# ---- design 1 ----
**Design 1: the metal 2 layer**

Bar = 20 um. Cells faint in the background.
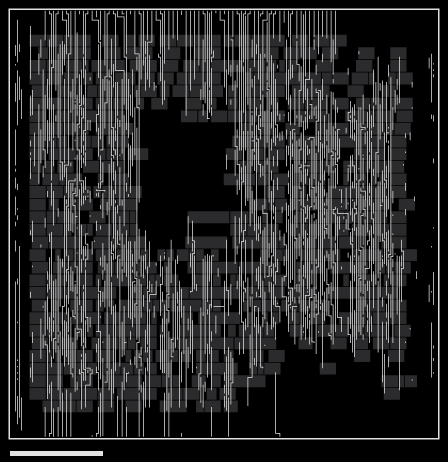

File: src/rtl/riscv_lsu_pkg.sv
// Shared types and helpers for the load/store sequencer.
package riscv_lsu_pkg;

  typedef enum logic [2:0] {
    LD_NONE = 3'd0,
    LD_LB   = 3'd1,
    LD_LH   = 3'd2,
    LD_LW   = 3'd3,
    LD_LBU  = 3'd4,
    LD_LHU  = 3'd5
  } load_type_e;

  typedef enum logic [1:0] {
    ST_NONE = 2'd0,
    ST_SB   = 2'd1,
    ST_SH   = 2'd2,
    ST_SW   = 2'd3
  } store_type_e;

  typedef enum logic [1:0] {
    IDLE = 2'd0,
    REQ  = 2'd1,
    RESP = 2'd2
  } lsu_state_e;

  typedef enum logic [1:0] {
    SZ_B = 2'd0,
    SZ_H = 2'd1,
    SZ_W = 2'd2
  } size_e;

  function automatic logic [3:0] be_gen(input size_e size, input logic [1:0] offset);
    case (size)
      SZ_B:    be_gen = 4'b0001 << offset;
      SZ_H:    be_gen = offset[1] ? 4'b1100 : 4'b0011;
      default: be_gen = 4'b1111;
    endcase
  endfunction

endpackage

File: src/rtl/lsu_load_align.sv
// Selects the addressed byte/halfword lane of a read word and sign/zero-extends it.
module lsu_load_align
  import riscv_lsu_pkg::*;
(
  input  logic [2:0]  load_type,
  input  logic [1:0]  offset,
  input  logic [31:0] rdata,
  output logic [31:0] result
);

  logic [7:0]  byte_sel;
  logic [15:0] half_sel;

  always_comb begin
    case (offset)
      2'd0:    byte_sel = rdata[7:0];
      2'd1:    byte_sel = rdata[15:8];
      2'd2:    byte_sel = rdata[23:16];
      default: byte_sel = rdata[31:24];
    endcase
    half_sel = offset[1] ? rdata[31:16] : rdata[15:0];

    case (load_type)
      LD_LB:   result = {{24{byte_sel[7]}}, byte_sel};
      LD_LBU:  result = {24'd0, byte_sel};
      LD_LH:   result = {{16{half_sel[15]}}, half_sel};
      LD_LHU:  result = {16'd0, half_sel};
      LD_LW:   result = rdata;
      default: result = 32'd0;
    endcase
  end

endmodule

File: src/rtl/lsu_ctrl.sv
// Load/store sequencer: one data-memory transaction per op, stalls the pipeline until rvalid.
// Optional LSU_MISALIGN_EXC_EN: misaligned H/W accesses raise misaligned_o instead of issuing.
module lsu_ctrl
  import riscv_lsu_pkg::*;
#(
  parameter int WORD_WIDTH = 32
) (
  input  logic                  clk,
  input  logic                  rst_n,
  input  logic [2:0]            load_type_i,
  input  logic [1:0]            store_type_i,
  input  logic [WORD_WIDTH-1:0] addr_i,
  input  logic [WORD_WIDTH-1:0] wdata_i,
  output logic                  stall_o,
  output logic                  done_o,
  output logic [WORD_WIDTH-1:0] rdata_o,
`ifdef LSU_MISALIGN_EXC_EN
  output logic                  misaligned_o,
`endif
  output logic                  data_req_o,
  output logic [WORD_WIDTH-1:0] data_addr_o,
  output logic                  data_we_o,
  output logic [3:0]            data_be_o,
  output logic [WORD_WIDTH-1:0] data_wdata_o,
  input  logic [WORD_WIDTH-1:0] data_rdata_i,
  input  logic                  data_rvalid_i,
  input  logic                  data_gnt_i
);

  lsu_state_e state, state_nxt;
  logic [2:0] ld_q;
  logic [1:0] off_q;

  logic       is_load, is_store, op, misaligned, mis_pulse;
  logic       issue, grant, resp_done;
  size_e      size;
  logic [1:0] off;
  logic [WORD_WIDTH-1:0] wdata_lane, load_result;

  always_comb begin
    is_load  = load_type_i inside {LD_LB, LD_LH, LD_LW, LD_LBU, LD_LHU};
    is_store = (store_type_i != ST_NONE);
    op       = is_load | is_store;

    // A load takes priority; a simultaneous store request is dropped.
    size = SZ_W;
    if (is_load) begin
      if (load_type_i == LD_LB || load_type_i == LD_LBU)      size = SZ_B;
      else if (load_type_i == LD_LH || load_type_i == LD_LHU) size = SZ_H;
    end else if (store_type_i == ST_SB) begin
      size = SZ_B;
    end else if (store_type_i == ST_SH) begin
      size = SZ_H;
    end

    off        = addr_i[1:0];
    misaligned = 1'b0;
`ifdef LSU_MISALIGN_EXC_EN
    misaligned = op & (((size == SZ_H) & off[0]) | ((size == SZ_W) & (off != 2'd0)));
`else
    if (size == SZ_H)      off[0] = 1'b0;
    else if (size == SZ_W) off    = 2'd0;
`endif

    case (size)
      SZ_B:    wdata_lane = {4{wdata_i[7:0]}};
      SZ_H:    wdata_lane = {2{wdata_i[15:0]}};
      default: wdata_lane = wdata_i;
    endcase

    issue     = rst_n & op & ~misaligned & (state != RESP);
    grant     = issue & data_gnt_i;
    resp_done = rst_n & (state == RESP) & data_rvalid_i;
    mis_pulse = rst_n & op & misaligned & (state == IDLE);
  end

  lsu_load_align u_load_align (
    .load_type (ld_q),
    .offset    (off_q),
    .rdata     (data_rdata_i),
    .result    (load_result)
  );

  // Bus outputs follow the inputs combinationally while a request is pending.
  assign data_req_o   = issue;
  assign data_addr_o  = issue ? {addr_i[WORD_WIDTH-1:2], 2'b00} : '0;
  assign data_we_o    = issue & is_store & ~is_load;
  assign data_be_o    = issue ? be_gen(size, off) : 4'b0000;
  assign data_wdata_o = (issue & is_store & ~is_load) ? wdata_lane : '0;

  assign stall_o = rst_n & op & ~misaligned & ~resp_done;
  assign done_o  = resp_done | mis_pulse;
  assign rdata_o = (resp_done && ld_q != LD_NONE) ? load_result : '0;
`ifdef LSU_MISALIGN_EXC_EN
  assign misaligned_o = mis_pulse;
`endif

  always_comb begin
    state_nxt = state;
    case (state)
      IDLE:    if (issue) state_nxt = data_gnt_i ? RESP : REQ;
      REQ:     if (grant) state_nxt = RESP;
      RESP:    if (data_rvalid_i) state_nxt = IDLE;
      default: state_nxt = IDLE;
    endcase
  end

  // Lane offset and load kind are latched at grant for use when the response returns.
  always_ff @(posedge clk or negedge rst_n) begin
    if (!rst_n) begin
      state <= IDLE;
      ld_q  <= 3'd0;
      off_q <= 2'd0;
    end else begin
      state <= state_nxt;
      if (grant) begin
        ld_q  <= is_load ? load_type_i : 3'd0;
        off_q <= off;
      end
    end
  end

endmodule

File: config.mk
export PLATFORM = sky130hd
export DESIGN_NAME = lsu_ctrl
export DESIGN_NICKNAME = d
export VERILOG_FILES = /design/src/rtl/riscv_lsu_pkg.sv /design/src/rtl/lsu_load_align.sv /design/src/rtl/lsu_ctrl.sv
export SDC_FILE = /design/constraint.sdc
export NUM_CORES = 1
export LEC_CHECK = 0
export CAP_MARGIN = 20
export CORE_MARGIN = 4
export CORE_UTILIZATION = 36
export CTS_BUF_LIST = sky130_fd_sc_hd__clkbuf_16
export CTS_CLUSTER_DIAMETER = 40
export DETAILED_ROUTE_END_ITERATION = 8
export GPL_TIMING_DRIVEN = 0
export PLACE_DENSITY = 0.94
export SYNTH_ARGS = -nofsm -noshare
export SYNTH_HDL_FRONTEND = slang
export SYNTH_SLANG_ARGS = --single-unit
File: constraint.sdc
create_clock -name clk -period 5.26 [get_ports clk]
set_input_delay 0.789 -clock clk [delete_from_list [all_inputs] [get_ports clk]]
set_output_delay 0.789 -clock clk [all_outputs]
set_load 0.02 [all_outputs]
# ---- design 2 ----
**src/rtl/weighted_round_robin_dispatcher_if.sv**
```systemverilog
// rtl/weighted_round_robin_dispatcher_if.sv - input stream and fan-out bus of the weighted round-robin dispatcher
interface weighted_round_robin_dispatcher_if #(
  parameter int CLIENTS    = 8,
  parameter int DATA_WIDTH = 32
);
  logic                       in_valid;
  logic                       in_ready;
  logic [DATA_WIDTH-1:0]      in_data;
  logic [CLIENTS-1:0]         out_valid;
  logic [CLIENTS-1:0]         out_ready;
  logic [DATA_WIDTH-1:0]      out_data;
  logic [$clog2(CLIENTS)-1:0] out_dest;

  // producer side plus destination readies
  modport master (
    output in_valid, in_data, out_ready,
    input  in_ready, out_valid, out_data, out_dest
  );

  // dispatcher side
  modport slave (
    input  in_valid, in_data, out_ready,
    output in_ready, out_valid, out_data, out_dest
  );
endinterface

```
**src/rtl/weighted_round_robin_dispatcher.sv**
```systemverilog
// rtl/weighted_round_robin_dispatcher.sv - one-to-many weighted round-robin beat dispatcher (optional WRR_DISPATCH_CLIENT_MASK_EN adds client_en_i)
module weighted_round_robin_dispatcher #(
  parameter int CLIENTS    = 8,
  parameter int MAX_THRESH = 8,
  parameter int DATA_WIDTH = 32
) (
  input  logic                                         clk,
  input  logic                                         rst_n,
  input  logic [CLIENTS-1:0][$clog2(MAX_THRESH)-1:0]   max_thresh_i,
`ifdef WRR_DISPATCH_CLIENT_MASK_EN
  input  logic [CLIENTS-1:0]                           client_en_i,
`endif
  weighted_round_robin_dispatcher_if.slave             bus
);
  localparam int TW = $clog2(MAX_THRESH);
  localparam int CW = $clog2(MAX_THRESH + 1);
  localparam int DW = $clog2(CLIENTS);

  typedef enum logic [1:0] {IDLE, ARB, SEND} state_t;

  state_t                state_q, state_d;
  logic [DATA_WIDTH-1:0] data_q;
  logic [DW-1:0]         dest_q;
  logic [DW-1:0]         last_ptr_q;
  logic [CW-1:0]         crd_cnt_q [CLIENTS];

  logic [CLIENTS-1:0]    eff_ready;
  logic [CLIENTS-1:0]    has_crd;
  logic [CLIENTS-1:0]    cand;
  logic                  replenish;
  logic [DW-1:0]         pick;
  logic                  capture;
  logic                  lock;
  logic                  in_ready;
  logic [CLIENTS-1:0]    out_valid;

`ifdef WRR_DISPATCH_CLIENT_MASK_EN
  assign eff_ready = bus.out_ready & client_en_i;
`else
  assign eff_ready = bus.out_ready;
`endif

  // a destination has credit while one more beat stays within its live weight
  always_comb begin
    has_crd = '0;
    for (int i = 0; i < CLIENTS; i++) begin
      has_crd[i] = (({1'b0, crd_cnt_q[i]} + (CW+1)'(1)) <= (CW+1)'(max_thresh_i[i]));
    end
  end

  // a new round starts only when some ready destination exists but none has credit left
  assign replenish = ((eff_ready & has_crd) == '0) && (eff_ready != '0);
  assign cand      = replenish ? eff_ready : (eff_ready & has_crd);

  // rotating-priority search starting just after the last served destination
  always_comb begin
    logic          found;
    logic [DW-1:0] idx;
    found = 1'b0;
    idx   = '0;
    pick  = last_ptr_q;
    for (int k = 1; k <= CLIENTS; k++) begin
      idx = DW'((int'(last_ptr_q) + k) % CLIENTS);
      if (!found && cand[idx]) begin
        pick  = idx;
        found = 1'b1;
      end
    end
  end

  // state register
  always_ff @(posedge clk or negedge rst_n) begin
    if (!rst_n) begin
      state_q <= IDLE;
    end else begin
      state_q <= state_d;
    end
  end

  // next state, handshakes and datapath enables
  always_comb begin
    state_d   = state_q;
    in_ready  = 1'b0;
    out_valid = '0;
    capture   = 1'b0;
    lock      = 1'b0;
    case (state_q)
      IDLE: begin
        in_ready = 1'b1;
        if (bus.in_valid) begin
          capture = 1'b1;
          state_d = ARB;
        end
      end
      ARB: begin
        if (eff_ready != '0) begin
          lock    = 1'b1;
          state_d = SEND;
        end
      end
      SEND: begin
        out_valid = CLIENTS'(1) << dest_q;
        in_ready  = bus.out_ready[dest_q];
        if (bus.out_ready[dest_q]) begin
          if (bus.in_valid) begin
            capture = 1'b1;
            state_d = ARB;
          end else begin
            state_d = IDLE;
          end
        end
      end
      default: state_d = IDLE;
    endcase
  end

  // holding register, locked destination, pointer and credit counters
  always_ff @(posedge clk or negedge rst_n) begin
    if (!rst_n) begin
      data_q     <= '0;
      dest_q     <= '0;
      last_ptr_q <= DW'(CLIENTS - 1);
      for (int i = 0; i < CLIENTS; i++) begin
        crd_cnt_q[i] <= '0;
      end
    end else begin
      if (capture) begin
        data_q <= bus.in_data;
      end
      if (lock) begin
        dest_q     <= pick;
        last_ptr_q <= pick;
        for (int i = 0; i < CLIENTS; i++) begin
          if (replenish) begin
            crd_cnt_q[i] <= (DW'(i) == pick) ? CW'(1) : '0;
          end else if (DW'(i) == pick) begin
            crd_cnt_q[i] <= crd_cnt_q[i] + CW'(1);
          end
        end
      end
    end
  end

  assign bus.in_ready  = in_ready;
  assign bus.out_valid = out_valid;
  assign bus.out_data  = data_q;
  assign bus.out_dest  = dest_q;

endmodule

```
**src/flat_wrapper.sv**
```systemverilog
// flat-port wrapper written by rule: the top's interface ports become plain ports
module weighted_round_robin_dispatcher_flat 
#(
  parameter int CLIENTS    = 8,
  parameter int MAX_THRESH = 8,
  parameter int DATA_WIDTH = 32
)
  (clk, rst_n, max_thresh_i, bus_in_valid, bus_in_data, bus_out_ready, bus_in_ready, bus_out_valid, bus_out_data, bus_out_dest);
  weighted_round_robin_dispatcher_if #(.CLIENTS(CLIENTS), .DATA_WIDTH(DATA_WIDTH)) bus_i ();
  input  logic clk;
  input  logic rst_n;
  input  logic [CLIENTS-1:0][$clog2(MAX_THRESH)-1:0] max_thresh_i;
  input wire logic [$bits(bus_i.in_valid)-1:0] bus_in_valid;
  input wire logic [$bits(bus_i.in_data)-1:0] bus_in_data;
  input wire logic [$bits(bus_i.out_ready)-1:0] bus_out_ready;
  output wire logic [$bits(bus_i.in_ready)-1:0] bus_in_ready;
  output wire logic [$bits(bus_i.out_valid)-1:0] bus_out_valid;
  output wire logic [$bits(bus_i.out_data)-1:0] bus_out_data;
  output wire logic [$bits(bus_i.out_dest)-1:0] bus_out_dest;
  assign bus_i.in_valid = bus_in_valid;
  assign bus_i.in_data = bus_in_data;
  assign bus_i.out_ready = bus_out_ready;
  assign bus_in_ready = bus_i.in_ready;
  assign bus_out_valid = bus_i.out_valid;
  assign bus_out_data = bus_i.out_data;
  assign bus_out_dest = bus_i.out_dest;
  weighted_round_robin_dispatcher #(.CLIENTS(CLIENTS), .MAX_THRESH(MAX_THRESH), .DATA_WIDTH(DATA_WIDTH)) u_core (.clk(clk), .rst_n(rst_n), .max_thresh_i(max_thresh_i), .bus(bus_i));
endmodule
```
**config.mk**
```make
export PLATFORM = sky130hd
export DESIGN_NAME = weighted_round_robin_dispatcher_flat
export DESIGN_NICKNAME = d
export VERILOG_FILES = /design/src/rtl/weighted_round_robin_dispatcher_if.sv /design/src/rtl/weighted_round_robin_dispatcher.sv /design/src/flat_wrapper.sv
export SDC_FILE = /design/constraint.sdc
export NUM_CORES = 1
export LEC_CHECK = 0
export ABC_AREA = 1
export CAP_MARGIN = 20
export CORE_MARGIN = 10
export CORE_UTILIZATION = 52
export CTS_CLUSTER_DIAMETER = 30
export CTS_CLUSTER_SIZE = 30
export DETAILED_ROUTE_END_ITERATION = 6
export GPL_TIMING_DRIVEN = 1
export PLACE_DENSITY_LB_ADDON = 0.05
export SLEW_MARGIN = 20
export SYNTH_ARGS = -nofsm -noshare
export SYNTH_HDL_FRONTEND = slang
export SYNTH_SLANG_ARGS = --single-unit
```
**constraint.sdc**
```tcl
create_clock -name clk -period 4.49 [get_ports clk]
set_input_delay 0.449 -clock clk [delete_from_list [all_inputs] [get_ports clk]]
set_output_delay 0.449 -clock clk [all_outputs]
set_load 0.01 [all_outputs]
```

==> notes/layouts.md <==
Pictures saved along the way, in no particular order.

Signal wires on met1.
picture 1
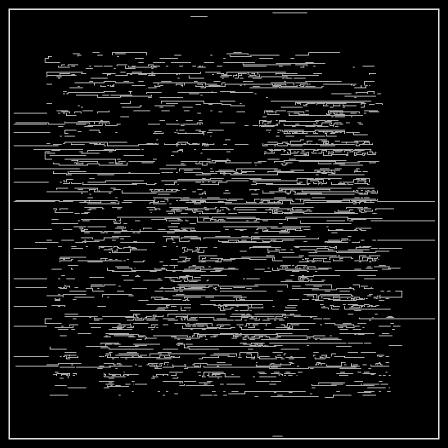
picture 2
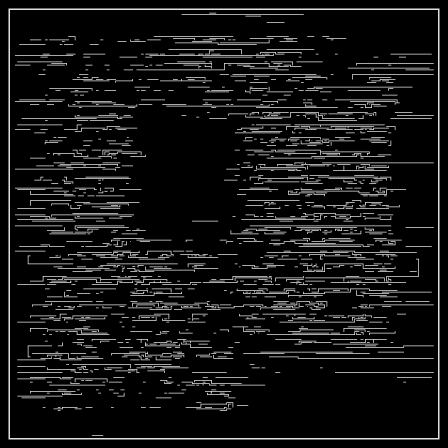
- picture 2 = design 1
- picture 1 = design 2

Key to picture 2:
nets with wire on the layer: 606
share of all routed wire: 34%
longest straight run: 30.4 um
main direction: horizontal

**Design 2: routing congestion**

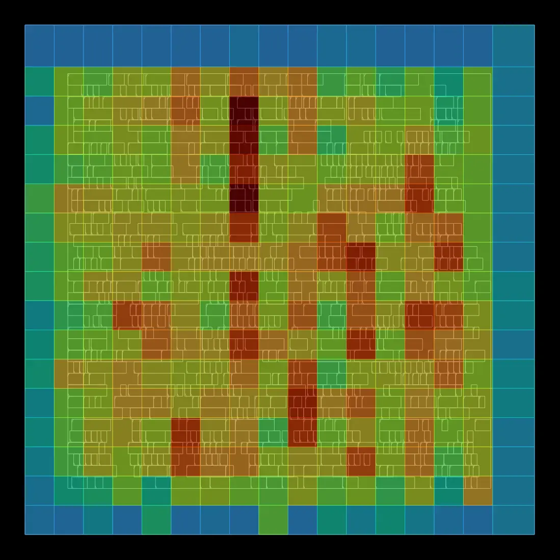
global routing usage on met2: 33.7%
Avg WL per Cell: 15.1 um
busiest metal layer after global routing: met2

==> impl_metrics.toml, design 2 <==
# generated from flow reports
[outcome]
status = "finished, final reports clean"

[sta]
setup_violations = 0
post-route-worst-setup-slack_ns = 0.497
fin_hold_ws_ns = 0.158
rsz0062_at_grt = "no"

[setup_path]
r2r.worst_path.cells = 28
worst-path-buf-inv = 1

[global_routing]
grt_antenna_before_repair = 0

[die]
io-pin-count = 111
fp.dieH_um = 120

[final_layout]
final_area_mm2 = 0.00666
largest_cell_class = "logic gates"
n_clock_buffer = 12

[clock_network]
clock_sink_count = 72

[yosys]
numSynthFlops = 72
flip_flop_cell_with_the_highest_count_after_synthesis = "sky130_fd_sc_hd__dfrtp_1"

[route]
via_count = 5030

[power_and_ir_drop]
internal_power_mw = 2.59
power.share.sequential_pct = 20.7
[design 2: layer usage]
metal | GRT usage [%] | part of all wire [%]
met3 | 5.77 | 7.4
met5 | 0 | 0
met2 | 33.7 | 49
met4 | 5.58 | 1.6
met1 | 23.6 | 42
[design 2: synthesized netlist by cell type (all sizes together) (2+ instances only)]
cell type	count	area, um^2
nor3	4	20.0
o21ai	12	60.1
nand2	260	1070
ha	34	425
clkbuf	10	37.5
o22ai	2	12.5
clkinv	2	7.51
buf	7	31.3
xor2	11	96.3
nand3	131	828
dfrtp	69	1730
a21oi	12	82.6
inv	78	293
nand4	20	146
dfstp	3	78.8
nor2	48	258
[design 2: flip-flops by register name (all words and copies together), names as in the netlist]
name	flops
u_core.last_ptr_q	3
u_core.bus.out_data	32
u_core.crd_cnt_q	32
u_core.state_q	2
u_core.bus.out_dest	3
[design 2: kinds of logic (layout without fill, tap and decap cells)]
family / Yosys count / in the layout / share of synthesized area, %
buffers and inverters: 97 / 209 / 7.06
and+or+nand+nor: 464 / 464 / 44.6
AOI/OAI and AO/OA: 31 / 31 / 3.71
DFF: 72 / 72 / 34.5
adders and majority gates: 34 / 34 / 8.13
xor gates and xnor gates: 12 / 12 / 2.01
**Design 1: routing congestion**

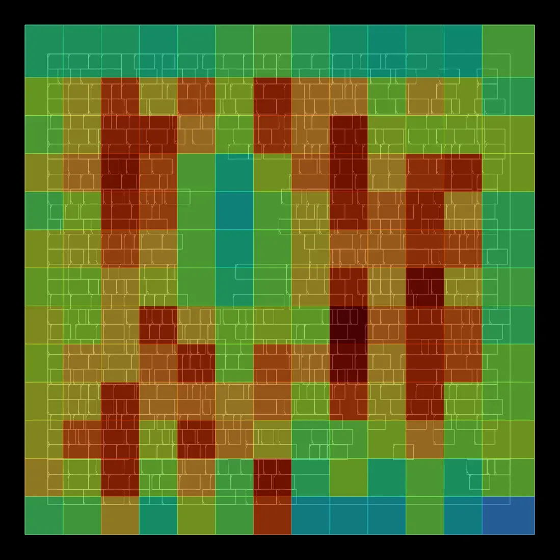
met3 track demand over resource: 9.02%
global routing usage on met2: 50.1%

## Picture notes: 'the metal 2 layer' of design 1
longest straight run: 38.1 um
wire length on this layer: 6300 um
nets with wire on the layer: 591
Total Routed Length: 12600 um
via total after detailed routing: 3783

==> impl_metrics.toml, design 1 <==
# generated from flow reports
[yosys]
yosys-top-cells-count = "sky130_fd_sc_hd__nand2_1, sky130_fd_sc_hd__and2_1, sky130_fd_sc_hd__a21oi_1, sky130_fd_sc_hd__mux2i_1, sky130_fd_sc_hd__inv_1"
yosys-mux-area-fraction_pct = 16.9
distinct_cell_type_count_after_synthesis = 50
postSynthAreaPerCell_um2 = 7.05
yosysWarnings = 0
async_reset_ff_share_pct = 100

[route]
drt_first_pass_iters = 6
remaining_drc_errors = 0

[die]
placeableCoreArea_mm2 = 0.00683
die-area_mm2 = 0.00852

[flow_run]
max-cap-violations = 0

[place]
dpl_worst_slack_ns = 0.619

[setup_path]
reg2reg_slack_ns = 3.88
r2r.worst_path.cells = 4
critPathRequiredTime_ns = 4.47
worst_path_max_delay_cell = "sky130_fd_sc_hd__clkdlybuf4s50_1"

[power_and_ir_drop]
sequentialPower_uw = 68.8

[outcome]
status = "finished, final reports clean"
design 1: worst min-delay path by stage:
stage          startpoint  endpoint  slack [ns]  cells after the start
4_1_cts          state[1]  state[0]        0.52                      1
5_1_grt          state[1]  state[0]        0.54                      1
3_5_place_dp     state[1]  state[0]        0.50                      1
2_1_floorplan    state[1]  state[0]        0.46                      1
3_3_place_gp     state[1]  state[0]        0.48                      1
6_report         state[1]  state[0]        0.52                      1
design 1: layout make-up:
| cell class | instances | share of cell area [%] |
|---|---|---|
| buffer | 36 | 4.62 |
| clock buffer | 3 | 1.56 |
| clock inverter | 1 | 0.0778 |
| inverter | 19 | 1.48 |
| multi-input combinational | 302 | 43.4 |
| sequential | 7 | 3.63 |
| tap | 96 | 2.49 |
| timing repair buffer | 207 | 42.8 |
design 1: state kept, by name, summed over array words and instances, names as in the netlist:
register / flops
off_q: 2
ld_q: 3
state: 2
design 1: worst max-delay path: cells and delay by family:
| kind | cells | cell delay [ns] |
|---|---|---|
| simple gates | 3 | 0.59 |
| compound gates | 1 | 0.18 |
| buf+inv | 4 | 1.97 |

# ---- design 3 ----
**Design 3: the metal 2 layer**

Bar = 20 um. Cells faint in the background.
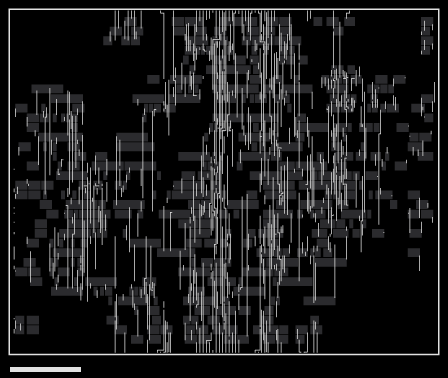

$ cat src/rtl/mem_arbiter_pkg.sv
// Shared encodings for the memory arbiter: FSM states and requester identity.
// The state values are fixed so waveforms and debug tooling can decode them.
package mem_arbiter_pkg;

    typedef enum logic [1:0] {
        ST_IDLE  = 2'd0,
        ST_FILL  = 2'd1,
        ST_WRITE = 2'd2,
        ST_DONE  = 2'd3
    } state_t;

    typedef enum logic {
        OWNER_I = 1'b0,
        OWNER_D = 1'b1
    } owner_t;

endpackage

$ cat src/rtl/mem_arbiter_block_counter.sv
// Issue/receive word counters for one block transfer, with terminal flags.
// issue_cnt is one bit wider so it can hold WORDS_PER_BLOCK once every command is out.
module block_counter #(
    parameter int  WORDS_PER_BLOCK = 8,
    localparam int CNT_W           = $clog2(WORDS_PER_BLOCK)
) (
    input  logic             clk,
    input  logic             rst,
    input  logic             issue_inc,
    input  logic             recv_inc,
    input  logic             clr,
    output logic [CNT_W:0]   issue_cnt,
    output logic [CNT_W-1:0] recv_cnt,
    output logic             issue_done,
    output logic             recv_last
);

    always_ff @(posedge clk or posedge rst) begin
        if (rst) begin
            issue_cnt <= '0;
            recv_cnt  <= '0;
        end else if (clr) begin
            issue_cnt <= '0;
            recv_cnt  <= '0;
        end else begin
            if (issue_inc)
                issue_cnt <= issue_cnt + (CNT_W+1)'(1);
            if (recv_inc)
                recv_cnt <= recv_cnt + CNT_W'(1);
        end
    end

    assign issue_done = (issue_cnt == (CNT_W+1)'(WORDS_PER_BLOCK));
    assign recv_last  = (recv_cnt == CNT_W'(WORDS_PER_BLOCK - 1));

endmodule

$ cat src/rtl/mem_arbiter.sv
// Arbitrates the shared main memory between the I-side and D-side miss handlers:
// block fills stream back word by word, D-side stores issue one write and wait for the ack.
//
// state | meaning
// IDLE  | no owner; arbitrate between i_req and d_req (alternate on contention)
// FILL  | issue block reads back to back, forward each returning word to the owner
// WRITE | single store command issued, waiting for the write acknowledge
// DONE  | one-cycle completion pulse to the owner; requests ignored
module mem_arbiter
    import mem_arbiter_pkg::*;
#(
    parameter int  WORDS_PER_BLOCK = 8,
    parameter int  ADDR_W          = 16,
    parameter int  DATA_W          = 16,
    localparam int WORD_W          = $clog2(WORDS_PER_BLOCK)
) (
    input  logic              clk,
    input  logic              rst,
    input  logic              i_req,
    input  logic [ADDR_W-1:0] i_addr,
    input  logic              d_req,
    input  logic              d_wr,
    input  logic [ADDR_W-1:0] d_addr,
    input  logic [DATA_W-1:0] d_wdata,
    output logic              mem_en,
    output logic              mem_wr,
    output logic [ADDR_W-1:0] mem_addr,
    output logic [DATA_W-1:0] mem_wdata,
    input  logic [DATA_W-1:0] mem_rdata,
    input  logic              mem_rvalid,
    output logic [DATA_W-1:0] fill_data,
    output logic [WORD_W-1:0] fill_word,
    output logic              i_fill_we,
    output logic              d_fill_we,
    output logic              i_done,
    output logic              d_done,
    output logic              busy
);

    // Blocks are aligned on WORDS_PER_BLOCK 2-byte words.
    localparam logic [ADDR_W-1:0] BLOCK_MASK = ~ADDR_W'(WORDS_PER_BLOCK * 2 - 1);

    state_t            state, state_next;
    owner_t            owner, last_owner, grant_owner;
    logic              grant;
    logic [ADDR_W-1:0] base_q, grant_addr;
    logic [DATA_W-1:0] wdata_q;

    logic [WORD_W:0]   issue_cnt;
    logic [WORD_W-1:0] recv_cnt;
    logic              issue_done, recv_last;
    logic              issue_inc, recv_inc, cnt_clr;

    block_counter #(.WORDS_PER_BLOCK(WORDS_PER_BLOCK)) u_cnt (
        .clk        (clk),
        .rst        (rst),
        .issue_inc  (issue_inc),
        .recv_inc   (recv_inc),
        .clr        (cnt_clr),
        .issue_cnt  (issue_cnt),
        .recv_cnt   (recv_cnt),
        .issue_done (issue_done),
        .recv_last  (recv_last)
    );

    always_ff @(posedge clk or posedge rst) begin
        if (rst)
            state <= ST_IDLE;
        else
            state <= state_next;
    end

    always_comb begin
        state_next  = state;
        grant       = 1'b0;
        grant_owner = OWNER_I;
        case (state)
            ST_IDLE: begin
                if (d_req && (!i_req || last_owner == OWNER_I)) begin
                    grant       = 1'b1;
                    grant_owner = OWNER_D;
                    state_next  = d_wr ? ST_WRITE : ST_FILL;
                end else if (i_req) begin
                    grant       = 1'b1;
                    grant_owner = OWNER_I;
                    state_next  = ST_FILL;
                end
            end
            ST_FILL: begin
                if (mem_rvalid && recv_last)
                    state_next = ST_DONE;
            end
            ST_WRITE: begin
                if (mem_rvalid)
                    state_next = ST_DONE;
            end
            ST_DONE: state_next = ST_IDLE;
            default: state_next = ST_IDLE;
        endcase
    end

    always_comb begin
        grant_addr = i_addr & BLOCK_MASK;
        if (grant_owner == OWNER_D)
            grant_addr = d_wr ? d_addr : (d_addr & BLOCK_MASK);
    end

    always_ff @(posedge clk or posedge rst) begin
        if (rst) begin
            owner      <= OWNER_I;
            last_owner <= OWNER_I;
            base_q     <= '0;
            wdata_q    <= '0;
        end else begin
            if (grant) begin
                owner   <= grant_owner;
                base_q  <= grant_addr;
                wdata_q <= d_wdata;
            end
            if (state == ST_DONE)
                last_owner <= owner;
        end
    end

    // WRITE reuses issue_cnt so the store command goes out for exactly one cycle.
    assign mem_en    = ((state == ST_FILL) && !issue_done) ||
                       ((state == ST_WRITE) && (issue_cnt == '0));
    assign mem_wr    = (state == ST_WRITE) && (issue_cnt == '0);
    assign mem_addr  = mem_en ? (base_q + ADDR_W'({issue_cnt, 1'b0})) : '0;
    assign mem_wdata = mem_wr ? wdata_q : '0;

    assign issue_inc = mem_en;
    assign recv_inc  = (state == ST_FILL) && mem_rvalid;
    assign cnt_clr   = (state == ST_DONE);

    assign fill_data = mem_rdata;
    assign fill_word = recv_cnt;
    assign i_fill_we = recv_inc && (owner == OWNER_I);
    assign d_fill_we = recv_inc && (owner == OWNER_D);

    assign i_done = (state == ST_DONE) && (owner == OWNER_I);
    assign d_done = (state == ST_DONE) && (owner == OWNER_D);
    assign busy   = (state != ST_IDLE);

endmodule

$ cat config.mk
export PLATFORM = sky130hd
export DESIGN_NAME = mem_arbiter
export DESIGN_NICKNAME = d
export VERILOG_FILES = /design/src/rtl/mem_arbiter_pkg.sv /design/src/rtl/mem_arbiter_block_counter.sv /design/src/rtl/mem_arbiter.sv
export SDC_FILE = /design/constraint.sdc
export NUM_CORES = 1
export LEC_CHECK = 0
export ABC_AREA = 0
export ABC_CLOCK_PERIOD_IN_PS = 3600
export CELL_PAD_IN_SITES_DETAIL_PLACEMENT = 0
export CELL_PAD_IN_SITES_GLOBAL_PLACEMENT = 2
export CORE_ASPECT_RATIO = 0.8
export CORE_UTILIZATION = 24
export DETAILED_ROUTE_END_ITERATION = 16
export GPL_TIMING_DRIVEN = 0
export PLACE_DENSITY = 0.86
export SLEW_MARGIN = 15
export SYNTH_ARGS = -nofsm -noshare
export SYNTH_HDL_FRONTEND = slang
export SYNTH_HIERARCHICAL = 1
export SYNTH_SLANG_ARGS = --single-unit
$ cat constraint.sdc
create_clock -name clk -period 3.6 [get_ports clk]
set_input_delay 0.54 -clock clk [delete_from_list [all_inputs] [get_ports clk]]
set_output_delay 0.54 -clock clk [all_outputs]
set_load 0.03 [all_outputs]
# ---- design 4 ----
$ cat src/rtl/load_store_unit.sv
// -----------------------------------------------------------------------------
// load_store_unit
//
// Memory-access stage that sits directly after the ALU. It accepts a LOAD or
// STOR whose effective address was already computed upstream (reg1 + imm6).
// It runs a req/ack handshake with data memory and holds the core through
// `stall` while the access is outstanding. Load data is returned to the
// register-file write-back port as a one-cycle strobe.
//
// Optional feature (macro LSU_TIMEOUT_EN):
//   When defined, a BUSY watchdog aborts an access that has not been
//   acknowledged within TIMEOUT_CYCLES cycles. The abort sets the sticky
//   mem_error flag, and an aborted load writes back ERR_DATA.
//   When undefined, BUSY waits forever and mem_error is tied to 0.
//
// Parameters:
//   TIMEOUT_CYCLES  BUSY cycles allowed without mem_ack (1..255, macro only)
//   ERR_DATA        write-back value for an aborted load (macro only)
//
// Ports:
//   clk         core clock
//   reset       asynchronous, active-low reset
//   clk_en      core advance enable; a new access starts only when high
//   load        decoded LOAD
//   store       decoded STOR
//   addr        effective byte address (passed through unmodified)
//   store_data  data to write
//   dest_reg    load destination register
//   mem_req     memory request, held until acknowledged
//   mem_we      1 = write, 0 = read; valid while mem_req
//   mem_addr    registered address
//   mem_wdata   registered write data
//   mem_ack     single-cycle completion pulse from memory
//   mem_rdata   read data, valid with mem_ack
//   stall       combinational hold request to the core
//   wb_valid    one-cycle write-back strobe for loads
//   wb_reg      write-back register index
//   wb_data     write-back data
//   mem_error   sticky abort flag, cleared only by reset
// -----------------------------------------------------------------------------
module load_store_unit #(
   parameter int          TIMEOUT_CYCLES = 15,
   parameter logic [15:0] ERR_DATA       = 16'hDEAD
) (
   input  logic        clk,
   input  logic        reset,
   input  logic        clk_en,
   input  logic        load,
   input  logic        store,
   input  logic [15:0] addr,
   input  logic [15:0] store_data,
   input  logic [2:0]  dest_reg,
   output logic        mem_req,
   output logic        mem_we,
   output logic [15:0] mem_addr,
   output logic [15:0] mem_wdata,
   input  logic        mem_ack,
   input  logic [15:0] mem_rdata,
   output logic        stall,
   output logic        wb_valid,
   output logic [2:0]  wb_reg,
   output logic [15:0] wb_data,
   output logic        mem_error
);

   typedef enum logic [1:0] {
      IDLE = 2'd0,
      BUSY = 2'd1,
      DONE = 2'd2
   } state_t;

   state_t      state_q, state_d;
   logic        mem_req_q, mem_req_d;
   logic        mem_we_q, mem_we_d;
   logic [15:0] mem_addr_q, mem_addr_d;
   logic [15:0] mem_wdata_q, mem_wdata_d;
   logic [2:0]  wb_reg_q, wb_reg_d;
   logic [15:0] wb_data_q, wb_data_d;
   logic        wb_valid_q, wb_valid_d;

`ifdef LSU_TIMEOUT_EN
   // The counter holds the number of BUSY cycles already spent without an
   // ack. The access therefore expires in the cycle where it equals
   // TIMEOUT_CYCLES-1.
   localparam logic [7:0] TIMEOUT_LAST = 8'(TIMEOUT_CYCLES - 1);

   logic [7:0]  tmo_cnt_q, tmo_cnt_d;
   logic        mem_error_q, mem_error_d;
`endif

   // Next-state and datapath capture for the access FSM
   always_comb begin
      state_d     = state_q;
      mem_req_d   = mem_req_q;
      mem_we_d    = mem_we_q;
      mem_addr_d  = mem_addr_q;
      mem_wdata_d = mem_wdata_q;
      wb_reg_d    = wb_reg_q;
      wb_data_d   = wb_data_q;
      wb_valid_d  = 1'b0;
`ifdef LSU_TIMEOUT_EN
      tmo_cnt_d   = tmo_cnt_q;
      mem_error_d = mem_error_q;
`endif

      case (state_q)
         IDLE: begin
            if (clk_en && (load || store)) begin
               mem_addr_d  = addr;
               mem_wdata_d = store_data;
               wb_reg_d    = dest_reg;
               // A load always wins when both decodes are high
               mem_we_d    = store & ~load;
               mem_req_d   = 1'b1;
               state_d     = BUSY;
`ifdef LSU_TIMEOUT_EN
               tmo_cnt_d   = 8'd0;
`endif
            end
         end

         BUSY: begin
            // An ack that arrives in the expiry cycle still completes normally
            if (mem_ack) begin
               mem_req_d = 1'b0;
               state_d   = DONE;
               if (!mem_we_q) begin
                  wb_data_d  = mem_rdata;
                  wb_valid_d = 1'b1;
               end
            end
`ifdef LSU_TIMEOUT_EN
            else if (tmo_cnt_q == TIMEOUT_LAST) begin
               mem_req_d   = 1'b0;
               mem_error_d = 1'b1;
               state_d     = DONE;
               if (!mem_we_q) begin
                  wb_data_d  = ERR_DATA;
                  wb_valid_d = 1'b1;
               end
            end
            else begin
               tmo_cnt_d = tmo_cnt_q + 8'd1;
            end
`endif
         end

         // The same instruction is still presented while the core advances,
         // so load/store are deliberately ignored here.
         DONE: begin
            state_d = IDLE;
         end

         default: begin
            state_d   = IDLE;
            mem_req_d = 1'b0;
         end
      endcase
   end

   always_ff @(posedge clk or negedge reset) begin
      if (!reset) begin
         state_q     <= IDLE;
         mem_req_q   <= 1'b0;
         mem_we_q    <= 1'b0;
         mem_addr_q  <= 16'd0;
         mem_wdata_q <= 16'd0;
         wb_reg_q    <= 3'd0;
         wb_data_q   <= 16'd0;
         wb_valid_q  <= 1'b0;
      end else begin
         state_q     <= state_d;
         mem_req_q   <= mem_req_d;
         mem_we_q    <= mem_we_d;
         mem_addr_q  <= mem_addr_d;
         mem_wdata_q <= mem_wdata_d;
         wb_reg_q    <= wb_reg_d;
         wb_data_q   <= wb_data_d;
         wb_valid_q  <= wb_valid_d;
      end
   end

`ifdef LSU_TIMEOUT_EN
   always_ff @(posedge clk or negedge reset) begin
      if (!reset) begin
         tmo_cnt_q   <= 8'd0;
         mem_error_q <= 1'b0;
      end else begin
         tmo_cnt_q   <= tmo_cnt_d;
         mem_error_q <= mem_error_d;
      end
   end

   assign mem_error = mem_error_q;
`else
   assign mem_error = 1'b0;
`endif

   // The stall is gated by reset so the core is released while the unit is
   // held in reset, even if an instruction is still being presented.
   assign stall = reset & (((state_q == IDLE) & (load | store)) | (state_q == BUSY));

   assign mem_req   = mem_req_q;
   assign mem_we    = mem_we_q;
   assign mem_addr  = mem_addr_q;
   assign mem_wdata = mem_wdata_q;
   assign wb_valid  = wb_valid_q;
   assign wb_reg    = wb_reg_q;
   assign wb_data   = wb_data_q;

endmodule

$ cat config.mk
export PLATFORM = sky130hd
export DESIGN_NAME = load_store_unit
export DESIGN_NICKNAME = d
export VERILOG_FILES = /design/src/rtl/load_store_unit.sv
export SDC_FILE = /design/constraint.sdc
export NUM_CORES = 1
export LEC_CHECK = 0
export ABC_CLOCK_PERIOD_IN_PS = 1470
export CAP_MARGIN = 20
export CELL_PAD_IN_SITES_DETAIL_PLACEMENT = 1
export CELL_PAD_IN_SITES_GLOBAL_PLACEMENT = 2
export CORE_MARGIN = 3
export CORE_UTILIZATION = 22
export CTS_CLUSTER_SIZE = 12
export DETAILED_ROUTE_END_ITERATION = 7
export GPL_TIMING_DRIVEN = 0
export PLACE_DENSITY_LB_ADDON = 0.1
export SETUP_SLACK_MARGIN = 0.4
export SYNTH_ARGS = -nofsm -noshare
export SYNTH_HDL_FRONTEND = slang
export SYNTH_SLANG_ARGS = --single-unit
export TNS_END_PERCENT = 20
$ cat constraint.sdc
create_clock -name clk -period 1.47 [get_ports clk]
set_input_delay 0.147 -clock clk [delete_from_list [all_inputs] [get_ports clk]]
set_output_delay 0.147 -clock clk [all_outputs]
set_load 0.03 [all_outputs]
# ---- design 5 ----
**src/rtl/temp_control_multi.sv**
```systemverilog
// Multi-zone hysteresis thermostat: one IDLE/COOLDOWN/HEATUP FSM per zone sharing
// one threshold pair, with a minimum dwell time, a sample qualifier and a config sanity check.
module temp_control_multi #(
  parameter int WIDTH     = 8,
  parameter int CHANNELS  = 4,
  parameter int HYST      = 5,
  parameter int MIN_DWELL = 16
) (
  input  logic                      clk,
  input  logic                      rst,
  input  logic                      enable,
  input  logic [WIDTH-1:0]          cooldown_th,
  input  logic [WIDTH-1:0]          heatup_th,
  input  logic [CHANNELS*WIDTH-1:0] temps,
  input  logic                      sample_valid,
  output logic [CHANNELS-1:0]       cool_out,
  output logic [CHANNELS-1:0]       heat_out,
  output logic [2*CHANNELS-1:0]     state_out,
  output logic                      cfg_err
);

  // state    | meaning
  // S_IDLE   | no actuator driven
  // S_COOL   | fan on until t <= hot_exit and dwell expired
  // S_HEAT   | heater on until t >= cold_exit and dwell expired
  typedef enum logic [1:0] {
    S_IDLE = 2'd0,
    S_COOL = 2'd1,
    S_HEAT = 2'd2
  } state_t;

  localparam int EW = WIDTH + 2;
  localparam int DW = (MIN_DWELL > 0) ? $clog2(MIN_DWELL + 1) : 1;
  localparam logic [DW-1:0] DWELL_LOAD = DW'(MIN_DWELL);
  localparam logic signed [EW-1:0] HYST_E = EW'(HYST);

  // Two guard bits so threshold +/- HYST can never wrap
  logic signed [EW-1:0] cool_th_e, heat_th_e, hot_exit, cold_exit;
  logic signed [EW-1:0] t_e [CHANNELS];
  logic                 cfg_err_d, force_idle;

  state_t               state_q [CHANNELS];
  logic [DW-1:0]        dwell_q [CHANNELS];
  logic                 cfg_err_q;

  assign cool_th_e  = {{2{cooldown_th[WIDTH-1]}}, cooldown_th};
  assign heat_th_e  = {{2{heatup_th[WIDTH-1]}}, heatup_th};
  assign hot_exit   = cool_th_e - HYST_E;
  assign cold_exit  = heat_th_e + HYST_E;
  assign cfg_err_d  = (cold_exit >= hot_exit);
  assign force_idle = !enable || cfg_err_d;

  always_comb begin
    for (int i = 0; i < CHANNELS; i++) begin
      t_e[i] = {{2{temps[i*WIDTH+WIDTH-1]}}, temps[i*WIDTH +: WIDTH]};
    end
  end

  always_ff @(posedge clk or negedge rst) begin
    if (!rst) begin
      cfg_err_q <= 1'b0;
      for (int i = 0; i < CHANNELS; i++) begin
        state_q[i] <= S_IDLE;
        dwell_q[i] <= '0;
      end
    end else begin
      cfg_err_q <= cfg_err_d;
      for (int i = 0; i < CHANNELS; i++) begin
        if (force_idle) begin
          state_q[i] <= S_IDLE;
          dwell_q[i] <= '0;
        end else begin
          // Entry loads below override this free-running countdown
          dwell_q[i] <= (dwell_q[i] != '0) ? dwell_q[i] - DW'(1) : '0;
          if (sample_valid) begin
            case (state_q[i])
              S_IDLE: begin
                if (t_e[i] >= cool_th_e) begin
                  state_q[i] <= S_COOL;
                  dwell_q[i] <= DWELL_LOAD;
                end else if (t_e[i] <= heat_th_e) begin
                  state_q[i] <= S_HEAT;
                  dwell_q[i] <= DWELL_LOAD;
                end
              end
              S_COOL: begin
                if (dwell_q[i] == '0 && t_e[i] <= hot_exit) state_q[i] <= S_IDLE;
              end
              S_HEAT: begin
                if (dwell_q[i] == '0 && t_e[i] >= cold_exit) state_q[i] <= S_IDLE;
              end
              default: state_q[i] <= S_IDLE;
            endcase
          end
        end
      end
    end
  end

  always_comb begin
    for (int i = 0; i < CHANNELS; i++) begin
      cool_out[i]         = (state_q[i] == S_COOL);
      heat_out[i]         = (state_q[i] == S_HEAT);
      state_out[2*i +: 2] = state_q[i];
    end
  end

  assign cfg_err = cfg_err_q;

endmodule

```
**config.mk**
```make
export PLATFORM = sky130hd
export DESIGN_NAME = temp_control_multi
export DESIGN_NICKNAME = d
export VERILOG_FILES = /design/src/rtl/temp_control_multi.sv
export SDC_FILE = /design/constraint.sdc
export NUM_CORES = 1
export LEC_CHECK = 0
export ABC_AREA = 1
export CAP_MARGIN = 20
export CORE_MARGIN = 2
export CORE_UTILIZATION = 40
export DETAILED_ROUTE_END_ITERATION = 8
export GPL_TIMING_DRIVEN = 0
export PLACE_DENSITY = 0.69
export SLEW_MARGIN = 20
export SYNTH_ARGS = -nofsm -noshare
export SYNTH_HDL_FRONTEND = slang
export SYNTH_SLANG_ARGS = --single-unit
```
**constraint.sdc**
```tcl
create_clock -name clk -period 3.01 [get_ports clk]
set_input_delay 0.602 -clock clk [delete_from_list [all_inputs] [get_ports clk]]
set_output_delay 0.602 -clock clk [all_outputs]
set_load 0.005 [all_outputs]
```
# ---- design 6 ----
File: config.mk
export PLATFORM = sky130hd
export DESIGN_NAME = add16_arbiter
export DESIGN_NICKNAME = d
export VERILOG_FILES = /design/src/rtl/add16_arbiter.sv
export SDC_FILE = /design/constraint.sdc
export NUM_CORES = 1
export LEC_CHECK = 0
export ABC_AREA = 1
export CAP_MARGIN = 20
export CORE_AREA = 2 2 63 65
export CTS_CLUSTER_DIAMETER = 60
export DETAILED_ROUTE_END_ITERATION = 8
export DIE_AREA = 0 0 65 67
export PLACE_DENSITY = 0.85
export SYNTH_ARGS = -nofsm -noshare
export SYNTH_HDL_FRONTEND = slang
export SYNTH_SLANG_ARGS = --single-unit
File: constraint.sdc
create_clock -name clk -period 19.8 [get_ports clk]
set_input_delay 3.96 -clock clk [delete_from_list [all_inputs] [get_ports clk]]
set_output_delay 3.96 -clock clk [all_outputs]
set_load 0.1 [all_outputs]
File: src/rtl/add16_arbiter.sv
// add16_arbiter: two requesters share a single 16-bit ripple-carry adder.
// A round-robin arbiter picks one requester per cycle. The sum of the granted
// requester lands in a one-deep response register, so there is one cycle of
// latency. Results can be issued back to back, one per cycle.
//
// Ports:
//   clk, rst_n              clock; asynchronous active-low reset
//   req0_valid/ready/a/b    requester 0 handshake and operands
//   req1_valid/ready/a/b    requester 1 handshake and operands
//   rsp_valid/ready         response handshake
//   rsp_sum                 registered 16-bit sum (modulo 2^16)
//   rsp_id                  requester that produced rsp_sum
module add16_arbiter (
  input  logic        clk,
  input  logic        rst_n,
  input  logic        req0_valid,
  output logic        req0_ready,
  input  logic [15:0] req0_a,
  input  logic [15:0] req0_b,
  input  logic        req1_valid,
  output logic        req1_ready,
  input  logic [15:0] req1_a,
  input  logic [15:0] req1_b,
  output logic        rsp_valid,
  input  logic        rsp_ready,
  output logic [15:0] rsp_sum,
  output logic        rsp_id
);

  typedef enum logic {EMPTY = 1'b0, FULL = 1'b1} state_t;

  state_t      r_state;
  state_t      w_state_nxt;
  logic        r_prio;
  logic [15:0] r_rsp_sum;
  logic        r_rsp_id;

  logic        w_can_accept;
  logic        w_gnt_any;
  logic        w_gnt_id;
  logic        w_req_xfer;
  logic [15:0] w_op_a;
  logic [15:0] w_op_b;
  logic [15:0] w_carry;
  logic [15:0] w_sum;

  // Grant: a single valid requester always wins. When both are valid, prio
  // decides the winner.
  always_comb begin
    w_gnt_any = req0_valid | req1_valid;
    w_gnt_id  = 1'b0;
    if (req0_valid && req1_valid) begin
      w_gnt_id = r_prio;
    end else if (req1_valid) begin
      w_gnt_id = 1'b1;
    end
  end

  // The response register can take new data when it is empty or being drained
  assign w_can_accept = (r_state == EMPTY) || rsp_ready;
  assign w_req_xfer   = w_can_accept && w_gnt_any;

  assign w_op_a = w_gnt_id ? req1_a : req0_a;
  assign w_op_b = w_gnt_id ? req1_b : req0_b;

  // Ripple-carry adder with carry-in 0. The carry out of bit 15 is never
  // formed, because the sum wraps modulo 2^16.
  always_comb begin
    w_carry = '0;
    for (int unsigned i = 0; i < 15; i++) begin
      w_carry[i+1] = (w_op_a[i] & w_op_b[i]) | (w_carry[i] & (w_op_a[i] ^ w_op_b[i]));
    end
    w_sum = w_op_a ^ w_op_b ^ w_carry;
  end

  // State register
  always_ff @(posedge clk or negedge rst_n) begin
    if (!rst_n) begin
      r_state <= EMPTY;
    end else begin
      r_state <= w_state_nxt;
    end
  end

  // Next state
  always_comb begin
    w_state_nxt = r_state;
    case (r_state)
      EMPTY: if (w_req_xfer) w_state_nxt = FULL;
      FULL:  if (rsp_ready && !w_req_xfer) w_state_nxt = EMPTY;
      default: w_state_nxt = EMPTY;
    endcase
  end

  // Outputs
  always_comb begin
    rsp_valid  = (r_state == FULL);
    req0_ready = w_req_xfer && !w_gnt_id;
    req1_ready = w_req_xfer &&  w_gnt_id;
  end

  // Datapath and round-robin pointer. They change only when a request
  // transfer happens, so a held result stays stable under backpressure.
  always_ff @(posedge clk or negedge rst_n) begin
    if (!rst_n) begin
      r_rsp_sum <= '0;
      r_rsp_id  <= 1'b0;
      r_prio    <= 1'b0;
    end else if (w_req_xfer) begin
      r_rsp_sum <= w_sum;
      r_rsp_id  <= w_gnt_id;
      r_prio    <= ~w_gnt_id;
    end
  end

  assign rsp_sum = r_rsp_sum;
  assign rsp_id  = r_rsp_id;

endmodule


==> gallery <==
Signal wires on met1.
panel A
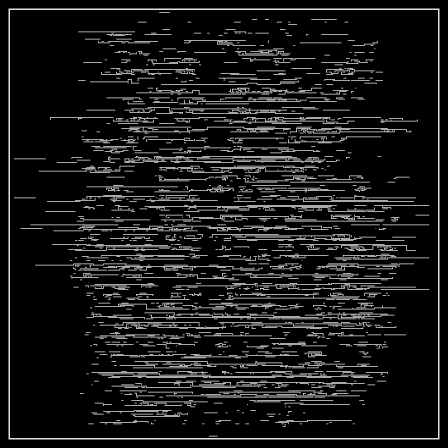
panel B
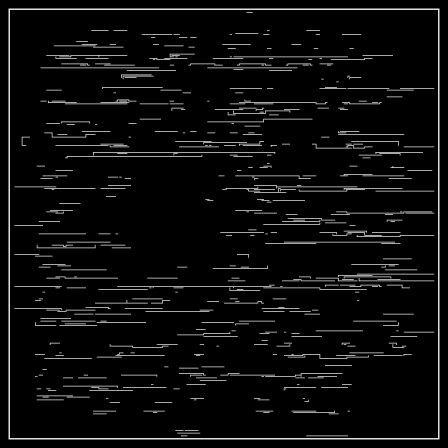
panel C
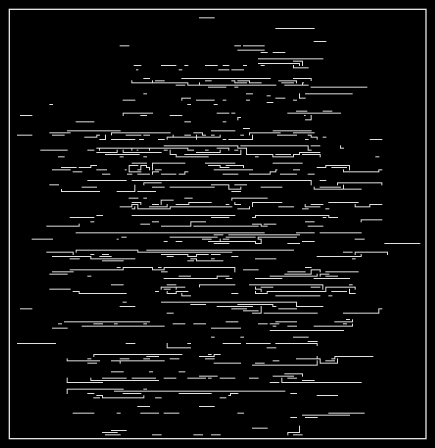
panel D
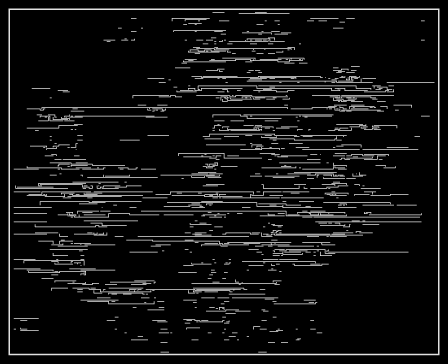
Panel A is design 5.
Panel B is design 4.
Panel D is design 3.
Panel C is design 6.

**Design 4: close-up of the layout**

Bar = 5 um. Window x 16 to 36, y 69 to 89 um. Cells in gray, sequential cells in the stronger gray; small squares are vias.
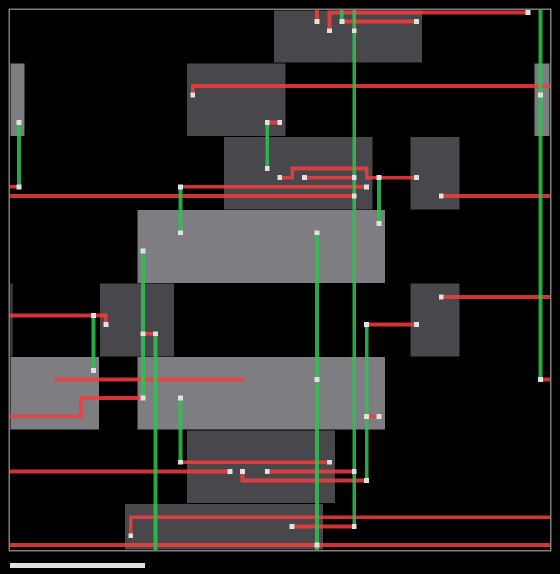
[green] metal 2
[red] metal 1
most frequent: mux2_4 (3), dfrtp_1 (2), buf_2 (2)
sequential cells in the window: 2
cells with their middle in the window: 10
netlist names of flops here include: mem_addr (2)

==> impl_metrics.toml, design 4 <==
# generated from flow reports
[setup_path]
worstPathMaxFanout = 10
reg2reg_slack_ns = -0.002
r2r.worst_path.cells = 5
max_stage_delay_ns = 0.41
timing.rr.start = "state_q[1]"
worst-path-buf-inv = 2
timing.rr.end = "wb_data[10]"

[sta]
fin_worst_skew_ns = 0.0146
setup_violations = 2
rsz0062_at_grt = "yes"
layout_worst_path_cycle_share_pct = 100
hold_viol_final = 56
post-route-worst-setup-slack_ns = -0.00234
fin_hold_ws_ns = -0.219
finalSetupTns_ns = -0.00262

[final_layout]
syn_to_final_growth_pct = 71.2
post_route_cells_drive_above_1_share_pct = 53.1

[outcome]
status = "complete, but fails checks"
violations_in_the_final_reports = "negative hold slack, negative setup slack"

[die]
floorplanUtilization_pct = 23.0

[place]
hpwlAfterDp_um = 3980

[route]
detail_route.wirelength_um = 5880
drt_first_pass_iters = 4

[yosys]
synth-simple-area-share_pct = 2.72
yosys.stat.chipArea_mm2 = 0.00216
syn-cell-area_mm2 = 0.00216
yosys-mux-area-fraction_pct = 28.6
ys_sh_adder_pct = 0
seq_area_frac_synth_pct = 64.7

[clock_network]
maximum_buffer_depth_of_the_clock_tree = 2
clock_sink_count = 56
==> design 4: metal layers <==
metal	vias to the layer above	wire, um
met5	-	0
met4	0	57
met3	4	429
met2	60	2870
met1	762	2520
li1	693	-
==> design 4: how the worst min path moves through the flow <==
stage,endpoint,cells after the start,start,slack [ns]
final,mem_wdata[7],1,reset,-0.22
after global routing,mem_wdata[7],1,reset,-0.18
after CTS,mem_wdata[7],1,reset,-0.20
after detailed placement,mem_wdata[7],1,reset,0.28
after global placement,mem_req,2,mem_req,0.47
after floorplan,mem_addr[0],0,reset,-0.15
==> design 4: through the flow <==
| stage | util [%] | cells |
|---|---|---|
| floorplan | - | 128 |
| global placement | 36.6 | 368 |
| detailed placement | 36.5 | 368 |
| CTS | 37.5 | 384 |
| global route | 39.3 | 385 |
| finish | 39.3 | 385 |
==> design 4: power breakdown <==
group | internal [mW] | total [mW] | switching [mW]
Combinational | 1.83 | 3.70 | 1.87
Clock | 0.339 | 0.871 | 0.531
Sequential | 2.14 | 2.51 | 0.366
==> design 4: cell type report <==
type	count	area [um^2]
plain buffers	7	92.6
clock buffers	5	68.8
repair buffers	120	1110
multi-input cells	65	841
flip-flops and latches	56	1400
well taps	129	161
fillers	997	5710
clock inverters	3	23.8
**Design 3: signal wires on met3**

Bar = 20 um.
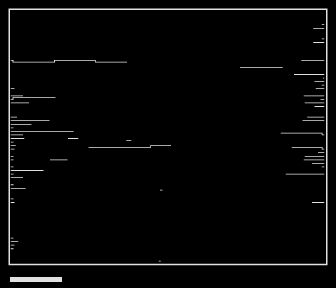
nets with wire on the layer: 59
wire length on this layer: 371 um
main direction: horizontal
met3 track demand over resource: 2.76%
Total Routed Length: 7970 um
via total after detailed routing: 2576

## Picture notes: 'the metal 2 layer' of design 3
main direction: vertical
share of all routed wire: 47%
wire length on this layer: 3710 um
longest straight run: 43.5 um
global routing usage on met2: 22.0%

==> impl_metrics.toml, design 3 <==
# generated from flow reports
[clock_network]
number_of_h_tree_branching_levels = 2
cts_root_buffer = "sky130_fd_sc_hd__clkbuf_16"
cts_tree = "done"
path_clk_slew_ns = 0.06
cts_inserted_buffers = 5

[yosys]
numSynthFlops = 43
async_reset_ff_share_pct = 100
postSynthAreaPerCell_um2 = 8.53
most_common_cell = "sky130_fd_sc_hd__nand2_1"
synthTopCellsByArea = "sky130_fd_sc_hd__dfrtp_1, sky130_fd_sc_hd__nand2_1, sky130_fd_sc_hd__ha_1"
synth.largest_area_cell = "sky130_fd_sc_hd__dfrtp_1"
synth-cells-yosys = 318

[sta]
timing.slew.headroom_pct = 63.4
period_needed_ns = 3.47
fin_hold_ws_ns = 0.466

[setup_path]
cells_traversed_along_the_worst_timing_path = "inv_2 -> buf_2 -> fa_1 -> nand2b_1 -> a21o_1 -> or4_1 -> a21oi_1 -> clkdlybuf4s15_2"
worstSetupEndpointType = "output pin"
critPathTopFamily = "buffers and inverters"
setup.worst_path.start = "u_cnt/issue_cnt[1]"
reg2reg_slack_ns = 1.50

[power_and_ir_drop]
top_power_group = "combinational logic"
clockPowerShare_pct = 15.8

[route]
met2_wirelength_um = 3710
met3_length_um = 370
met1_wirelength_um = 3830
detail_route.vias_per_cell = 4.46
detail_route.iter0.violations = 85

[place]
finalWeightedCongestion = 0.759
post_dp_cell_area_mm2 = 0.00398

[final_layout]
syn_to_final_growth_pct = 54.2
finalCoreUtilization_pct = 38.3
nets = 516
antenna-diode-count = 0
multi_input_comb_area_mm2 = 0.00141

[global_routing]
global_route.usage.total_pct = 13.6

[die]
floorplan.die.width_um = 121
placeableCoreArea_mm2 = 0.0109

[outcome]
status = "finished, final reports clean"
## design 3: registers in the layout, indices dropped and copies added (netlist names)
register	cells
wdata_q	16
last_owner	1
u_cnt/issue_cnt	4
state	2
u_cnt/recv_cnt	3
owner	1
base_q	16
## design 3: final cells by class
type                    instances  share of cell area [%]
plain buffers                  31                    4.37
clock buffers                   6                    3.32
clock inverters                 2                   0.838
inverters                      15                    1.35
multi-input cells             229                    33.8
flip-flops and latches         43                    25.7
well taps                     144                    4.31
repair buffers                108                    26.3
## design 3: repair_timing
item                                    4_1_cts  5_1_grt
gates resized                                 6        6
hold buffers                                  0        0
pin swaps                                     0        0
setup buffers                                 0        1
endpoints found under the setup margin        5       15
## design 3: cells by family (layout without fill, tap and decap cells)
logic type                 Yosys count  after routing  synth area share [%]
and+or+nand+nor                    141            141                  26.9
AOI/OAI and AO/OA                   61             61                  13.5
buffers and inverters               46            162                  8.76
DFF                                 43             43                  39.7
adders and majority gates           13             13                  6.27
xor gates and xnor gates             7              7                  2.26
muxes                                7              7                  2.68
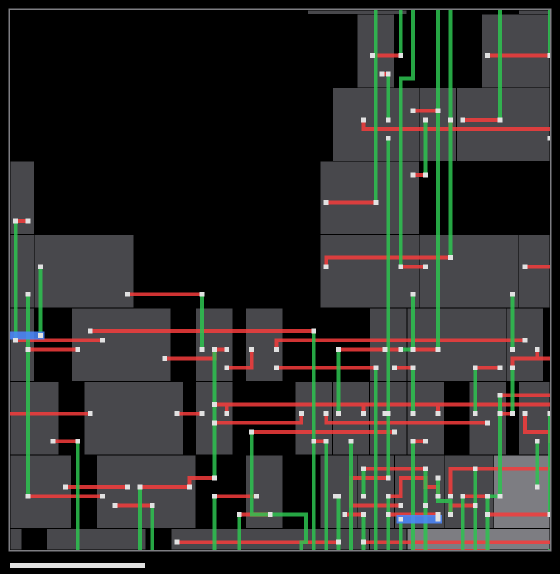
**Above:** design 6 (close-up of the layout).
Bar = 5 um. Window x 6 to 26, y 40 to 60 um. Cells in gray, sequential cells in the stronger gray; small squares are vias.
[green] metal 2
[red] metal 1
[blue] metal 3
cells with their middle in the window: 30
sequential cells in the window: 0
most frequent: nand2_1 (11), clkdlybuf4s50_1 (9), inv_1 (5)

==> impl_metrics.toml, design 6 <==
# generated from flow reports
[global_routing]
global_route.usage.met1_pct = 22.7
global_route.usage.total_pct = 19.8
grt_start_max_net_pins = 38
busiest_metal_layer_after_global_routing = "met2"

[setup_path]
reg2reg_slack_ns = 11.99
worst_path_max_delay_cell = "sky130_fd_sc_hd__clkdlybuf4s50_1"
worst-path-buf-inv = 6

[yosys]
syn-cell-area_mm2 = 0.00144
yosys.area_share.aoi_pct = 7.75
flip_flop_cell_with_the_highest_count_after_synthesis = "sky130_fd_sc_hd__dfrtp_1"
async_reset_ff_share_pct = 100
yosys-top-cells-count = "sky130_fd_sc_hd__nand2_1, sky130_fd_sc_hd__mux2i_1, sky130_fd_sc_hd__dfrtp_1, sky130_fd_sc_hd__o21ai_0, sky130_fd_sc_hd__fa_1"

[die]
die-area_mm2 = 0.00436

[power_and_ir_drop]
power.combinational.fraction_pct = 66.8
clockPowerShare_pct = 10.8
switching_power_uw = 144
vdd_drop_max_uv = 42.3
power.share.sequential_pct = 22.4

[clock_network]
maximum_buffer_depth_of_the_clock_tree = 2
cts_root_buffer = "sky130_fd_sc_hd__clkbuf_8"
cts_tree = "done"
worstSkewPairLatency_ns = 0.26

[final_layout]
post_route_cells_drive_above_1_share_pct = 3.90
largest_cell_class = "non-clock buffers"
clockNetworkAreaShare_pct = 1.95
antenna-diode-count = 0
nets = 316
area_taken_by_flip_flops_and_latches_um2 = 475

[place]
post_dp_cell_area_mm2 = 0.00233
hpwlAfterDp_um = 3250

[route]
drt_first_pass_iters = 4

[outcome]
status = "finished, final reports clean"

[sta]
hold_viol_final = 0
rsz0062_at_grt = "no"
design 6: state kept, by name, indices dropped and copies added, names as in the netlist:
signal / flops
r_prio: 1
rsp_id: 1
rsp_sum: 16
rsp_valid: 1
design 6: through the flow:
step                      setup WS [ns]  instances  utilization [%]  hold WS [ns]  power (mW)
after floorplan                    9.02        145                -         0.507       0.180
after detailed placement           7.85        275             64.5         0.472       0.230
final                              8.15        279             65.8         0.484       0.257
after global routing               7.66        279             65.8         0.509       0.269
after CTS                          8.11        279             65.8         0.491       0.258
after global placement             8.06        275             64.5         0.465       0.228
design 6: worst max path at each step:
stage | endpoint | slack (ns)
floorplan | rsp_sum[15] | 9.02
global placement | rsp_sum[15] | 8.06
detailed placement | rsp_sum[15] | 7.85
CTS | rsp_sum[15] | 8.11
global route | rsp_sum[15] | 7.66
finish | rsp_sum[15] | 8.15
design 6: worst reg2reg max path, delay by kind of cell, from the launching register on:
kind | cells | cell delay (ns)
AND/OR/NAND/NOR | 9 | 1.04
buffers and inverters | 5 | 0.35
adder cells (fa/ha/maj) | 15 | 5.96
flip-flops | 1 | 0.36
design 6: routing by layer:
layer	up-vias	share of wire, %
met1	625	39
met5	-	0
met3	4	3.3
met4	0	1.4
met2	38	56
li1	645	-
**Design 5: routing congestion**

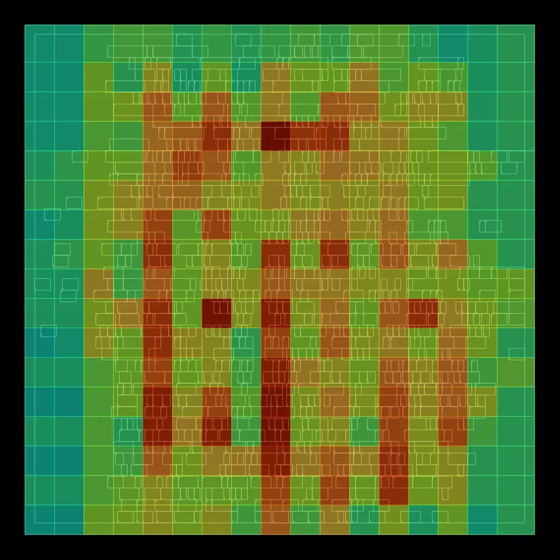
busiest metal layer after global routing: met2
met1 GRT Util: 28.0%
global routing usage summed across all routing layers: 20.8%
global routing usage on met2: 36.3%

==> impl_metrics.toml, design 5 <==
# generated from flow reports
[sta]
setup_violations = 0

[final_layout]
layout.filler_cells = 1318

[global_routing]
global_route.usage.met3_pct = 2.25

[yosys]
synth-simple-area-share_pct = 36.5
syn_nets = 995
synth-cells-yosys = 830

[outcome]
status = "finished, final reports clean"

[power_and_ir_drop]
sequentialPower_uw = 463
power.combinational.fraction_pct = 54.7

[route]
via_count = 5572
route.antenna.remaining_nets = 0

[clock_network]
worstSkewPairLatency_ns = 0.27

[worst_hold_path]
hold_path.class = "in -> async"

[die]
floorplanUtilization_pct = 40.5

[setup_path]
worstSetupEndpointType = "flip-flop"
max_stage_delay_ns = 0.55
==> design 5: layout make-up <==
class	count	share of cell area, %
plain buffers	4	0.598
clock buffers	6	1.99
clock inverters	2	0.154
inverters	133	7.80
multi-input cells	664	63.9
flip-flops and latches	29	11.2
well taps	176	3.40
repair buffers	72	11.0
==> design 5: state kept, by name (all words and copies together) (netlist names) <==
| signal | cells |
|---|---|
| dwell_q | 20 |
| cfg_err | 1 |
| state_out | 8 |
==> design 5: Yosys cell counts, drive strengths merged <==
cell	count	area, um^2
a21boi	2	15.0
a21oi	56	280
a22oi	1	7.51
a31oi	2	12.5
and3	1	6.26
buf	4	38.8
clkinv	1	5.00
dfrtp	29	726
ha	113	1410
inv	132	495
nand2	238	956
nand3	53	280
nand3b	5	37.5
nand4	18	125
nor2	91	369
nor3	18	90.1
nor3b	2	20.0
o211ai	4	30.0
o21a	3	22.5
o21ai	30	154
o21bai	7	52.6
o221ai	1	8.76
o41ai	2	17.5
or2	7	43.8
or4	1	7.51
xnor2	5	43.8
xor2	4	42.6

# ---- design 7 ----
**Design 7: routing congestion**

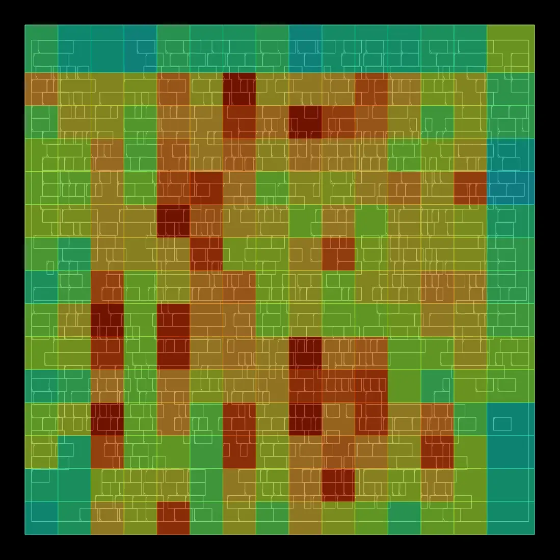

<file path="src/rtl/io_channel_dispatcher.sv">
// io_channel_dispatcher
// Routes core IO commands to one of CHANNELS port controllers by address,
// limits outstanding loads per channel, answers out-of-range loads with a
// fixed error value, and merges channel writebacks through a registered
// round-robin arbiter.
module io_channel_dispatcher #(
  parameter int DATABITWIDTH = 16,
  parameter int CHANNELS     = 4,
  parameter int IOBASEADDR   = 384,
  parameter int CHANSPANLOG2 = 3,
  parameter int MAXPENDING   = 2,
  parameter int ERRDATA      = 0
) (
  input  logic                               sys_clk,
  input  logic                               clk_en,
  input  logic                               sync_rst,
  input  logic                               CommandACK,
  output logic                               CommandREQ,
  input  logic [3:0]                         MinorOpcodeIn,
  input  logic [DATABITWIDTH-1:0]            CommandAddressIn,
  input  logic [DATABITWIDTH-1:0]            CommandDataIn,
  input  logic [3:0]                         CommandDestReg,
  output logic [CHANNELS-1:0]                ChanCommandACK,
  input  logic [CHANNELS-1:0]                ChanCommandREQ,
  output logic [3:0]                         ChanMinorOpcode,
  output logic [CHANSPANLOG2-1:0]            ChanAddrOffset,
  output logic [DATABITWIDTH-1:0]            ChanData,
  output logic [3:0]                         ChanDestReg,
  input  logic [CHANNELS-1:0]                ChanWritebackACK,
  output logic [CHANNELS-1:0]                ChanWritebackREQ,
  input  logic [CHANNELS*4-1:0]              ChanWritebackDestReg,
  input  logic [CHANNELS*DATABITWIDTH-1:0]   ChanWritebackData,
  output logic                               WritebackACK,
  input  logic                               WritebackREQ,
  output logic [3:0]                         WritebackDestReg,
  output logic [DATABITWIDTH-1:0]            WritebackDataOut,
  output logic [7:0]                         ErrorCount
);

  // The error slot is the extra requester just above the last channel.
  localparam int NREQ = CHANNELS + 1;
  localparam int RRW  = $clog2(NREQ);
  localparam int PW   = $clog2(MAXPENDING + 1);
  localparam int IDXW = DATABITWIDTH - CHANSPANLOG2;

  logic [DATABITWIDTH-1:0] offset;
  logic [IDXW-1:0]         chanIndex;
  logic                    isLoad;
  logic                    inRange;
  logic                    throttle;
  logic                    selReq;
  logic                    cmdAccept;
  logic                    oorAccept;
  logic                    errCapture;
  logic [CHANNELS-1:0]     chanHit;
  logic [CHANNELS-1:0]     loadInc;
  logic [PW-1:0]           pending [CHANNELS];
  logic                    errValid;
  logic [3:0]              errDest;
  logic [RRW-1:0]          rrPtr;
  logic [RRW-1:0]          grantIdx;
  logic                    grantFound;
  logic                    canGrant;
  logic                    grant;
  logic                    grantErr;
  logic [NREQ-1:0]         reqVec;
  logic [3:0]              grantDest;
  logic [DATABITWIDTH-1:0] grantData;
  int                      cand;

  assign offset    = CommandAddressIn - DATABITWIDTH'(IOBASEADDR);
  assign chanIndex = offset[DATABITWIDTH-1:CHANSPANLOG2];
  assign isLoad    = MinorOpcodeIn[3] & ~MinorOpcodeIn[2];
  assign inRange   = (CommandAddressIn >= DATABITWIDTH'(IOBASEADDR)) &&
                     (chanIndex < IDXW'(CHANNELS));

  assign ChanMinorOpcode = MinorOpcodeIn;
  assign ChanAddrOffset  = offset[CHANSPANLOG2-1:0];
  assign ChanData        = CommandDataIn;
  assign ChanDestReg     = CommandDestReg;

  // Decode the target channel and decide whether a load there must wait.
  always_comb begin
    chanHit  = '0;
    selReq   = 1'b0;
    throttle = 1'b0;
    for (int k = 0; k < CHANNELS; k++) begin
      if (inRange && chanIndex == IDXW'(k)) begin
        chanHit[k] = 1'b1;
        selReq     = ChanCommandREQ[k];
        throttle   = isLoad && (pending[k] == PW'(MAXPENDING));
      end
    end
  end

  // Command handshake: forward in-range commands, absorb out-of-range ones.
  always_comb begin
    CommandREQ     = 1'b0;
    ChanCommandACK = '0;
    if (clk_en) begin
      if (inRange) begin
        CommandREQ = selReq & ~throttle;
        if (CommandACK && !throttle) begin
          ChanCommandACK = chanHit;
        end
      end else if (isLoad) begin
        CommandREQ = ~errValid;
      end else begin
        CommandREQ = 1'b1;
      end
    end
  end

  assign cmdAccept  = CommandACK & CommandREQ;
  assign loadInc    = (cmdAccept && inRange && isLoad) ? chanHit : '0;
  assign oorAccept  = cmdAccept & ~inRange;
  assign errCapture = oorAccept & isLoad;

  assign reqVec   = {errValid, ChanWritebackACK};
  assign canGrant = clk_en && (!WritebackACK || WritebackREQ);
  assign grant    = canGrant & grantFound;
  assign grantErr = grant && (grantIdx == RRW'(CHANNELS));

  // Round-robin search starting at the requester after the last winner.
  always_comb begin
    grantFound = 1'b0;
    grantIdx   = '0;
    cand       = 0;
    for (int i = 0; i < NREQ; i++) begin
      cand = int'(rrPtr) + i;
      if (cand >= NREQ) cand = cand - NREQ;
      if (!grantFound && reqVec[RRW'(cand)]) begin
        grantFound = 1'b1;
        grantIdx   = RRW'(cand);
      end
    end
  end

  // Steer the winning requester's payload and grant strobe.
  always_comb begin
    ChanWritebackREQ = '0;
    grantDest        = errDest;
    grantData        = DATABITWIDTH'(ERRDATA);
    for (int k = 0; k < CHANNELS; k++) begin
      if (grantIdx == RRW'(k)) begin
        grantDest           = ChanWritebackDestReg[k*4 +: 4];
        grantData           = ChanWritebackData[k*DATABITWIDTH +: DATABITWIDTH];
        ChanWritebackREQ[k] = grant;
      end
    end
  end

  // Outstanding-load counters; unsolicited responses at zero leave it at zero.
  always_ff @(posedge sys_clk) begin
    if (sync_rst) begin
      for (int k = 0; k < CHANNELS; k++) pending[k] <= '0;
    end else begin
      for (int k = 0; k < CHANNELS; k++) begin
        if (loadInc[k] && !ChanWritebackREQ[k]) begin
          pending[k] <= pending[k] + PW'(1);
        end else if (!loadInc[k] && ChanWritebackREQ[k] && pending[k] != '0) begin
          pending[k] <= pending[k] - PW'(1);
        end
      end
    end
  end

  // Error slot: holds one out-of-range load until the arbiter returns it.
  always_ff @(posedge sys_clk) begin
    if (sync_rst) begin
      errValid <= 1'b0;
      errDest  <= '0;
    end else if (errCapture) begin
      errValid <= 1'b1;
      errDest  <= CommandDestReg;
    end else if (grantErr) begin
      errValid <= 1'b0;
    end
  end

  // Saturating count of every accepted out-of-range command.
  always_ff @(posedge sys_clk) begin
    if (sync_rst) begin
      ErrorCount <= '0;
    end else if (oorAccept && ErrorCount != 8'hFF) begin
      ErrorCount <= ErrorCount + 8'd1;
    end
  end

  // Advance the round-robin pointer past each winner.
  always_ff @(posedge sys_clk) begin
    if (sync_rst) begin
      rrPtr <= '0;
    end else if (grant) begin
      rrPtr <= (grantIdx == RRW'(NREQ - 1)) ? '0 : grantIdx + RRW'(1);
    end
  end

  // Output buffer: load on grant, clear once drained, hold while stalled.
  always_ff @(posedge sys_clk) begin
    if (sync_rst) begin
      WritebackACK     <= 1'b0;
      WritebackDestReg <= '0;
      WritebackDataOut <= '0;
    end else if (clk_en) begin
      if (grant) begin
        WritebackACK     <= 1'b1;
        WritebackDestReg <= grantDest;
        WritebackDataOut <= grantData;
      end else if (WritebackACK && WritebackREQ) begin
        WritebackACK <= 1'b0;
      end
    end
  end

endmodule

</file>
<file path="config.mk">
export PLATFORM = sky130hd
export DESIGN_NAME = io_channel_dispatcher
export DESIGN_NICKNAME = d
export VERILOG_FILES = /design/src/rtl/io_channel_dispatcher.sv
export SDC_FILE = /design/constraint.sdc
export NUM_CORES = 1
export LEC_CHECK = 0
export CAP_MARGIN = 10
export CORE_UTILIZATION = 45
export CTS_BUF_LIST = sky130_fd_sc_hd__clkbuf_4 sky130_fd_sc_hd__clkbuf_8 sky130_fd_sc_hd__clkbuf_16
export CTS_CLUSTER_SIZE = 16
export DETAILED_ROUTE_END_ITERATION = 10
export GPL_ROUTABILITY_DRIVEN = 0
export PLACE_DENSITY_LB_ADDON = 0.12
export SLEW_MARGIN = 5
export SYNTH_ARGS = -nofsm -noshare
export SYNTH_HDL_FRONTEND = slang
export SYNTH_SLANG_ARGS = --single-unit
</file>
<file path="constraint.sdc">
create_clock -name sys_clk -period 6.95 [get_ports sys_clk]
set_input_delay 1.39 -clock sys_clk [delete_from_list [all_inputs] [get_ports sys_clk]]
set_output_delay 1.39 -clock sys_clk [all_outputs]
set_load 0.05 [all_outputs]
</file>
# ---- design 8 ----
File: src/rtl/mux_rr_sched_if.sv
`default_nettype none
// ============================================================================
//  Module      : mux_rr_sched_if
//  Description : Request/data/grant bundle between requesters, the
//                round-robin scheduler and the shared serial output.
//  Revision    : 1.0 - initial release
// ============================================================================
interface mux_rr_sched_if #(
    parameter int N  = 8,
    parameter int SW = 3
);
    logic [N-1:0]  req;    // bit i: requester i wants the output
    logic [N-1:0]  din;    // mux data inputs, din[i] owned by requester i
    logic [SW-1:0] s;      // mux select (current/last grantee)
    logic [N-1:0]  gnt;    // one-hot grant, zero when idle
    logic          y;      // registered mux output
    logic          y_vld;  // y is a valid sample of an active grantee

    // Requester / datapath side
    modport master (
        output req,
        output din,
        input  s,
        input  gnt,
        input  y,
        input  y_vld
    );

    // Scheduler side
    modport slave (
        input  req,
        input  din,
        output s,
        output gnt,
        output y,
        output y_vld
    );
endinterface
`default_nettype wire

File: src/rtl/mux_rr_sched.sv
`default_nettype none
// ============================================================================
//  Module      : mux_rr_sched
//  Description : Round-robin scheduler for a shared N:1 mux. Picks a winner
//                after the last grantee, holds it for at most HOLD cycles,
//                drives the registered select/grant and registers din[s].
//  Revision    : 1.0 - initial release
// ============================================================================
module mux_rr_sched #(
    parameter int N    = 8,
    parameter int SW   = 3,
    parameter int HOLD = 4
) (
    input  wire logic       clk,
    input  wire logic       rst,
    mux_rr_sched_if.slave   bus
);

    typedef enum logic [0:0] {
        ST_IDLE  = 1'b0,
        ST_GRANT = 1'b1
    } state_t;

    localparam logic [7:0]   c_hold_last = 8'(HOLD - 1);
    localparam logic [N-1:0] c_one       = {{(N-1){1'b0}}, 1'b1};
    localparam logic [SW-1:0] c_ptr_rst  = SW'(N - 1);

    state_t        r_state;
    logic [SW-1:0] r_s;
    logic [SW-1:0] r_ptr;
    logic [N-1:0]  r_gnt;
    logic [7:0]    r_cnt;
    logic          r_y;
    logic          r_y_vld;

    logic [SW-1:0] w_pick;
    logic          w_any;
    logic          w_slot_end;

    // Round-robin pick: first set request after r_ptr, r_ptr itself scanned last
    always_comb begin
        w_pick = r_ptr;
        for (int k = N - 1; k >= 1; k--) begin
            if (bus.req[SW'((int'(r_ptr) + k) % N)]) begin
                w_pick = SW'((int'(r_ptr) + k) % N);
            end
        end
    end

    assign w_any      = |bus.req;
    assign w_slot_end = (r_cnt == c_hold_last) || !bus.req[r_s];

    // Grant FSM plus registered select, grant and data sample
    always_ff @(posedge clk) begin
        if (rst) begin
            r_state <= ST_IDLE;
            r_s     <= '0;
            r_gnt   <= '0;
            r_cnt   <= '0;
            r_ptr   <= c_ptr_rst;
            r_y     <= 1'b0;
            r_y_vld <= 1'b0;
        end else begin
            // Data path samples the select that was on the mux this cycle
            r_y     <= bus.din[r_s];
            r_y_vld <= (r_state == ST_GRANT) && bus.req[r_s];

            case (r_state)
                ST_IDLE: begin
                    if (w_any) begin
                        r_state <= ST_GRANT;
                        r_gnt   <= c_one << w_pick;
                        r_s     <= w_pick;
                        r_ptr   <= w_pick;
                        r_cnt   <= '0;
                    end else begin
                        r_gnt   <= '0;
                    end
                end
                ST_GRANT: begin
                    if (!w_slot_end) begin
                        r_cnt <= r_cnt + 8'd1;
                    end else if (w_any) begin
                        // Back-to-back re-arbitration, no idle gap
                        r_gnt <= c_one << w_pick;
                        r_s   <= w_pick;
                        r_ptr <= w_pick;
                        r_cnt <= '0;
                    end else begin
                        // Select keeps the last grantee while idle
                        r_state <= ST_IDLE;
                        r_gnt   <= '0;
                        r_cnt   <= '0;
                    end
                end
                default: begin
                    r_state <= ST_IDLE;
                    r_gnt   <= '0;
                end
            endcase
        end
    end

    assign bus.s     = r_s;
    assign bus.gnt   = r_gnt;
    assign bus.y     = r_y;
    assign bus.y_vld = r_y_vld;

endmodule
`default_nettype wire

File: src/flat_wrapper.sv
// flat-port wrapper written by rule: the top's interface ports become plain ports
module mux_rr_sched_flat 
#(
    parameter int N    = 8,
    parameter int SW   = 3,
    parameter int HOLD = 4
)
  (clk, rst, bus_req, bus_din, bus_s, bus_gnt, bus_y, bus_y_vld);
  mux_rr_sched_if #(.N(N), .SW(SW)) bus_i ();
  input  wire logic clk;
  input  wire logic rst;
  input wire logic [$bits(bus_i.req)-1:0] bus_req;
  input wire logic [$bits(bus_i.din)-1:0] bus_din;
  output wire logic [$bits(bus_i.s)-1:0] bus_s;
  output wire logic [$bits(bus_i.gnt)-1:0] bus_gnt;
  output wire logic [$bits(bus_i.y)-1:0] bus_y;
  output wire logic [$bits(bus_i.y_vld)-1:0] bus_y_vld;
  assign bus_i.req = bus_req;
  assign bus_i.din = bus_din;
  assign bus_s = bus_i.s;
  assign bus_gnt = bus_i.gnt;
  assign bus_y = bus_i.y;
  assign bus_y_vld = bus_i.y_vld;
  mux_rr_sched #(.N(N), .SW(SW), .HOLD(HOLD)) u_core (.clk(clk), .rst(rst), .bus(bus_i));
endmodule
File: config.mk
export PLATFORM = sky130hd
export DESIGN_NAME = mux_rr_sched_flat
export DESIGN_NICKNAME = d
export VERILOG_FILES = /design/src/rtl/mux_rr_sched_if.sv /design/src/rtl/mux_rr_sched.sv /design/src/flat_wrapper.sv
export SDC_FILE = /design/constraint.sdc
export NUM_CORES = 1
export LEC_CHECK = 0
export CORE_MARGIN = 10
export CORE_UTILIZATION = 35
export CTS_CLUSTER_SIZE = 16
export DETAILED_ROUTE_END_ITERATION = 7
export PLACE_DENSITY_LB_ADDON = 0.3
export REMOVE_ABC_BUFFERS = 1
export SLEW_MARGIN = 20
export SYNTH_ARGS = -nofsm -noshare
export SYNTH_HDL_FRONTEND = slang
export SYNTH_SLANG_ARGS = --single-unit
File: constraint.sdc
create_clock -name clk -period 6.15 [get_ports clk]
set_input_delay 0.615 -clock clk [delete_from_list [all_inputs] [get_ports clk]]
set_output_delay 0.615 -clock clk [all_outputs]
set_load 0.02 [all_outputs]
# ---- design 9 ----
`src/rtl/neurex_pkg.sv`:
```
// neurex_pkg: types and helpers shared by the output-memory read path.
//   state_e           : read-controller FSM state (2-bit)
//   log2_pow2()       : log2 of a power-of-two size, usable in constant context
//   SYS_COL_DEF       : default number of output memory banks
//   SYS_COL_LOG2_DEF  : log2 of the default bank count
package neurex_pkg;

  typedef enum logic [1:0] {
    IDLE   = 2'd0,
    STREAM = 2'd1,
    DONE   = 2'd2
  } state_e;

  function automatic int log2_pow2(input int n);
    int r;
    r = 0;
    for (int i = 0; i < 31; i++) begin
      if ((1 << i) < n) r = i + 1;
    end
    return r;
  endfunction

  localparam int SYS_COL_DEF      = 16;
  localparam int SYS_COL_LOG2_DEF = log2_pow2(SYS_COL_DEF);

endpackage

```
`src/rtl/out_skid_fifo.sv`:
```
// out_skid_fifo: 2-entry FIFO of SYS_COL x PSUM_WIDTH words that absorbs the
// one-cycle memory read latency against downstream backpressure.
//   clk, rstn  : clock, synchronous active-low reset
//   push       : store push_data this cycle
//   push_data  : incoming word (straight from the memory banks)
//   pop        : drop the head entry this cycle (ignored when empty)
//   head_data  : oldest stored word, driven from registers only
//   occ        : number of stored words (0..2)
module out_skid_fifo #(
  parameter int SYS_COL    = 16,
  parameter int PSUM_WIDTH = 32
) (
  input  logic                  clk,
  input  logic                  rstn,
  input  logic                  push,
  input  logic [PSUM_WIDTH-1:0] push_data [0:SYS_COL-1],
  input  logic                  pop,
  output logic [PSUM_WIDTH-1:0] head_data [0:SYS_COL-1],
  output logic [1:0]            occ
);

  logic [PSUM_WIDTH-1:0] entry_q [0:1][0:SYS_COL-1];
  logic [PSUM_WIDTH-1:0] entry_d [0:1][0:SYS_COL-1];
  logic                  wr_ptr_q, wr_ptr_d;
  logic                  rd_ptr_q, rd_ptr_d;
  logic [1:0]            occ_q, occ_d;
  logic                  pop_ok;

  assign pop_ok = pop && (occ_q != 2'd0);

  always_comb begin
    entry_d  = entry_q;
    wr_ptr_d = wr_ptr_q;
    rd_ptr_d = rd_ptr_q;
    occ_d    = occ_q;
    if (push) begin
      for (int j = 0; j < SYS_COL; j++) entry_d[wr_ptr_q][j] = push_data[j];
      wr_ptr_d = ~wr_ptr_q;
    end
    if (pop_ok) rd_ptr_d = ~rd_ptr_q;
    // simultaneous push and pop leaves the count unchanged
    case ({push, pop_ok})
      2'b10:   occ_d = occ_q + 2'd1;
      2'b01:   occ_d = occ_q - 2'd1;
      default: occ_d = occ_q;
    endcase
  end

  always_ff @(posedge clk) begin
    if (!rstn) begin
      for (int i = 0; i < 2; i++) begin
        for (int j = 0; j < SYS_COL; j++) entry_q[i][j] <= '0;
      end
      wr_ptr_q <= 1'b0;
      rd_ptr_q <= 1'b0;
      occ_q    <= 2'd0;
    end else begin
      entry_q  <= entry_d;
      wr_ptr_q <= wr_ptr_d;
      rd_ptr_q <= rd_ptr_d;
      occ_q    <= occ_d;
    end
  end

  always_comb begin
    for (int j = 0; j < SYS_COL; j++) head_data[j] = entry_q[rd_ptr_q][j];
  end

  assign occ = occ_q;

endmodule

```
`src/rtl/out_mem_rd_ctrl.sv`:
```
// out_mem_rd_ctrl: walks the output memory in linear address order after a
// layer completes and streams each SYS_COL-wide word over valid/ready.
//   clk, rstn     : clock, synchronous active-low reset
//   start         : begin draining (sampled in IDLE only)
//   num_in        : number of output rows
//   num_out       : number of output columns (words per row = num_out/SYS_COL)
//   mem_rd_en     : bank read enables (all bits equal)
//   mem_rd_addr   : bank read addresses (all entries equal, 0 when idle)
//   mem_rd_data   : bank read data, one cycle after mem_rd_en
//   out_valid     : out_data holds a word
//   out_ready     : consumer takes the word
//   out_data      : streamed word (0 when out_valid is low)
//   out_last      : final word of the transfer
//   busy          : transfer in progress
//   done          : one-cycle completion pulse
//
// state  | meaning
// IDLE   | waiting for start; size latched on start
// STREAM | issuing reads and draining the skid FIFO
// DONE   | one-cycle done pulse, then back to IDLE
module out_mem_rd_ctrl
  import neurex_pkg::*;
#(
  parameter  int SYS_COL    = 16,
  parameter  int DATA_WIDTH = 16,
  parameter  int ADDR_WIDTH = 16,
  localparam int PSUM_WIDTH = 2 * DATA_WIDTH
) (
  input  logic                  clk,
  input  logic                  rstn,
  input  logic                  start,
  input  logic [DATA_WIDTH-1:0] num_in,
  input  logic [DATA_WIDTH-1:0] num_out,
  output logic [SYS_COL-1:0]    mem_rd_en,
  output logic [ADDR_WIDTH-1:0] mem_rd_addr [0:SYS_COL-1],
  input  logic [PSUM_WIDTH-1:0] mem_rd_data [0:SYS_COL-1],
  output logic                  out_valid,
  input  logic                  out_ready,
  output logic [PSUM_WIDTH-1:0] out_data [0:SYS_COL-1],
  output logic                  out_last,
  output logic                  busy,
  output logic                  done
);

  localparam int COL_SHIFT = log2_pow2(SYS_COL);

  state_e                state_q, state_d;
  logic [ADDR_WIDTH-1:0] total_q, total_d;
  logic [ADDR_WIDTH-1:0] issue_addr_q, issue_addr_d;
  logic [ADDR_WIDTH-1:0] sent_cnt_q, sent_cnt_d;
  logic                  inflight_q, inflight_d;

  logic [DATA_WIDTH-1:0] words_per_row;
  logic [ADDR_WIDTH-1:0] total_new;
  logic [PSUM_WIDTH-1:0] head_data [0:SYS_COL-1];
  logic [1:0]            occ;
  logic [2:0]            fill;
  logic                  pop;
  logic                  rd_issue;
  logic                  is_last;

  // Product taken modulo 2^ADDR_WIDTH; truncating the operands first gives
  // the same low bits as truncating the full-width product.
  assign words_per_row = num_out >> COL_SHIFT;
  assign total_new     = ADDR_WIDTH'(num_in) * ADDR_WIDTH'(words_per_row);

  assign out_valid = (occ != 2'd0);
  assign pop       = out_valid && out_ready;
  assign is_last   = (sent_cnt_q == total_q - ADDR_WIDTH'(1));
  assign out_last  = out_valid && is_last;

  // Words held or owed to the FIFO after this cycle's pop; a new read may
  // only be issued if it still fits in the two entries.
  assign fill     = {1'b0, occ} + {2'b00, inflight_q} - {2'b00, pop};
  assign rd_issue = (state_q == STREAM) && (issue_addr_q < total_q) && (fill < 3'd2);

  out_skid_fifo #(
    .SYS_COL    (SYS_COL),
    .PSUM_WIDTH (PSUM_WIDTH)
  ) u_fifo (
    .clk       (clk),
    .rstn      (rstn),
    .push      (inflight_q),
    .push_data (mem_rd_data),
    .pop       (pop),
    .head_data (head_data),
    .occ       (occ)
  );

  always_comb begin
    state_d      = state_q;
    total_d      = total_q;
    issue_addr_d = issue_addr_q;
    sent_cnt_d   = sent_cnt_q;
    inflight_d   = rd_issue;
    unique case (state_q)
      IDLE: begin
        if (start) begin
          total_d      = total_new;
          issue_addr_d = '0;
          sent_cnt_d   = '0;
          state_d      = (total_new == '0) ? DONE : STREAM;
        end
      end
      STREAM: begin
        if (rd_issue) issue_addr_d = issue_addr_q + ADDR_WIDTH'(1);
        if (pop) begin
          sent_cnt_d = sent_cnt_q + ADDR_WIDTH'(1);
          if (is_last) state_d = DONE;
        end
      end
      DONE:    state_d = IDLE;
      default: state_d = IDLE;
    endcase
  end

  always_ff @(posedge clk) begin
    if (!rstn) begin
      state_q      <= IDLE;
      total_q      <= '0;
      issue_addr_q <= '0;
      sent_cnt_q   <= '0;
      inflight_q   <= 1'b0;
    end else begin
      state_q      <= state_d;
      total_q      <= total_d;
      issue_addr_q <= issue_addr_d;
      sent_cnt_q   <= sent_cnt_d;
      inflight_q   <= inflight_d;
    end
  end

  always_comb begin
    mem_rd_en = {SYS_COL{rd_issue}};
    for (int j = 0; j < SYS_COL; j++) begin
      mem_rd_addr[j] = rd_issue ? issue_addr_q : '0;
      out_data[j]    = out_valid ? head_data[j] : '0;
    end
  end

  assign busy = (state_q == STREAM);
  assign done = (state_q == DONE);

endmodule

```
`config.mk`:
```
export PLATFORM = sky130hd
export DESIGN_NAME = out_mem_rd_ctrl
export DESIGN_NICKNAME = d
export VERILOG_FILES = /design/src/rtl/neurex_pkg.sv /design/src/rtl/out_skid_fifo.sv /design/src/rtl/out_mem_rd_ctrl.sv
export SDC_FILE = /design/constraint.sdc
export NUM_CORES = 2
export LEC_CHECK = 0
export ABC_CLOCK_PERIOD_IN_PS = 17700
export CAP_MARGIN = 10
export CORE_AREA = 5 5 512 514
export CTS_CLUSTER_DIAMETER = 100
export DETAILED_ROUTE_END_ITERATION = 10
export DIE_AREA = 0 0 517 519
export PLACE_DENSITY = 0.37
export SETUP_SLACK_MARGIN = 0.15
export SLEW_MARGIN = 10
export SYNTH_ARGS = -nofsm -noshare
export SYNTH_HDL_FRONTEND = slang
export SYNTH_SLANG_ARGS = --single-unit
```
`constraint.sdc`:
```
create_clock -name clk -period 17.7 [get_ports clk]
set_input_delay 3.54 -clock clk [delete_from_list [all_inputs] [get_ports clk]]
set_output_delay 3.54 -clock clk [all_outputs]
set_load 0.005 [all_outputs]
```
**Design 9: the metal 2 layer**

Bar = 200 um. Cells faint in the background.
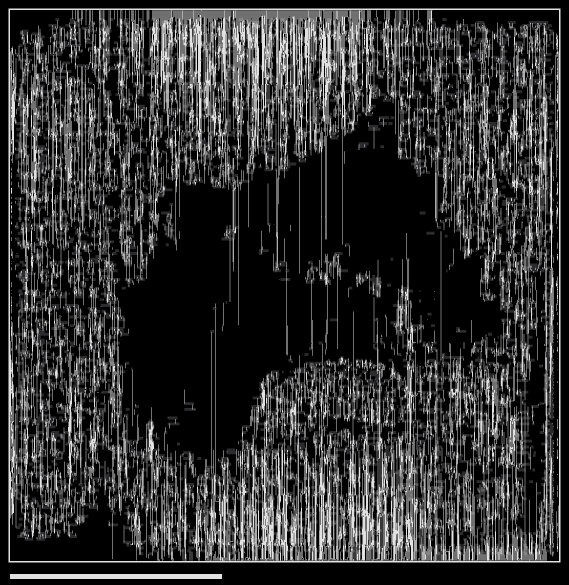
share of all routed wire: 48%
wire length on this layer: 111 mm
main direction: vertical
longest straight run: 195 um
nets with wire on the layer: 6577
via total after detailed routing: 47300
Total Routed Length: 235000 um
global routing usage on met2: 27.9%

**Design 9: routing congestion**

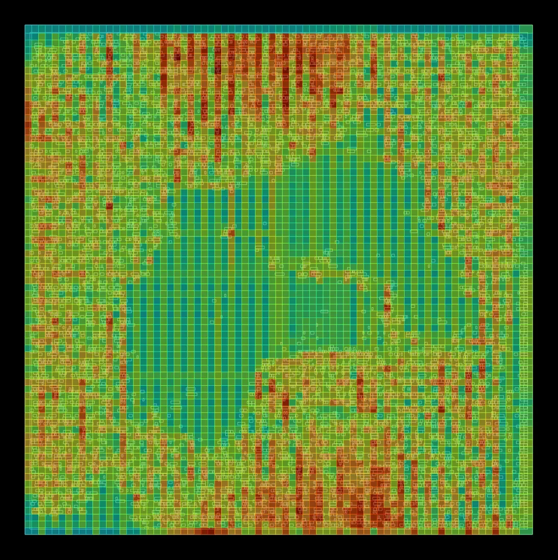
final core utilization: 28.4%
busiest metal layer after global routing: met2
global routing usage summed across all routing layers: 16.7%
met3 track demand over resource: 6.23%
met1 GRT Util: 19.6%

==> impl_metrics.toml, design 9 <==
# generated from flow reports
[sta]
timing.slew.headroom_pct = 23.5
hold_viol_final = 0
finalSetupTns_ns = 0
setup_violations = 0

[yosys]
yosys.stat.chipArea_mm2 = 0.0535
postSynthAreaPerCell_um2 = 8.03
synth.top_cell.area_share_pct = 40.4
syn-cell-area_mm2 = 0.0535
yosysWarnings = 0
count_of_library_flops_with_an_enable_pin = 0
syn_nets = 7349
async_reset_ff_share_pct = 0
synthTopCellsByArea = "sky130_fd_sc_hd__dfxtp_1, sky130_fd_sc_hd__nand2_1, sky130_fd_sc_hd__a21boi_1"
synth.largest_area_cell = "sky130_fd_sc_hd__dfxtp_1"
seq_area_frac_synth_pct = 40.4

[die]
die-area_mm2 = 0.268
floorplan.die.width_um = 517

[flow_run]
max-cap-violations = 0

[place]
post_dp_cell_area_mm2 = 0.0679
finalWeightedCongestion = 0.782

[final_layout]
final_cell_mix = "sky130_fd_sc_hd__nand2_1, sky130_fd_sc_hd__clkdlybuf4s50_1, sky130_fd_sc_hd__dfxtp_1, sky130_fd_sc_hd__a21boi_1, sky130_fd_sc_hd__nor2_1"

[global_routing]
grt_antenna_before_repair = 122

[setup_path]
path_depth = 14
reg2reg_slack_ns = 13.49
critPathTopFamily = "buffers and inverters"
cells_traversed_along_the_worst_timing_path = "clkdlybuf4s50_1 -> nand2_1 -> inv_2 -> ha_1 -> nand2b_1 -> fa_1 -> xnor2_1 -> nand4b_1 -> a21oi_1 -> o211ai_1 -> a41oi_4 -> buf_4 -> and2_1 -> clkdlybuf4s50_1"
cp-start-kind = "primary input"

[route]
detail_route.vias_per_cell = 4.30
detail_route.iter0.violations = 2385

[clock_network]
maximum_buffer_depth_of_the_clock_tree = 3
number_of_h_tree_branching_levels = 4

[outcome]
status = "finished, final reports clean"
design 9: cell type report:
cell class	instances	area, um^2
fillers	27500	184000
multi-input cells	4731	27800
flip-flops and latches	1079	21600
repair buffers	1394	13900
clock buffers	223	4330
well taps	3384	4230
clock inverters	31	430
inverters	112	420
diodes	41	103
design 9: flip-flops by register name (all words and copies together) (netlist names):
signal,cells
inflight_q,1
issue_addr_q,16
sent_cnt_q,16
state_q,2
total_q,16
u_fifo.entry_q,1024
u_fifo.occ,2
u_fifo.rd_ptr_q,1
u_fifo.wr_ptr_q,1
design 9: cell families (layout without fill, tap and decap cells):
family / Yosys count / count (layout) / share of synthesized area, %
adder cells (fa/ha/maj): 133 / 133 / 4.23
AND-OR/OR-AND: 1133 / 1133 / 15.7
multiplexers: 516 / 516 / 9.65
other: 0 / 41 / 0
AND/OR/NAND/NOR: 2880 / 2880 / 21.0
XOR/XNOR: 69 / 69 / 1.23
buffers and inverters: 858 / 1760 / 7.83
flip-flops: 1079 / 1079 / 40.4
design 9: through the flow:
stage	worst slack, ns	hold WS, ns
final	6.54	0.449
after global routing	6.20	0.461
after CTS	6.42	0.450
after detailed placement	6.42	0.444
after floorplan	7.57	0.434
after global placement	6.50	0.439
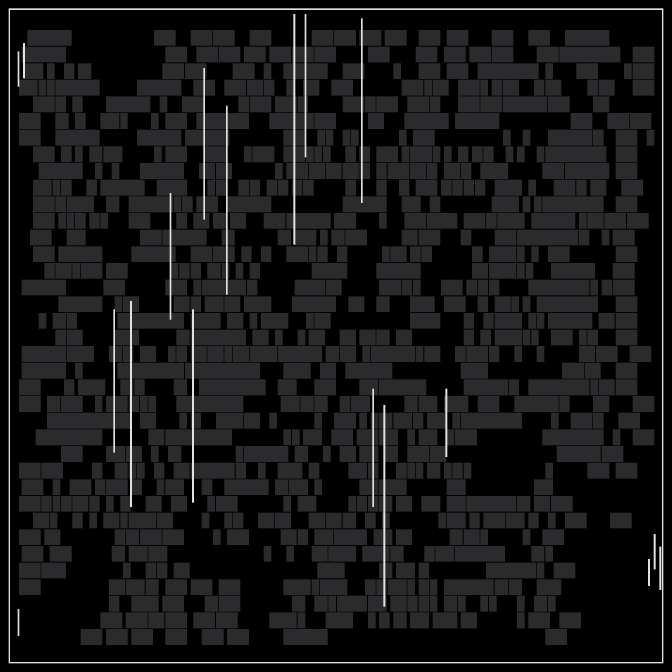
**Above:** design 7 (met4 routing).
Cells faint in the background.
share of all routed wire: 2.4%
longest straight run: 37.4 um
main direction: vertical
nets with wire on the layer: 18
wire length on this layer: 348 um
via total after detailed routing: 4990
Total Routed Length: 14600 um

About 'routing congestion' of design 7:
busiest metal layer after global routing: met2
Avg WL per Cell: 16.9 um
final core utilization: 61.9%
global routing usage on met2: 42.9%

==> impl_metrics.toml, design 7 <==
# generated from flow reports
[outcome]
status = "finished, final reports clean"

[route]
highest-signal-layer = "met4"
detail_route.vias_per_cell = 5.76

[final_layout]
final_area_mm2 = 0.00647
final_cell_mix = "sky130_fd_sc_hd__clkdlybuf4s50_1, sky130_fd_sc_hd__nand2_1, sky130_fd_sc_hd__nor2_1, sky130_fd_sc_hd__a21oi_1, sky130_fd_sc_hd__dfxtp_1"
antenna-diode-count = 0
layout.filler_cells = 993

[yosys]
numSynthFlops = 45

[sta]
timing.fmax_ghz = 0.156
timing_max_transition_violations_final = 0
rsz0062_at_grt = "no"
setup_violations = 0

[global_routing]
grt_antenna_before_repair = 0
global_route.usage.met1_pct = 33.1

[clock_network]
path_clk_slew_ns = 0.09

[setup_path]
max_stage_delay_ns = 0.60
cells_traversed_along_the_worst_timing_path = "clkdlybuf4s50_1 -> mux4_2 -> mux2i_1 -> or2_2 -> and2_1 -> and4_1 -> nand3_2 -> buf_4 -> and2_1 -> inv_4 -> ha_1 -> nand2_1 -> inv_1 -> buf_12"
worstSetupEndpointType = "output pin"
critPathTopFamily = "buffers and inverters"

[place]
hpwlAfterDp_um = 11000

[worst_hold_path]
hold_path.class = "reg -> reg"

[power_and_ir_drop]
sequentialPower_uw = 370
-- design 7: through the flow --
stage	setup slack (ns)	cells	power (mW)	hold slack [ns]	util, %
global placement	0.676	858	2.48	0.465	60.8
detailed placement	0.565	858	2.51	0.468	60.8
floorplan	0.769	625	2.02	0.465	-
CTS	0.550	866	2.73	0.481	61.9
global route	0.306	866	2.96	0.510	61.9
finish	0.536	866	2.73	0.477	61.9
-- design 7: layout make-up --
cell class                 instances  area (um^2)  share of cell area, %
clock inverter                     2         20.0                  0.309
inverter                          36          138                   2.13
tap                              136          170                   2.63
sequential                        45          981                   15.2
timing repair buffer             170         1700                   26.3
multi-input combinational        471         3370                   52.1
clock buffer                       6         93.8                   1.45
-- design 7: cell families after synthesis --
kind of cell,share of synthesized area [%]
flops,19.9
fa+ha+maj,4.99
mux,5.16
buf+inv,11.5
compound gates,31.7
simple gates,24.9
xor+xnor,1.78
-- design 7: final timing paths --
check	start	slack, ns	cells past startpoint	to
hold / removal	WritebackACK	0.48	2	WritebackACK
setup / recovery	ChanWritebackACK[1]	0.54	14	ChanWritebackREQ[3]
setup reg to reg	rrPtr[2]	1.30	16	WritebackDataOut[12]
hold reg to reg	WritebackACK	0.48	2	WritebackACK
**Design 8: signal wires on met3**

Bar = 20 um.
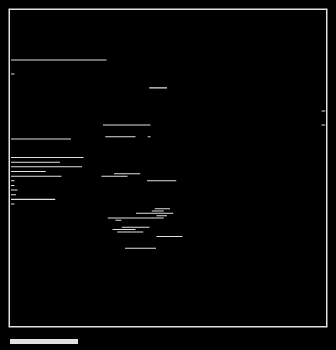
nets with wire on the layer: 30
main direction: horizontal
via total after detailed routing: 1598
met3 track demand over resource: 3.07%
Total Routed Length: 4360 um

==> impl_metrics.toml, design 8 <==
# generated from flow reports
[outcome]
status = "finished, final reports clean"

[sta]
period_needed_ns = 3.47
hold_viol_final = 0
timing.fmax_ghz = 0.288
worst_pin_slew_ns = 0.698

[die]
floorplan.die.width_um = 92.5
fp-row-count = 26

[place]
hpwlAfterDp_um = 3310
numPortBuffers = 30
finalWeightedCongestion = 0.813
placed_cells = 288

[yosys]
synth-simple-area-share_pct = 22.9
ys_sh_xor_pct = 2.86
most_common_cell = "sky130_fd_sc_hd__dfxtp_1"
numSynthFlops = 25

[worst_hold_path]
hold_path.class = "reg -> reg"

[setup_path]
critPathRequiredTime_ns = 6.36

[power_and_ir_drop]
top_power_group = "combinational logic"
[design 8: flip-flops by register name, summed over array words and instances, names as in the netlist]
name              cells
u_core.r_cnt          8
u_core.r_state        1
u_core.r_ptr          3
u_core.bus.s          3
u_core.bus.gnt        8
u_core.bus.y_vld      1
u_core.bus.y          1
[design 8: metrics by stage]
step	hold slack [ns]	power [mW]
6_report	0.450	1.17
5_1_grt	0.475	1.26
4_1_cts	0.457	1.17
3_5_place_dp	0.445	1.07
3_3_place_gp	0.440	1.07
2_1_floorplan	0.423	0.888
[design 8: cells in the final DEF (no fill, tap or decap), drive strengths merged, types with 2 or more instances in the layout]
cell,n
clkdlybuf4s50,30
dfxtp,25
nand2,22
o21ai,17
nor2,16
a21oi,15
mux4,13
mux2i,7
nand3b,7
inv,6
mux2,5
nand2b,5
nand3,5
xnor2,4
nor2b,4
nor4,4
nor3,3
and3,3
ha,3
clkbuf,3
a31oi,3
a22oi,3
xor2,2
a32oi,2
or3,2
[design 8: cell type report]
cell class	count	area [um^2]
Tap cell	70	87.6
Clock inverter	1	5.00
Inverter	6	22.5
Sequential cell	25	500
Multi-Input combinational cell	157	1260
Clock buffer	3	41.3
Timing Repair Buffer	30	300
Fill cell	512	2890

# ---- design 10 ----
**Design 10: met4 routing**

Cells faint in the background.
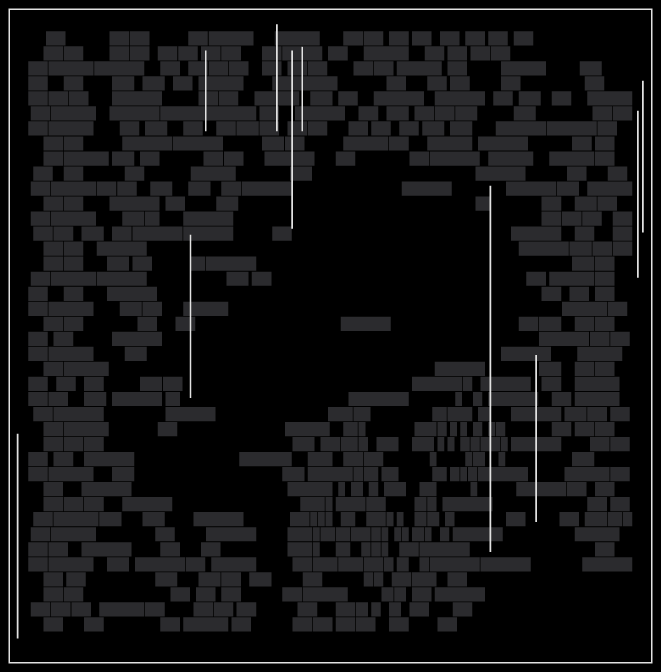

==> config.mk <==
export PLATFORM = sky130hd
export DESIGN_NAME = sdsu_bus_arbiter_flat
export DESIGN_NICKNAME = d
export VERILOG_FILES = /design/src/rtl/sdsu_bus_pkg.sv /design/src/rtl/sdsu_bus_arbiter_if.sv /design/src/rtl/sdsu_bus_arbiter_rr_pick.sv /design/src/rtl/sdsu_bus_arbiter.sv /design/src/flat_wrapper.sv
export SDC_FILE = /design/constraint.sdc
export NUM_CORES = 1
export LEC_CHECK = 0
export CORE_AREA = 3 3 113 115
export DETAILED_ROUTE_END_ITERATION = 8
export DIE_AREA = 0 0 116 118
export HOLD_SLACK_MARGIN = 0.12
export PLACE_DENSITY = 0.83
export SKIP_LAST_GASP = 1
export SLEW_MARGIN = 20
export SYNTH_ARGS = -nofsm -noshare
export SYNTH_HDL_FRONTEND = slang
export SYNTH_SLANG_ARGS = --single-unit
==> constraint.sdc <==
create_clock -name clk -period 5.9 [get_ports clk]
set_input_delay 0.59 -clock clk [delete_from_list [all_inputs] [get_ports clk]]
set_output_delay 0.59 -clock clk [all_outputs]
set_load 0.01 [all_outputs]
==> src/rtl/sdsu_bus_pkg.sv <==
// rtl/sdsu_bus_pkg.sv - shared bus width defaults and arbiter state encoding
package sdsu_bus_pkg;
    localparam int ADR_W_DEF  = 5;
    localparam int DATA_W_DEF = 32;

    typedef enum logic [1:0] {
        ST_IDLE  = 2'd0,
        ST_GRANT = 2'd1,
        ST_OWN   = 2'd2
    } arb_state_t;
endpackage

==> src/rtl/sdsu_bus_arbiter_if.sv <==
// rtl/sdsu_bus_arbiter_if.sv - master-side and slave-side sdsu_bus signals around the arbiter
interface sdsu_bus_arbiter_if
    import sdsu_bus_pkg::*;
#(
    parameter int NUM_MASTERS = 4,
    parameter int ADR_W       = ADR_W_DEF,
    parameter int DATA_W      = DATA_W_DEF
);
    logic [NUM_MASTERS-1:0]        m_req;
    logic [NUM_MASTERS-1:0]        m_signal;
    logic [NUM_MASTERS*ADR_W-1:0]  m_w_adr;
    logic [NUM_MASTERS*ADR_W-1:0]  m_r_adr;
    logic [NUM_MASTERS*DATA_W-1:0] m_w_data;
    logic [NUM_MASTERS-1:0]        m_gnt;
    logic [NUM_MASTERS-1:0]        m_ready;
    logic [DATA_W-1:0]             m_r_data;
    logic                          sl_signal;
    logic [ADR_W-1:0]              sl_w_adr;
    logic [ADR_W-1:0]              sl_r_adr;
    logic [DATA_W-1:0]             sl_w_data;
    logic [DATA_W-1:0]             sl_r_data;
    logic                          sl_ready;

    // Arbiter view
    modport slave (
        input  m_req, m_signal, m_w_adr, m_r_adr, m_w_data, sl_r_data, sl_ready,
        output m_gnt, m_ready, m_r_data, sl_signal, sl_w_adr, sl_r_adr, sl_w_data
    );

    // Environment view: the requesters plus the register-file slave
    modport master (
        output m_req, m_signal, m_w_adr, m_r_adr, m_w_data, sl_r_data, sl_ready,
        input  m_gnt, m_ready, m_r_data, sl_signal, sl_w_adr, sl_r_adr, sl_w_data
    );
endinterface

==> src/rtl/sdsu_bus_arbiter_rr_pick.sv <==
// rtl/sdsu_bus_arbiter_rr_pick.sv - combinational round-robin picker searching upward from ptr+1
module sdsu_bus_arbiter_rr_pick #(
    parameter int N = 4,
    localparam int IW = $clog2(N)
) (
    input  logic [N-1:0]  req,
    input  logic [IW-1:0] ptr,
    output logic [N-1:0]  gnt,
    output logic [IW-1:0] idx,
    output logic          any
);
    // The last master examined is ptr itself, so the previous winner ranks lowest.
    always_comb begin
        gnt = '0;
        idx = '0;
        any = 1'b0;
        for (int i = 1; i <= N; i++) begin
            if (!any && req[(int'(ptr) + i) % N]) begin
                any = 1'b1;
                idx = IW'((int'(ptr) + i) % N);
                gnt[(int'(ptr) + i) % N] = 1'b1;
            end
        end
    end
endmodule

==> src/rtl/sdsu_bus_arbiter.sv <==
// rtl/sdsu_bus_arbiter.sv - round-robin owner arbitration of the single sdsu_bus slave port
module sdsu_bus_arbiter
    import sdsu_bus_pkg::*;
#(
    parameter int NUM_MASTERS = 4,
    parameter int ADR_W       = ADR_W_DEF,
    parameter int DATA_W      = DATA_W_DEF,
    parameter int MAX_HOLD    = 16
) (
    input logic               clk,
    input logic               rst_n,
    sdsu_bus_arbiter_if.slave bus
);
    localparam int IW    = $clog2(NUM_MASTERS);
    localparam int HC_W  = (MAX_HOLD > 1) ? $clog2(MAX_HOLD) : 1;
    localparam int LIMIT = (MAX_HOLD > 0) ? MAX_HOLD - 1 : 0;

    arb_state_t             state;
    logic [NUM_MASTERS-1:0] gnt;
    logic [IW-1:0]          rr_ptr;
    logic [HC_W-1:0]        hold_cnt;
    logic [NUM_MASTERS-1:0] pick_gnt;
    logic [IW-1:0]          pick_idx;
    logic                   pick_any;
    logic                   timeout;
    logic [ADR_W-1:0]       mux_w_adr, mux_r_adr, held_w_adr, held_r_adr;
    logic [DATA_W-1:0]      mux_w_data, held_w_data;

    sdsu_bus_arbiter_rr_pick #(.N(NUM_MASTERS)) u_pick (
        .req (bus.m_req),
        .ptr (rr_ptr),
        .gnt (pick_gnt),
        .idx (pick_idx),
        .any (pick_any)
    );

    assign timeout = (MAX_HOLD != 0) && (hold_cnt == HC_W'(LIMIT));

    // rr_ptr doubles as the owner index once a grant has been issued.
    always_ff @(posedge clk or negedge rst_n) begin
        if (!rst_n) begin
            state    <= ST_IDLE;
            gnt      <= '0;
            rr_ptr   <= IW'(NUM_MASTERS - 1);
            hold_cnt <= '0;
        end else begin
            case (state)
                ST_IDLE: begin
                    if (pick_any) begin
                        gnt      <= pick_gnt;
                        rr_ptr   <= pick_idx;
                        hold_cnt <= '0;
                        state    <= ST_GRANT;
                    end
                end
                ST_GRANT: state <= ST_OWN;
                ST_OWN: begin
                    if (!bus.m_req[rr_ptr] || timeout) begin
                        gnt   <= '0;
                        state <= ST_IDLE;
                    end else begin
                        hold_cnt <= hold_cnt + 1'b1;
                    end
                end
                default: begin
                    gnt   <= '0;
                    state <= ST_IDLE;
                end
            endcase
        end
    end

    always_comb begin
        mux_w_adr  = bus.m_w_adr[rr_ptr*ADR_W +: ADR_W];
        mux_r_adr  = bus.m_r_adr[rr_ptr*ADR_W +: ADR_W];
        mux_w_data = bus.m_w_data[rr_ptr*DATA_W +: DATA_W];
    end

    // Snapshot of the owner's fields so the slave sees stable values while idle.
    always_ff @(posedge clk or negedge rst_n) begin
        if (!rst_n) begin
            held_w_adr  <= '0;
            held_r_adr  <= '0;
            held_w_data <= '0;
        end else if (state != ST_IDLE) begin
            held_w_adr  <= mux_w_adr;
            held_r_adr  <= mux_r_adr;
            held_w_data <= mux_w_data;
        end
    end

    assign bus.sl_w_adr  = (state == ST_IDLE) ? held_w_adr  : mux_w_adr;
    assign bus.sl_r_adr  = (state == ST_IDLE) ? held_r_adr  : mux_r_adr;
    assign bus.sl_w_data = (state == ST_IDLE) ? held_w_data : mux_w_data;
    assign bus.sl_signal = (state == ST_OWN) && bus.m_signal[rr_ptr];
    assign bus.m_gnt     = gnt;
    assign bus.m_r_data  = bus.sl_r_data;

    always_comb begin
        bus.m_ready = '0;
        if (state == ST_OWN) begin
            bus.m_ready[rr_ptr] = bus.sl_ready;
        end
    end
endmodule

==> src/flat_wrapper.sv <==
// flat-port wrapper written by rule: the top's interface ports become plain ports
module sdsu_bus_arbiter_flat import sdsu_bus_pkg::*;
#(
    parameter int NUM_MASTERS = 4,
    parameter int ADR_W       = ADR_W_DEF,
    parameter int DATA_W      = DATA_W_DEF,
    parameter int MAX_HOLD    = 16
)
  (clk, rst_n, bus_m_req, bus_m_signal, bus_m_w_adr, bus_m_r_adr, bus_m_w_data, bus_sl_r_data, bus_sl_ready, bus_m_gnt, bus_m_ready, bus_m_r_data, bus_sl_signal, bus_sl_w_adr, bus_sl_r_adr, bus_sl_w_data);
  sdsu_bus_arbiter_if #(.NUM_MASTERS(NUM_MASTERS), .ADR_W(ADR_W), .DATA_W(DATA_W)) bus_i ();
  input logic clk;
  input logic rst_n;
  input wire logic [$bits(bus_i.m_req)-1:0] bus_m_req;
  input wire logic [$bits(bus_i.m_signal)-1:0] bus_m_signal;
  input wire logic [$bits(bus_i.m_w_adr)-1:0] bus_m_w_adr;
  input wire logic [$bits(bus_i.m_r_adr)-1:0] bus_m_r_adr;
  input wire logic [$bits(bus_i.m_w_data)-1:0] bus_m_w_data;
  input wire logic [$bits(bus_i.sl_r_data)-1:0] bus_sl_r_data;
  input wire logic [$bits(bus_i.sl_ready)-1:0] bus_sl_ready;
  output wire logic [$bits(bus_i.m_gnt)-1:0] bus_m_gnt;
  output wire logic [$bits(bus_i.m_ready)-1:0] bus_m_ready;
  output wire logic [$bits(bus_i.m_r_data)-1:0] bus_m_r_data;
  output wire logic [$bits(bus_i.sl_signal)-1:0] bus_sl_signal;
  output wire logic [$bits(bus_i.sl_w_adr)-1:0] bus_sl_w_adr;
  output wire logic [$bits(bus_i.sl_r_adr)-1:0] bus_sl_r_adr;
  output wire logic [$bits(bus_i.sl_w_data)-1:0] bus_sl_w_data;
  assign bus_i.m_req = bus_m_req;
  assign bus_i.m_signal = bus_m_signal;
  assign bus_i.m_w_adr = bus_m_w_adr;
  assign bus_i.m_r_adr = bus_m_r_adr;
  assign bus_i.m_w_data = bus_m_w_data;
  assign bus_i.sl_r_data = bus_sl_r_data;
  assign bus_i.sl_ready = bus_sl_ready;
  assign bus_m_gnt = bus_i.m_gnt;
  assign bus_m_ready = bus_i.m_ready;
  assign bus_m_r_data = bus_i.m_r_data;
  assign bus_sl_signal = bus_i.sl_signal;
  assign bus_sl_w_adr = bus_i.sl_w_adr;
  assign bus_sl_r_adr = bus_i.sl_r_adr;
  assign bus_sl_w_data = bus_i.sl_w_data;
  sdsu_bus_arbiter #(.NUM_MASTERS(NUM_MASTERS), .ADR_W(ADR_W), .DATA_W(DATA_W), .MAX_HOLD(MAX_HOLD)) u_core (.clk(clk), .rst_n(rst_n), .bus(bus_i));
endmodule
# ---- design 11 ----
$ cat src/rtl/apb_master.sv
// APB3 requester: one command in, one SETUP/ACCESS transfer out, one response back.
// Define APB_MASTER_TIMEOUT_EN to abort ACCESS after TIMEOUT cycles without PREADY.
module apb_master #(
  parameter int AWIDTH  = 4,
  parameter int DWIDTH  = 8,
  parameter int TIMEOUT = 16
) (
  input  logic              PCLK,
  input  logic              PRESETn,
  input  logic              cmd_valid,
  output logic              cmd_ready,
  input  logic              cmd_write,
  input  logic [AWIDTH-1:0] cmd_addr,
  input  logic [DWIDTH-1:0] cmd_wdata,
  output logic              rsp_valid,
  output logic [DWIDTH-1:0] rsp_rdata,
  output logic              rsp_err,
  output logic [AWIDTH-1:0] PADDR,
  output logic              PSEL,
  output logic              PENABLE,
  output logic              PWRITE,
  output logic [DWIDTH-1:0] PWDATA,
  input  logic [DWIDTH-1:0] PRDATA,
  input  logic              PREADY
);

  typedef enum logic [1:0] {
    S_IDLE,
    S_SETUP,
    S_ACCESS
  } state_e;

  state_e state_q, state_d;

  logic [AWIDTH-1:0] paddr_q, paddr_d;
  logic [DWIDTH-1:0] pwdata_q, pwdata_d;
  logic [DWIDTH-1:0] rdata_q, rdata_d;
  logic pwrite_q, pwrite_d;
  logic psel_q, psel_d;
  logic penable_q, penable_d;
  logic rvalid_q, rvalid_d;
  logic rerr_q, rerr_d;
  logic done, abort;

  assign done = (state_q == S_ACCESS) && PREADY;

`ifdef APB_MASTER_TIMEOUT_EN
  localparam int CW = $clog2(TIMEOUT + 1);
  logic [CW-1:0] cnt_q, cnt_d;

  // PREADY in the limit cycle wins, so abort needs PREADY low
  assign abort = (state_q == S_ACCESS) && !PREADY &&
                 (cnt_q == CW'(TIMEOUT));

  always_comb begin
    cnt_d = cnt_q;
    if (state_q == S_SETUP)
      cnt_d = '0;
    else if (state_q == S_ACCESS && !PREADY &&
             cnt_q != CW'(TIMEOUT))
      cnt_d = cnt_q + CW'(1);
  end

  always_ff @(posedge PCLK or negedge PRESETn) begin
    if (!PRESETn) cnt_q <= '0;
    else          cnt_q <= cnt_d;
  end
`else
  logic unused_timeout;
  assign unused_timeout = (TIMEOUT > 0);
  assign abort = 1'b0;
`endif

  always_ff @(posedge PCLK or negedge PRESETn) begin
    if (!PRESETn) state_q <= S_IDLE;
    else          state_q <= state_d;
  end

  always_comb begin
    state_d = state_q;
    unique case (state_q)
      S_IDLE:   if (cmd_valid) state_d = S_SETUP;
      S_SETUP:  state_d = S_ACCESS;
      S_ACCESS: if (done || abort) state_d = S_IDLE;
      default:  state_d = S_IDLE;
    endcase
  end

  always_comb begin
    paddr_d   = paddr_q;
    pwrite_d  = pwrite_q;
    pwdata_d  = pwdata_q;
    rdata_d   = rdata_q;
    psel_d    = (state_d != S_IDLE);
    penable_d = (state_d == S_ACCESS);
    rvalid_d  = done || abort;
    rerr_d    = abort;
    if (state_q == S_IDLE && cmd_valid) begin
      paddr_d  = cmd_addr;
      pwrite_d = cmd_write;
      pwdata_d = cmd_wdata;
    end
    if (done)
      rdata_d = pwrite_q ? '0 : PRDATA;
    else if (abort)
      rdata_d = '0;
  end

  always_ff @(posedge PCLK or negedge PRESETn) begin
    if (!PRESETn) begin
      paddr_q   <= '0;
      pwrite_q  <= 1'b0;
      pwdata_q  <= '0;
      rdata_q   <= '0;
      psel_q    <= 1'b0;
      penable_q <= 1'b0;
      rvalid_q  <= 1'b0;
      rerr_q    <= 1'b0;
    end else begin
      paddr_q   <= paddr_d;
      pwrite_q  <= pwrite_d;
      pwdata_q  <= pwdata_d;
      rdata_q   <= rdata_d;
      psel_q    <= psel_d;
      penable_q <= penable_d;
      rvalid_q  <= rvalid_d;
      rerr_q    <= rerr_d;
    end
  end

  assign cmd_ready = (state_q == S_IDLE);
  assign PADDR     = paddr_q;
  assign PWRITE    = pwrite_q;
  assign PWDATA    = pwdata_q;
  assign PSEL      = psel_q;
  assign PENABLE   = penable_q;
  assign rsp_valid = rvalid_q;
  assign rsp_rdata = rdata_q;
  assign rsp_err   = rerr_q;

endmodule

$ cat config.mk
export PLATFORM = sky130hd
export DESIGN_NAME = apb_master
export DESIGN_NICKNAME = d
export VERILOG_FILES = /design/src/rtl/apb_master.sv
export SDC_FILE = /design/constraint.sdc
export NUM_CORES = 1
export LEC_CHECK = 0
export ABC_AREA = 1
export CAP_MARGIN = 10
export CORE_MARGIN = 3
export CORE_UTILIZATION = 40
export DETAILED_ROUTE_END_ITERATION = 10
export GPL_ROUTABILITY_DRIVEN = 0
export PLACE_DENSITY = 0.85
export SLEW_MARGIN = 20
export SYNTH_ARGS = -nofsm -noshare
export SYNTH_HDL_FRONTEND = slang
export SYNTH_SLANG_ARGS = --single-unit
$ cat constraint.sdc
create_clock -name PCLK -period 1.7 [get_ports PCLK]
set_clock_uncertainty 0.2 [all_clocks]
set_input_delay 0.425 -clock PCLK [delete_from_list [all_inputs] [get_ports PCLK]]
set_output_delay 0.425 -clock PCLK [all_outputs]
set_load 0.02 [all_outputs]
**Design 11: signal wires on met1**

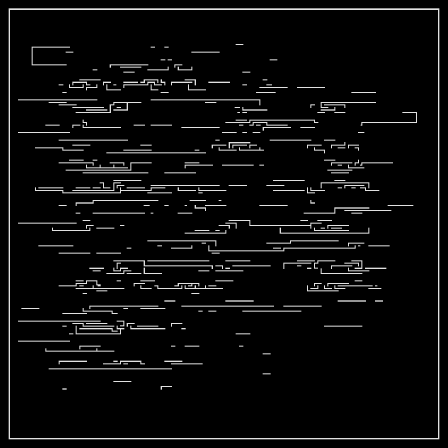
nets with wire on the layer: 169
wire length on this layer: 986 um
share of all routed wire: 41%
main direction: horizontal
longest straight run: 16.6 um
via total after detailed routing: 973
Total Routed Length: 2420 um
met1 GRT Util: 19.0%

==> impl_metrics.toml, design 11 <==
# generated from flow reports
[power_and_ir_drop]
clockPowerShare_pct = 14.4
p_leak_nw = 0.889
sequentialPower_mw = 1.07
top_power_group = "combinational logic"
internal_power_mw = 1.69
power_clock_uw = 411
switching_power_mw = 1.16

[yosys]
syn-cell-area_mm2 = 0.00108

[worst_hold_path]
hold_path.class = "in -> async"

[place]
placed_cells = 204
numPortBuffers = 49

[setup_path]
worstPathMaxFanout = 2
r2r.worst_path.cells = 5
reg2reg_slack_ns = 0.33

[route]
route.detailed.wl_per_inst_um = 11.6
met2_wirelength_um = 1170
met3_length_um = 253

[global_routing]
grt_first_pass_wirelength_um = 4000
busiest_metal_layer_after_global_routing = "met2"

[clock_network]
hold_buffers = 0
path_clk_slew_ns = 0.15
worstSkewPairLatency_ns = 0.30
cts_root_buffer = "sky130_fd_sc_hd__clkbuf_4"
number_of_h_tree_branching_levels = 1
cts_tree = "done"
maximum_buffer_depth_of_the_clock_tree = 2

[sta]
fin_hold_ws_ns = 0.246

[outcome]
status = "finished, final reports clean"

[final_layout]
final_cell_mix = "sky130_fd_sc_hd__nand2_1, sky130_fd_sc_hd__dfrtp_1, sky130_fd_sc_hd__clkdlybuf4s50_1, sky130_fd_sc_hd__clkdlybuf4s15_1, sky130_fd_sc_hd__nand3_1"
syn_to_final_growth_pct = 53.5
design 11: logic make-up after synthesis:
family	count (synthesis)	share of synthesized area [%]
other	1	0.348
buffers and inverters	16	7.08
flip-flops	26	60.4
AND/OR/NAND/NOR	81	32.2
design 11: layout make-up:
| class | instances | area, um^2 | area share (%) |
|---|---|---|---|
| clock buffers | 3 | 22.5 | 1.36 |
| clock inverters | 1 | 30.0 | 1.82 |
| inverters | 11 | 41.3 | 2.50 |
| multi-input cells | 82 | 350 | 21.2 |
| flip-flops and latches | 26 | 652 | 39.4 |
| well taps | 30 | 37.5 | 2.27 |
| repair buffers | 55 | 520 | 31.5 |
design 11: sequential cells by signal, summed over array words and instances, names as in the netlist:
signal / cells
PWDATA: 8
state_q: 2
rsp_rdata: 8
PENABLE: 1
PADDR: 4
rsp_valid: 1
PWRITE: 1
PSEL: 1
design 11: cells in the mapped netlist, drive strengths merged:
| cell | count | area share (%) |
|---|---|---|
| conb | 1 | 0.35 |
| clkbuf | 1 | 0.35 |
| nand3 | 16 | 7.4 |
| dfrtp | 26 | 60 |
| buf | 4 | 2.9 |
| nor2 | 10 | 4.9 |
| inv | 11 | 3.8 |
| nand2 | 55 | 20 |
**Design 10: routing congestion**

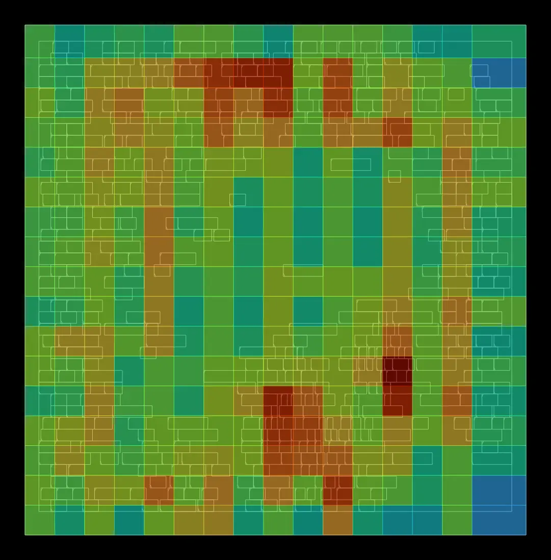
global routing usage on met2: 31.4%
Avg WL per Cell: 18.7 um
met1 GRT Util: 16.8%
busiest metal layer after global routing: met2
met3 track demand over resource: 5.14%

## Picture notes: 'met4 routing' of design 10
nets with wire on the layer: 9
share of all routed wire: 2.6%
main direction: vertical
Total Routed Length: 11700 um
via total after detailed routing: 3258

==> impl_metrics.toml, design 10 <==
# generated from flow reports
[sta]
timing_max_transition_violations_final = 0
fin_hold_ws_ns = 0.409
layout_worst_path_cycle_share_pct = 60.2

[place]
finalWeightedCongestion = 0.842
placed_cells = 619

[yosys]
ys_sh_adder_pct = 2.92
logic_family = "multiplexers"
most_common_cell = "sky130_fd_sc_hd__dfrtp_1"
synth-simple-area-share_pct = 4.38
yosys-mux-area-fraction_pct = 41.7
seq_area_frac_synth_pct = 35.1

[final_layout]
finalCoreUtilization_pct = 51.8
comb-cell-share_pct = 34.7

[setup_path]
timing.rr.end = "u_core.hold_cnt[0]"
cp-endpoint = "bus_sl_w_data[0]"
r2r.worst_path.cells = 7

[route]
drt_first_pass_iters = 4
met3_length_um = 1120

[global_routing]
grt_antenna_before_repair = 0

[die]
fp-row-count = 40

[clock_network]
cts.repair.resized = 0
cts_root_buffer = "sky130_fd_sc_hd__clkbuf_16"
clock_sink_count = 54

[outcome]
status = "finished, final reports clean"
design 10: registers in the layout (all words and copies together), names as in the netlist:
| name | flops |
|---|---|
| u_core.bus.m_gnt | 4 |
| u_core.held_r_adr | 5 |
| u_core.held_w_adr | 5 |
| u_core.held_w_data | 32 |
| u_core.hold_cnt | 4 |
| u_core.rr_ptr | 2 |
| u_core.state | 2 |
design 10: cells in the final DEF (no fill, tap or decap), drive strengths merged:
| cell | count |
|---|---|
| a32o | 5 |
| dfstp | 2 |
| clkinvlp | 2 |
| nand3 | 6 |
| a21oi | 10 |
| nor3 | 1 |
| a31oi | 6 |
| o21bai | 1 |
| mux2 | 47 |
| buf | 4 |
| clkbuf | 6 |
| a21o | 1 |
| ha | 9 |
| and3 | 4 |
| xnor2 | 1 |
| or4 | 1 |
| mux2i | 4 |
| clkdlybuf4s50 | 228 |
| a22oi | 1 |
| nor2 | 7 |
| dfrtp | 52 |
| o211ai | 4 |
| nor4b | 1 |
| nand2 | 11 |
| o31ai | 1 |
| o21ai | 6 |
| a211o | 1 |
| inv | 9 |
| and2 | 3 |
| mux4 | 46 |


==> screenshots <==
Met4 routing.
Cells faint in the background.
Plate I
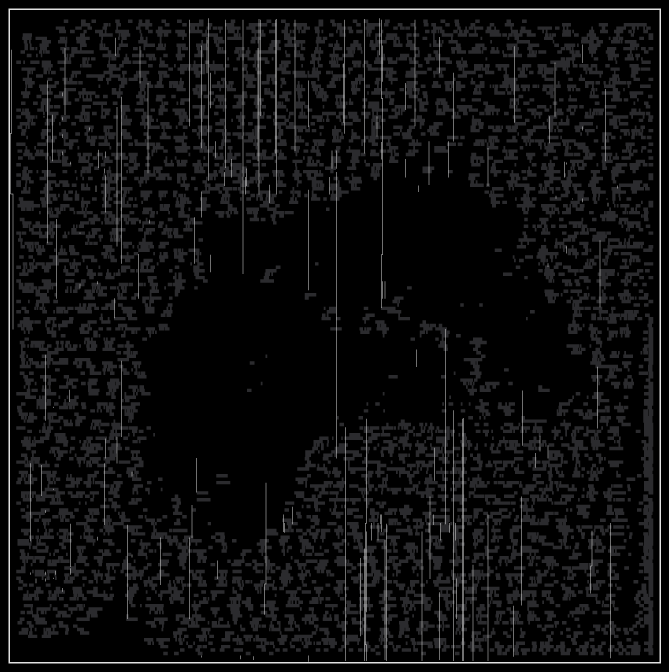
Plate II
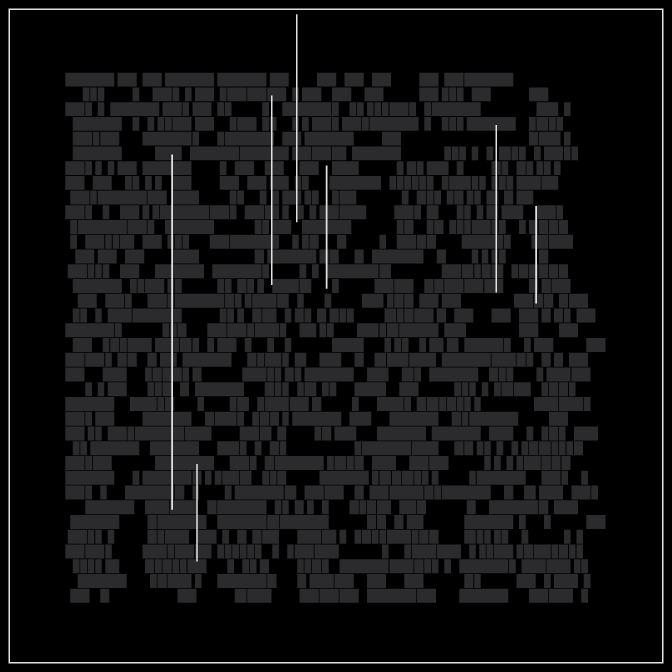
Plate III
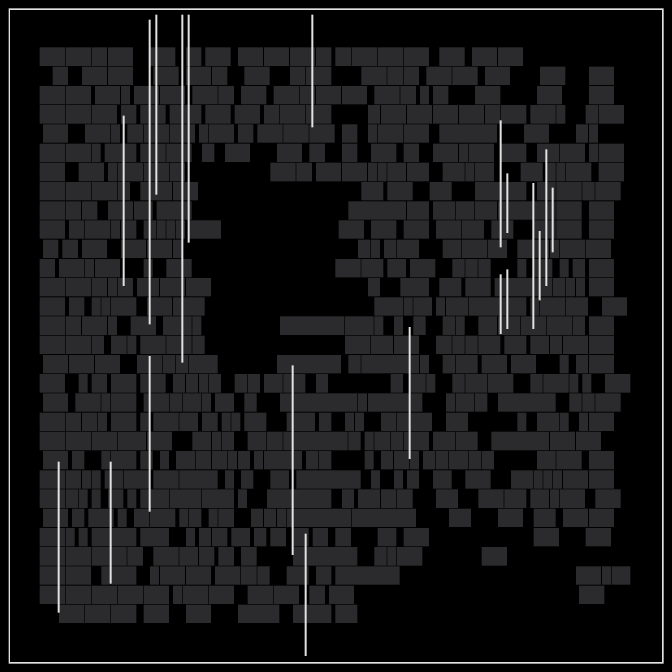
Plate IV
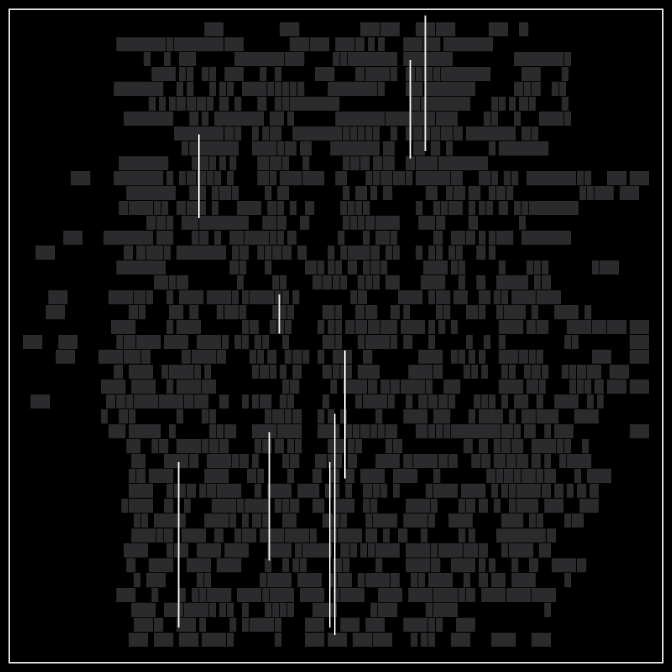
Plate IV: design 5
Plate II: design 2
Plate III: design 1
Plate I: design 9

Key to Plate I:
longest straight run: 228 um
wire length on this layer: 7330 um
nets with wire on the layer: 117


==> notes/layouts.md <==
Pictures saved along the way, in no particular order.

Signal wires on met1.
image #1
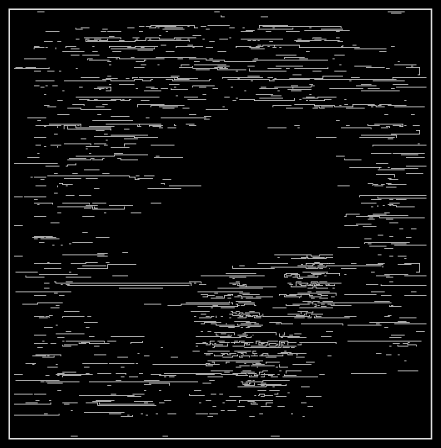
image #2
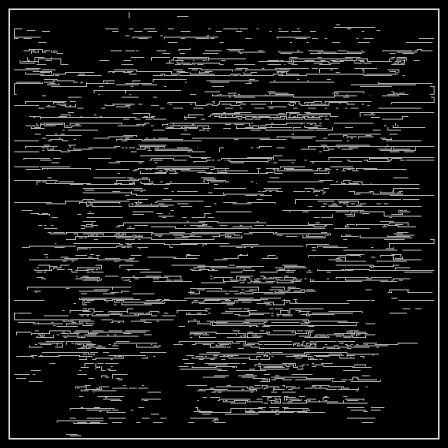
image #3
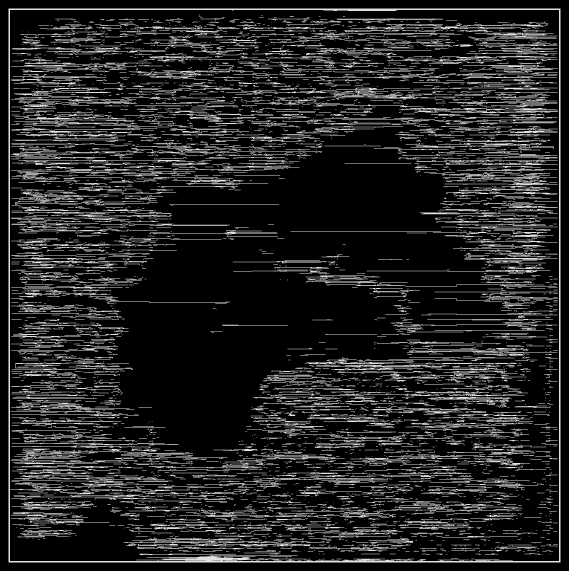
image #4
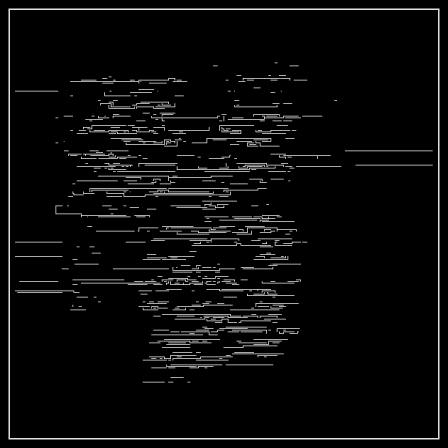
Design 10 is image #1.
Design 7 is image #2.
Design 9 is image #3.
Design 8 is image #4.

Key to image #4:
main direction: horizontal
longest straight run: 18.9 um
nets with wire on the layer: 224
wire length on this layer: 1870 um

Power is estimated from default activity; no workload was simulated.
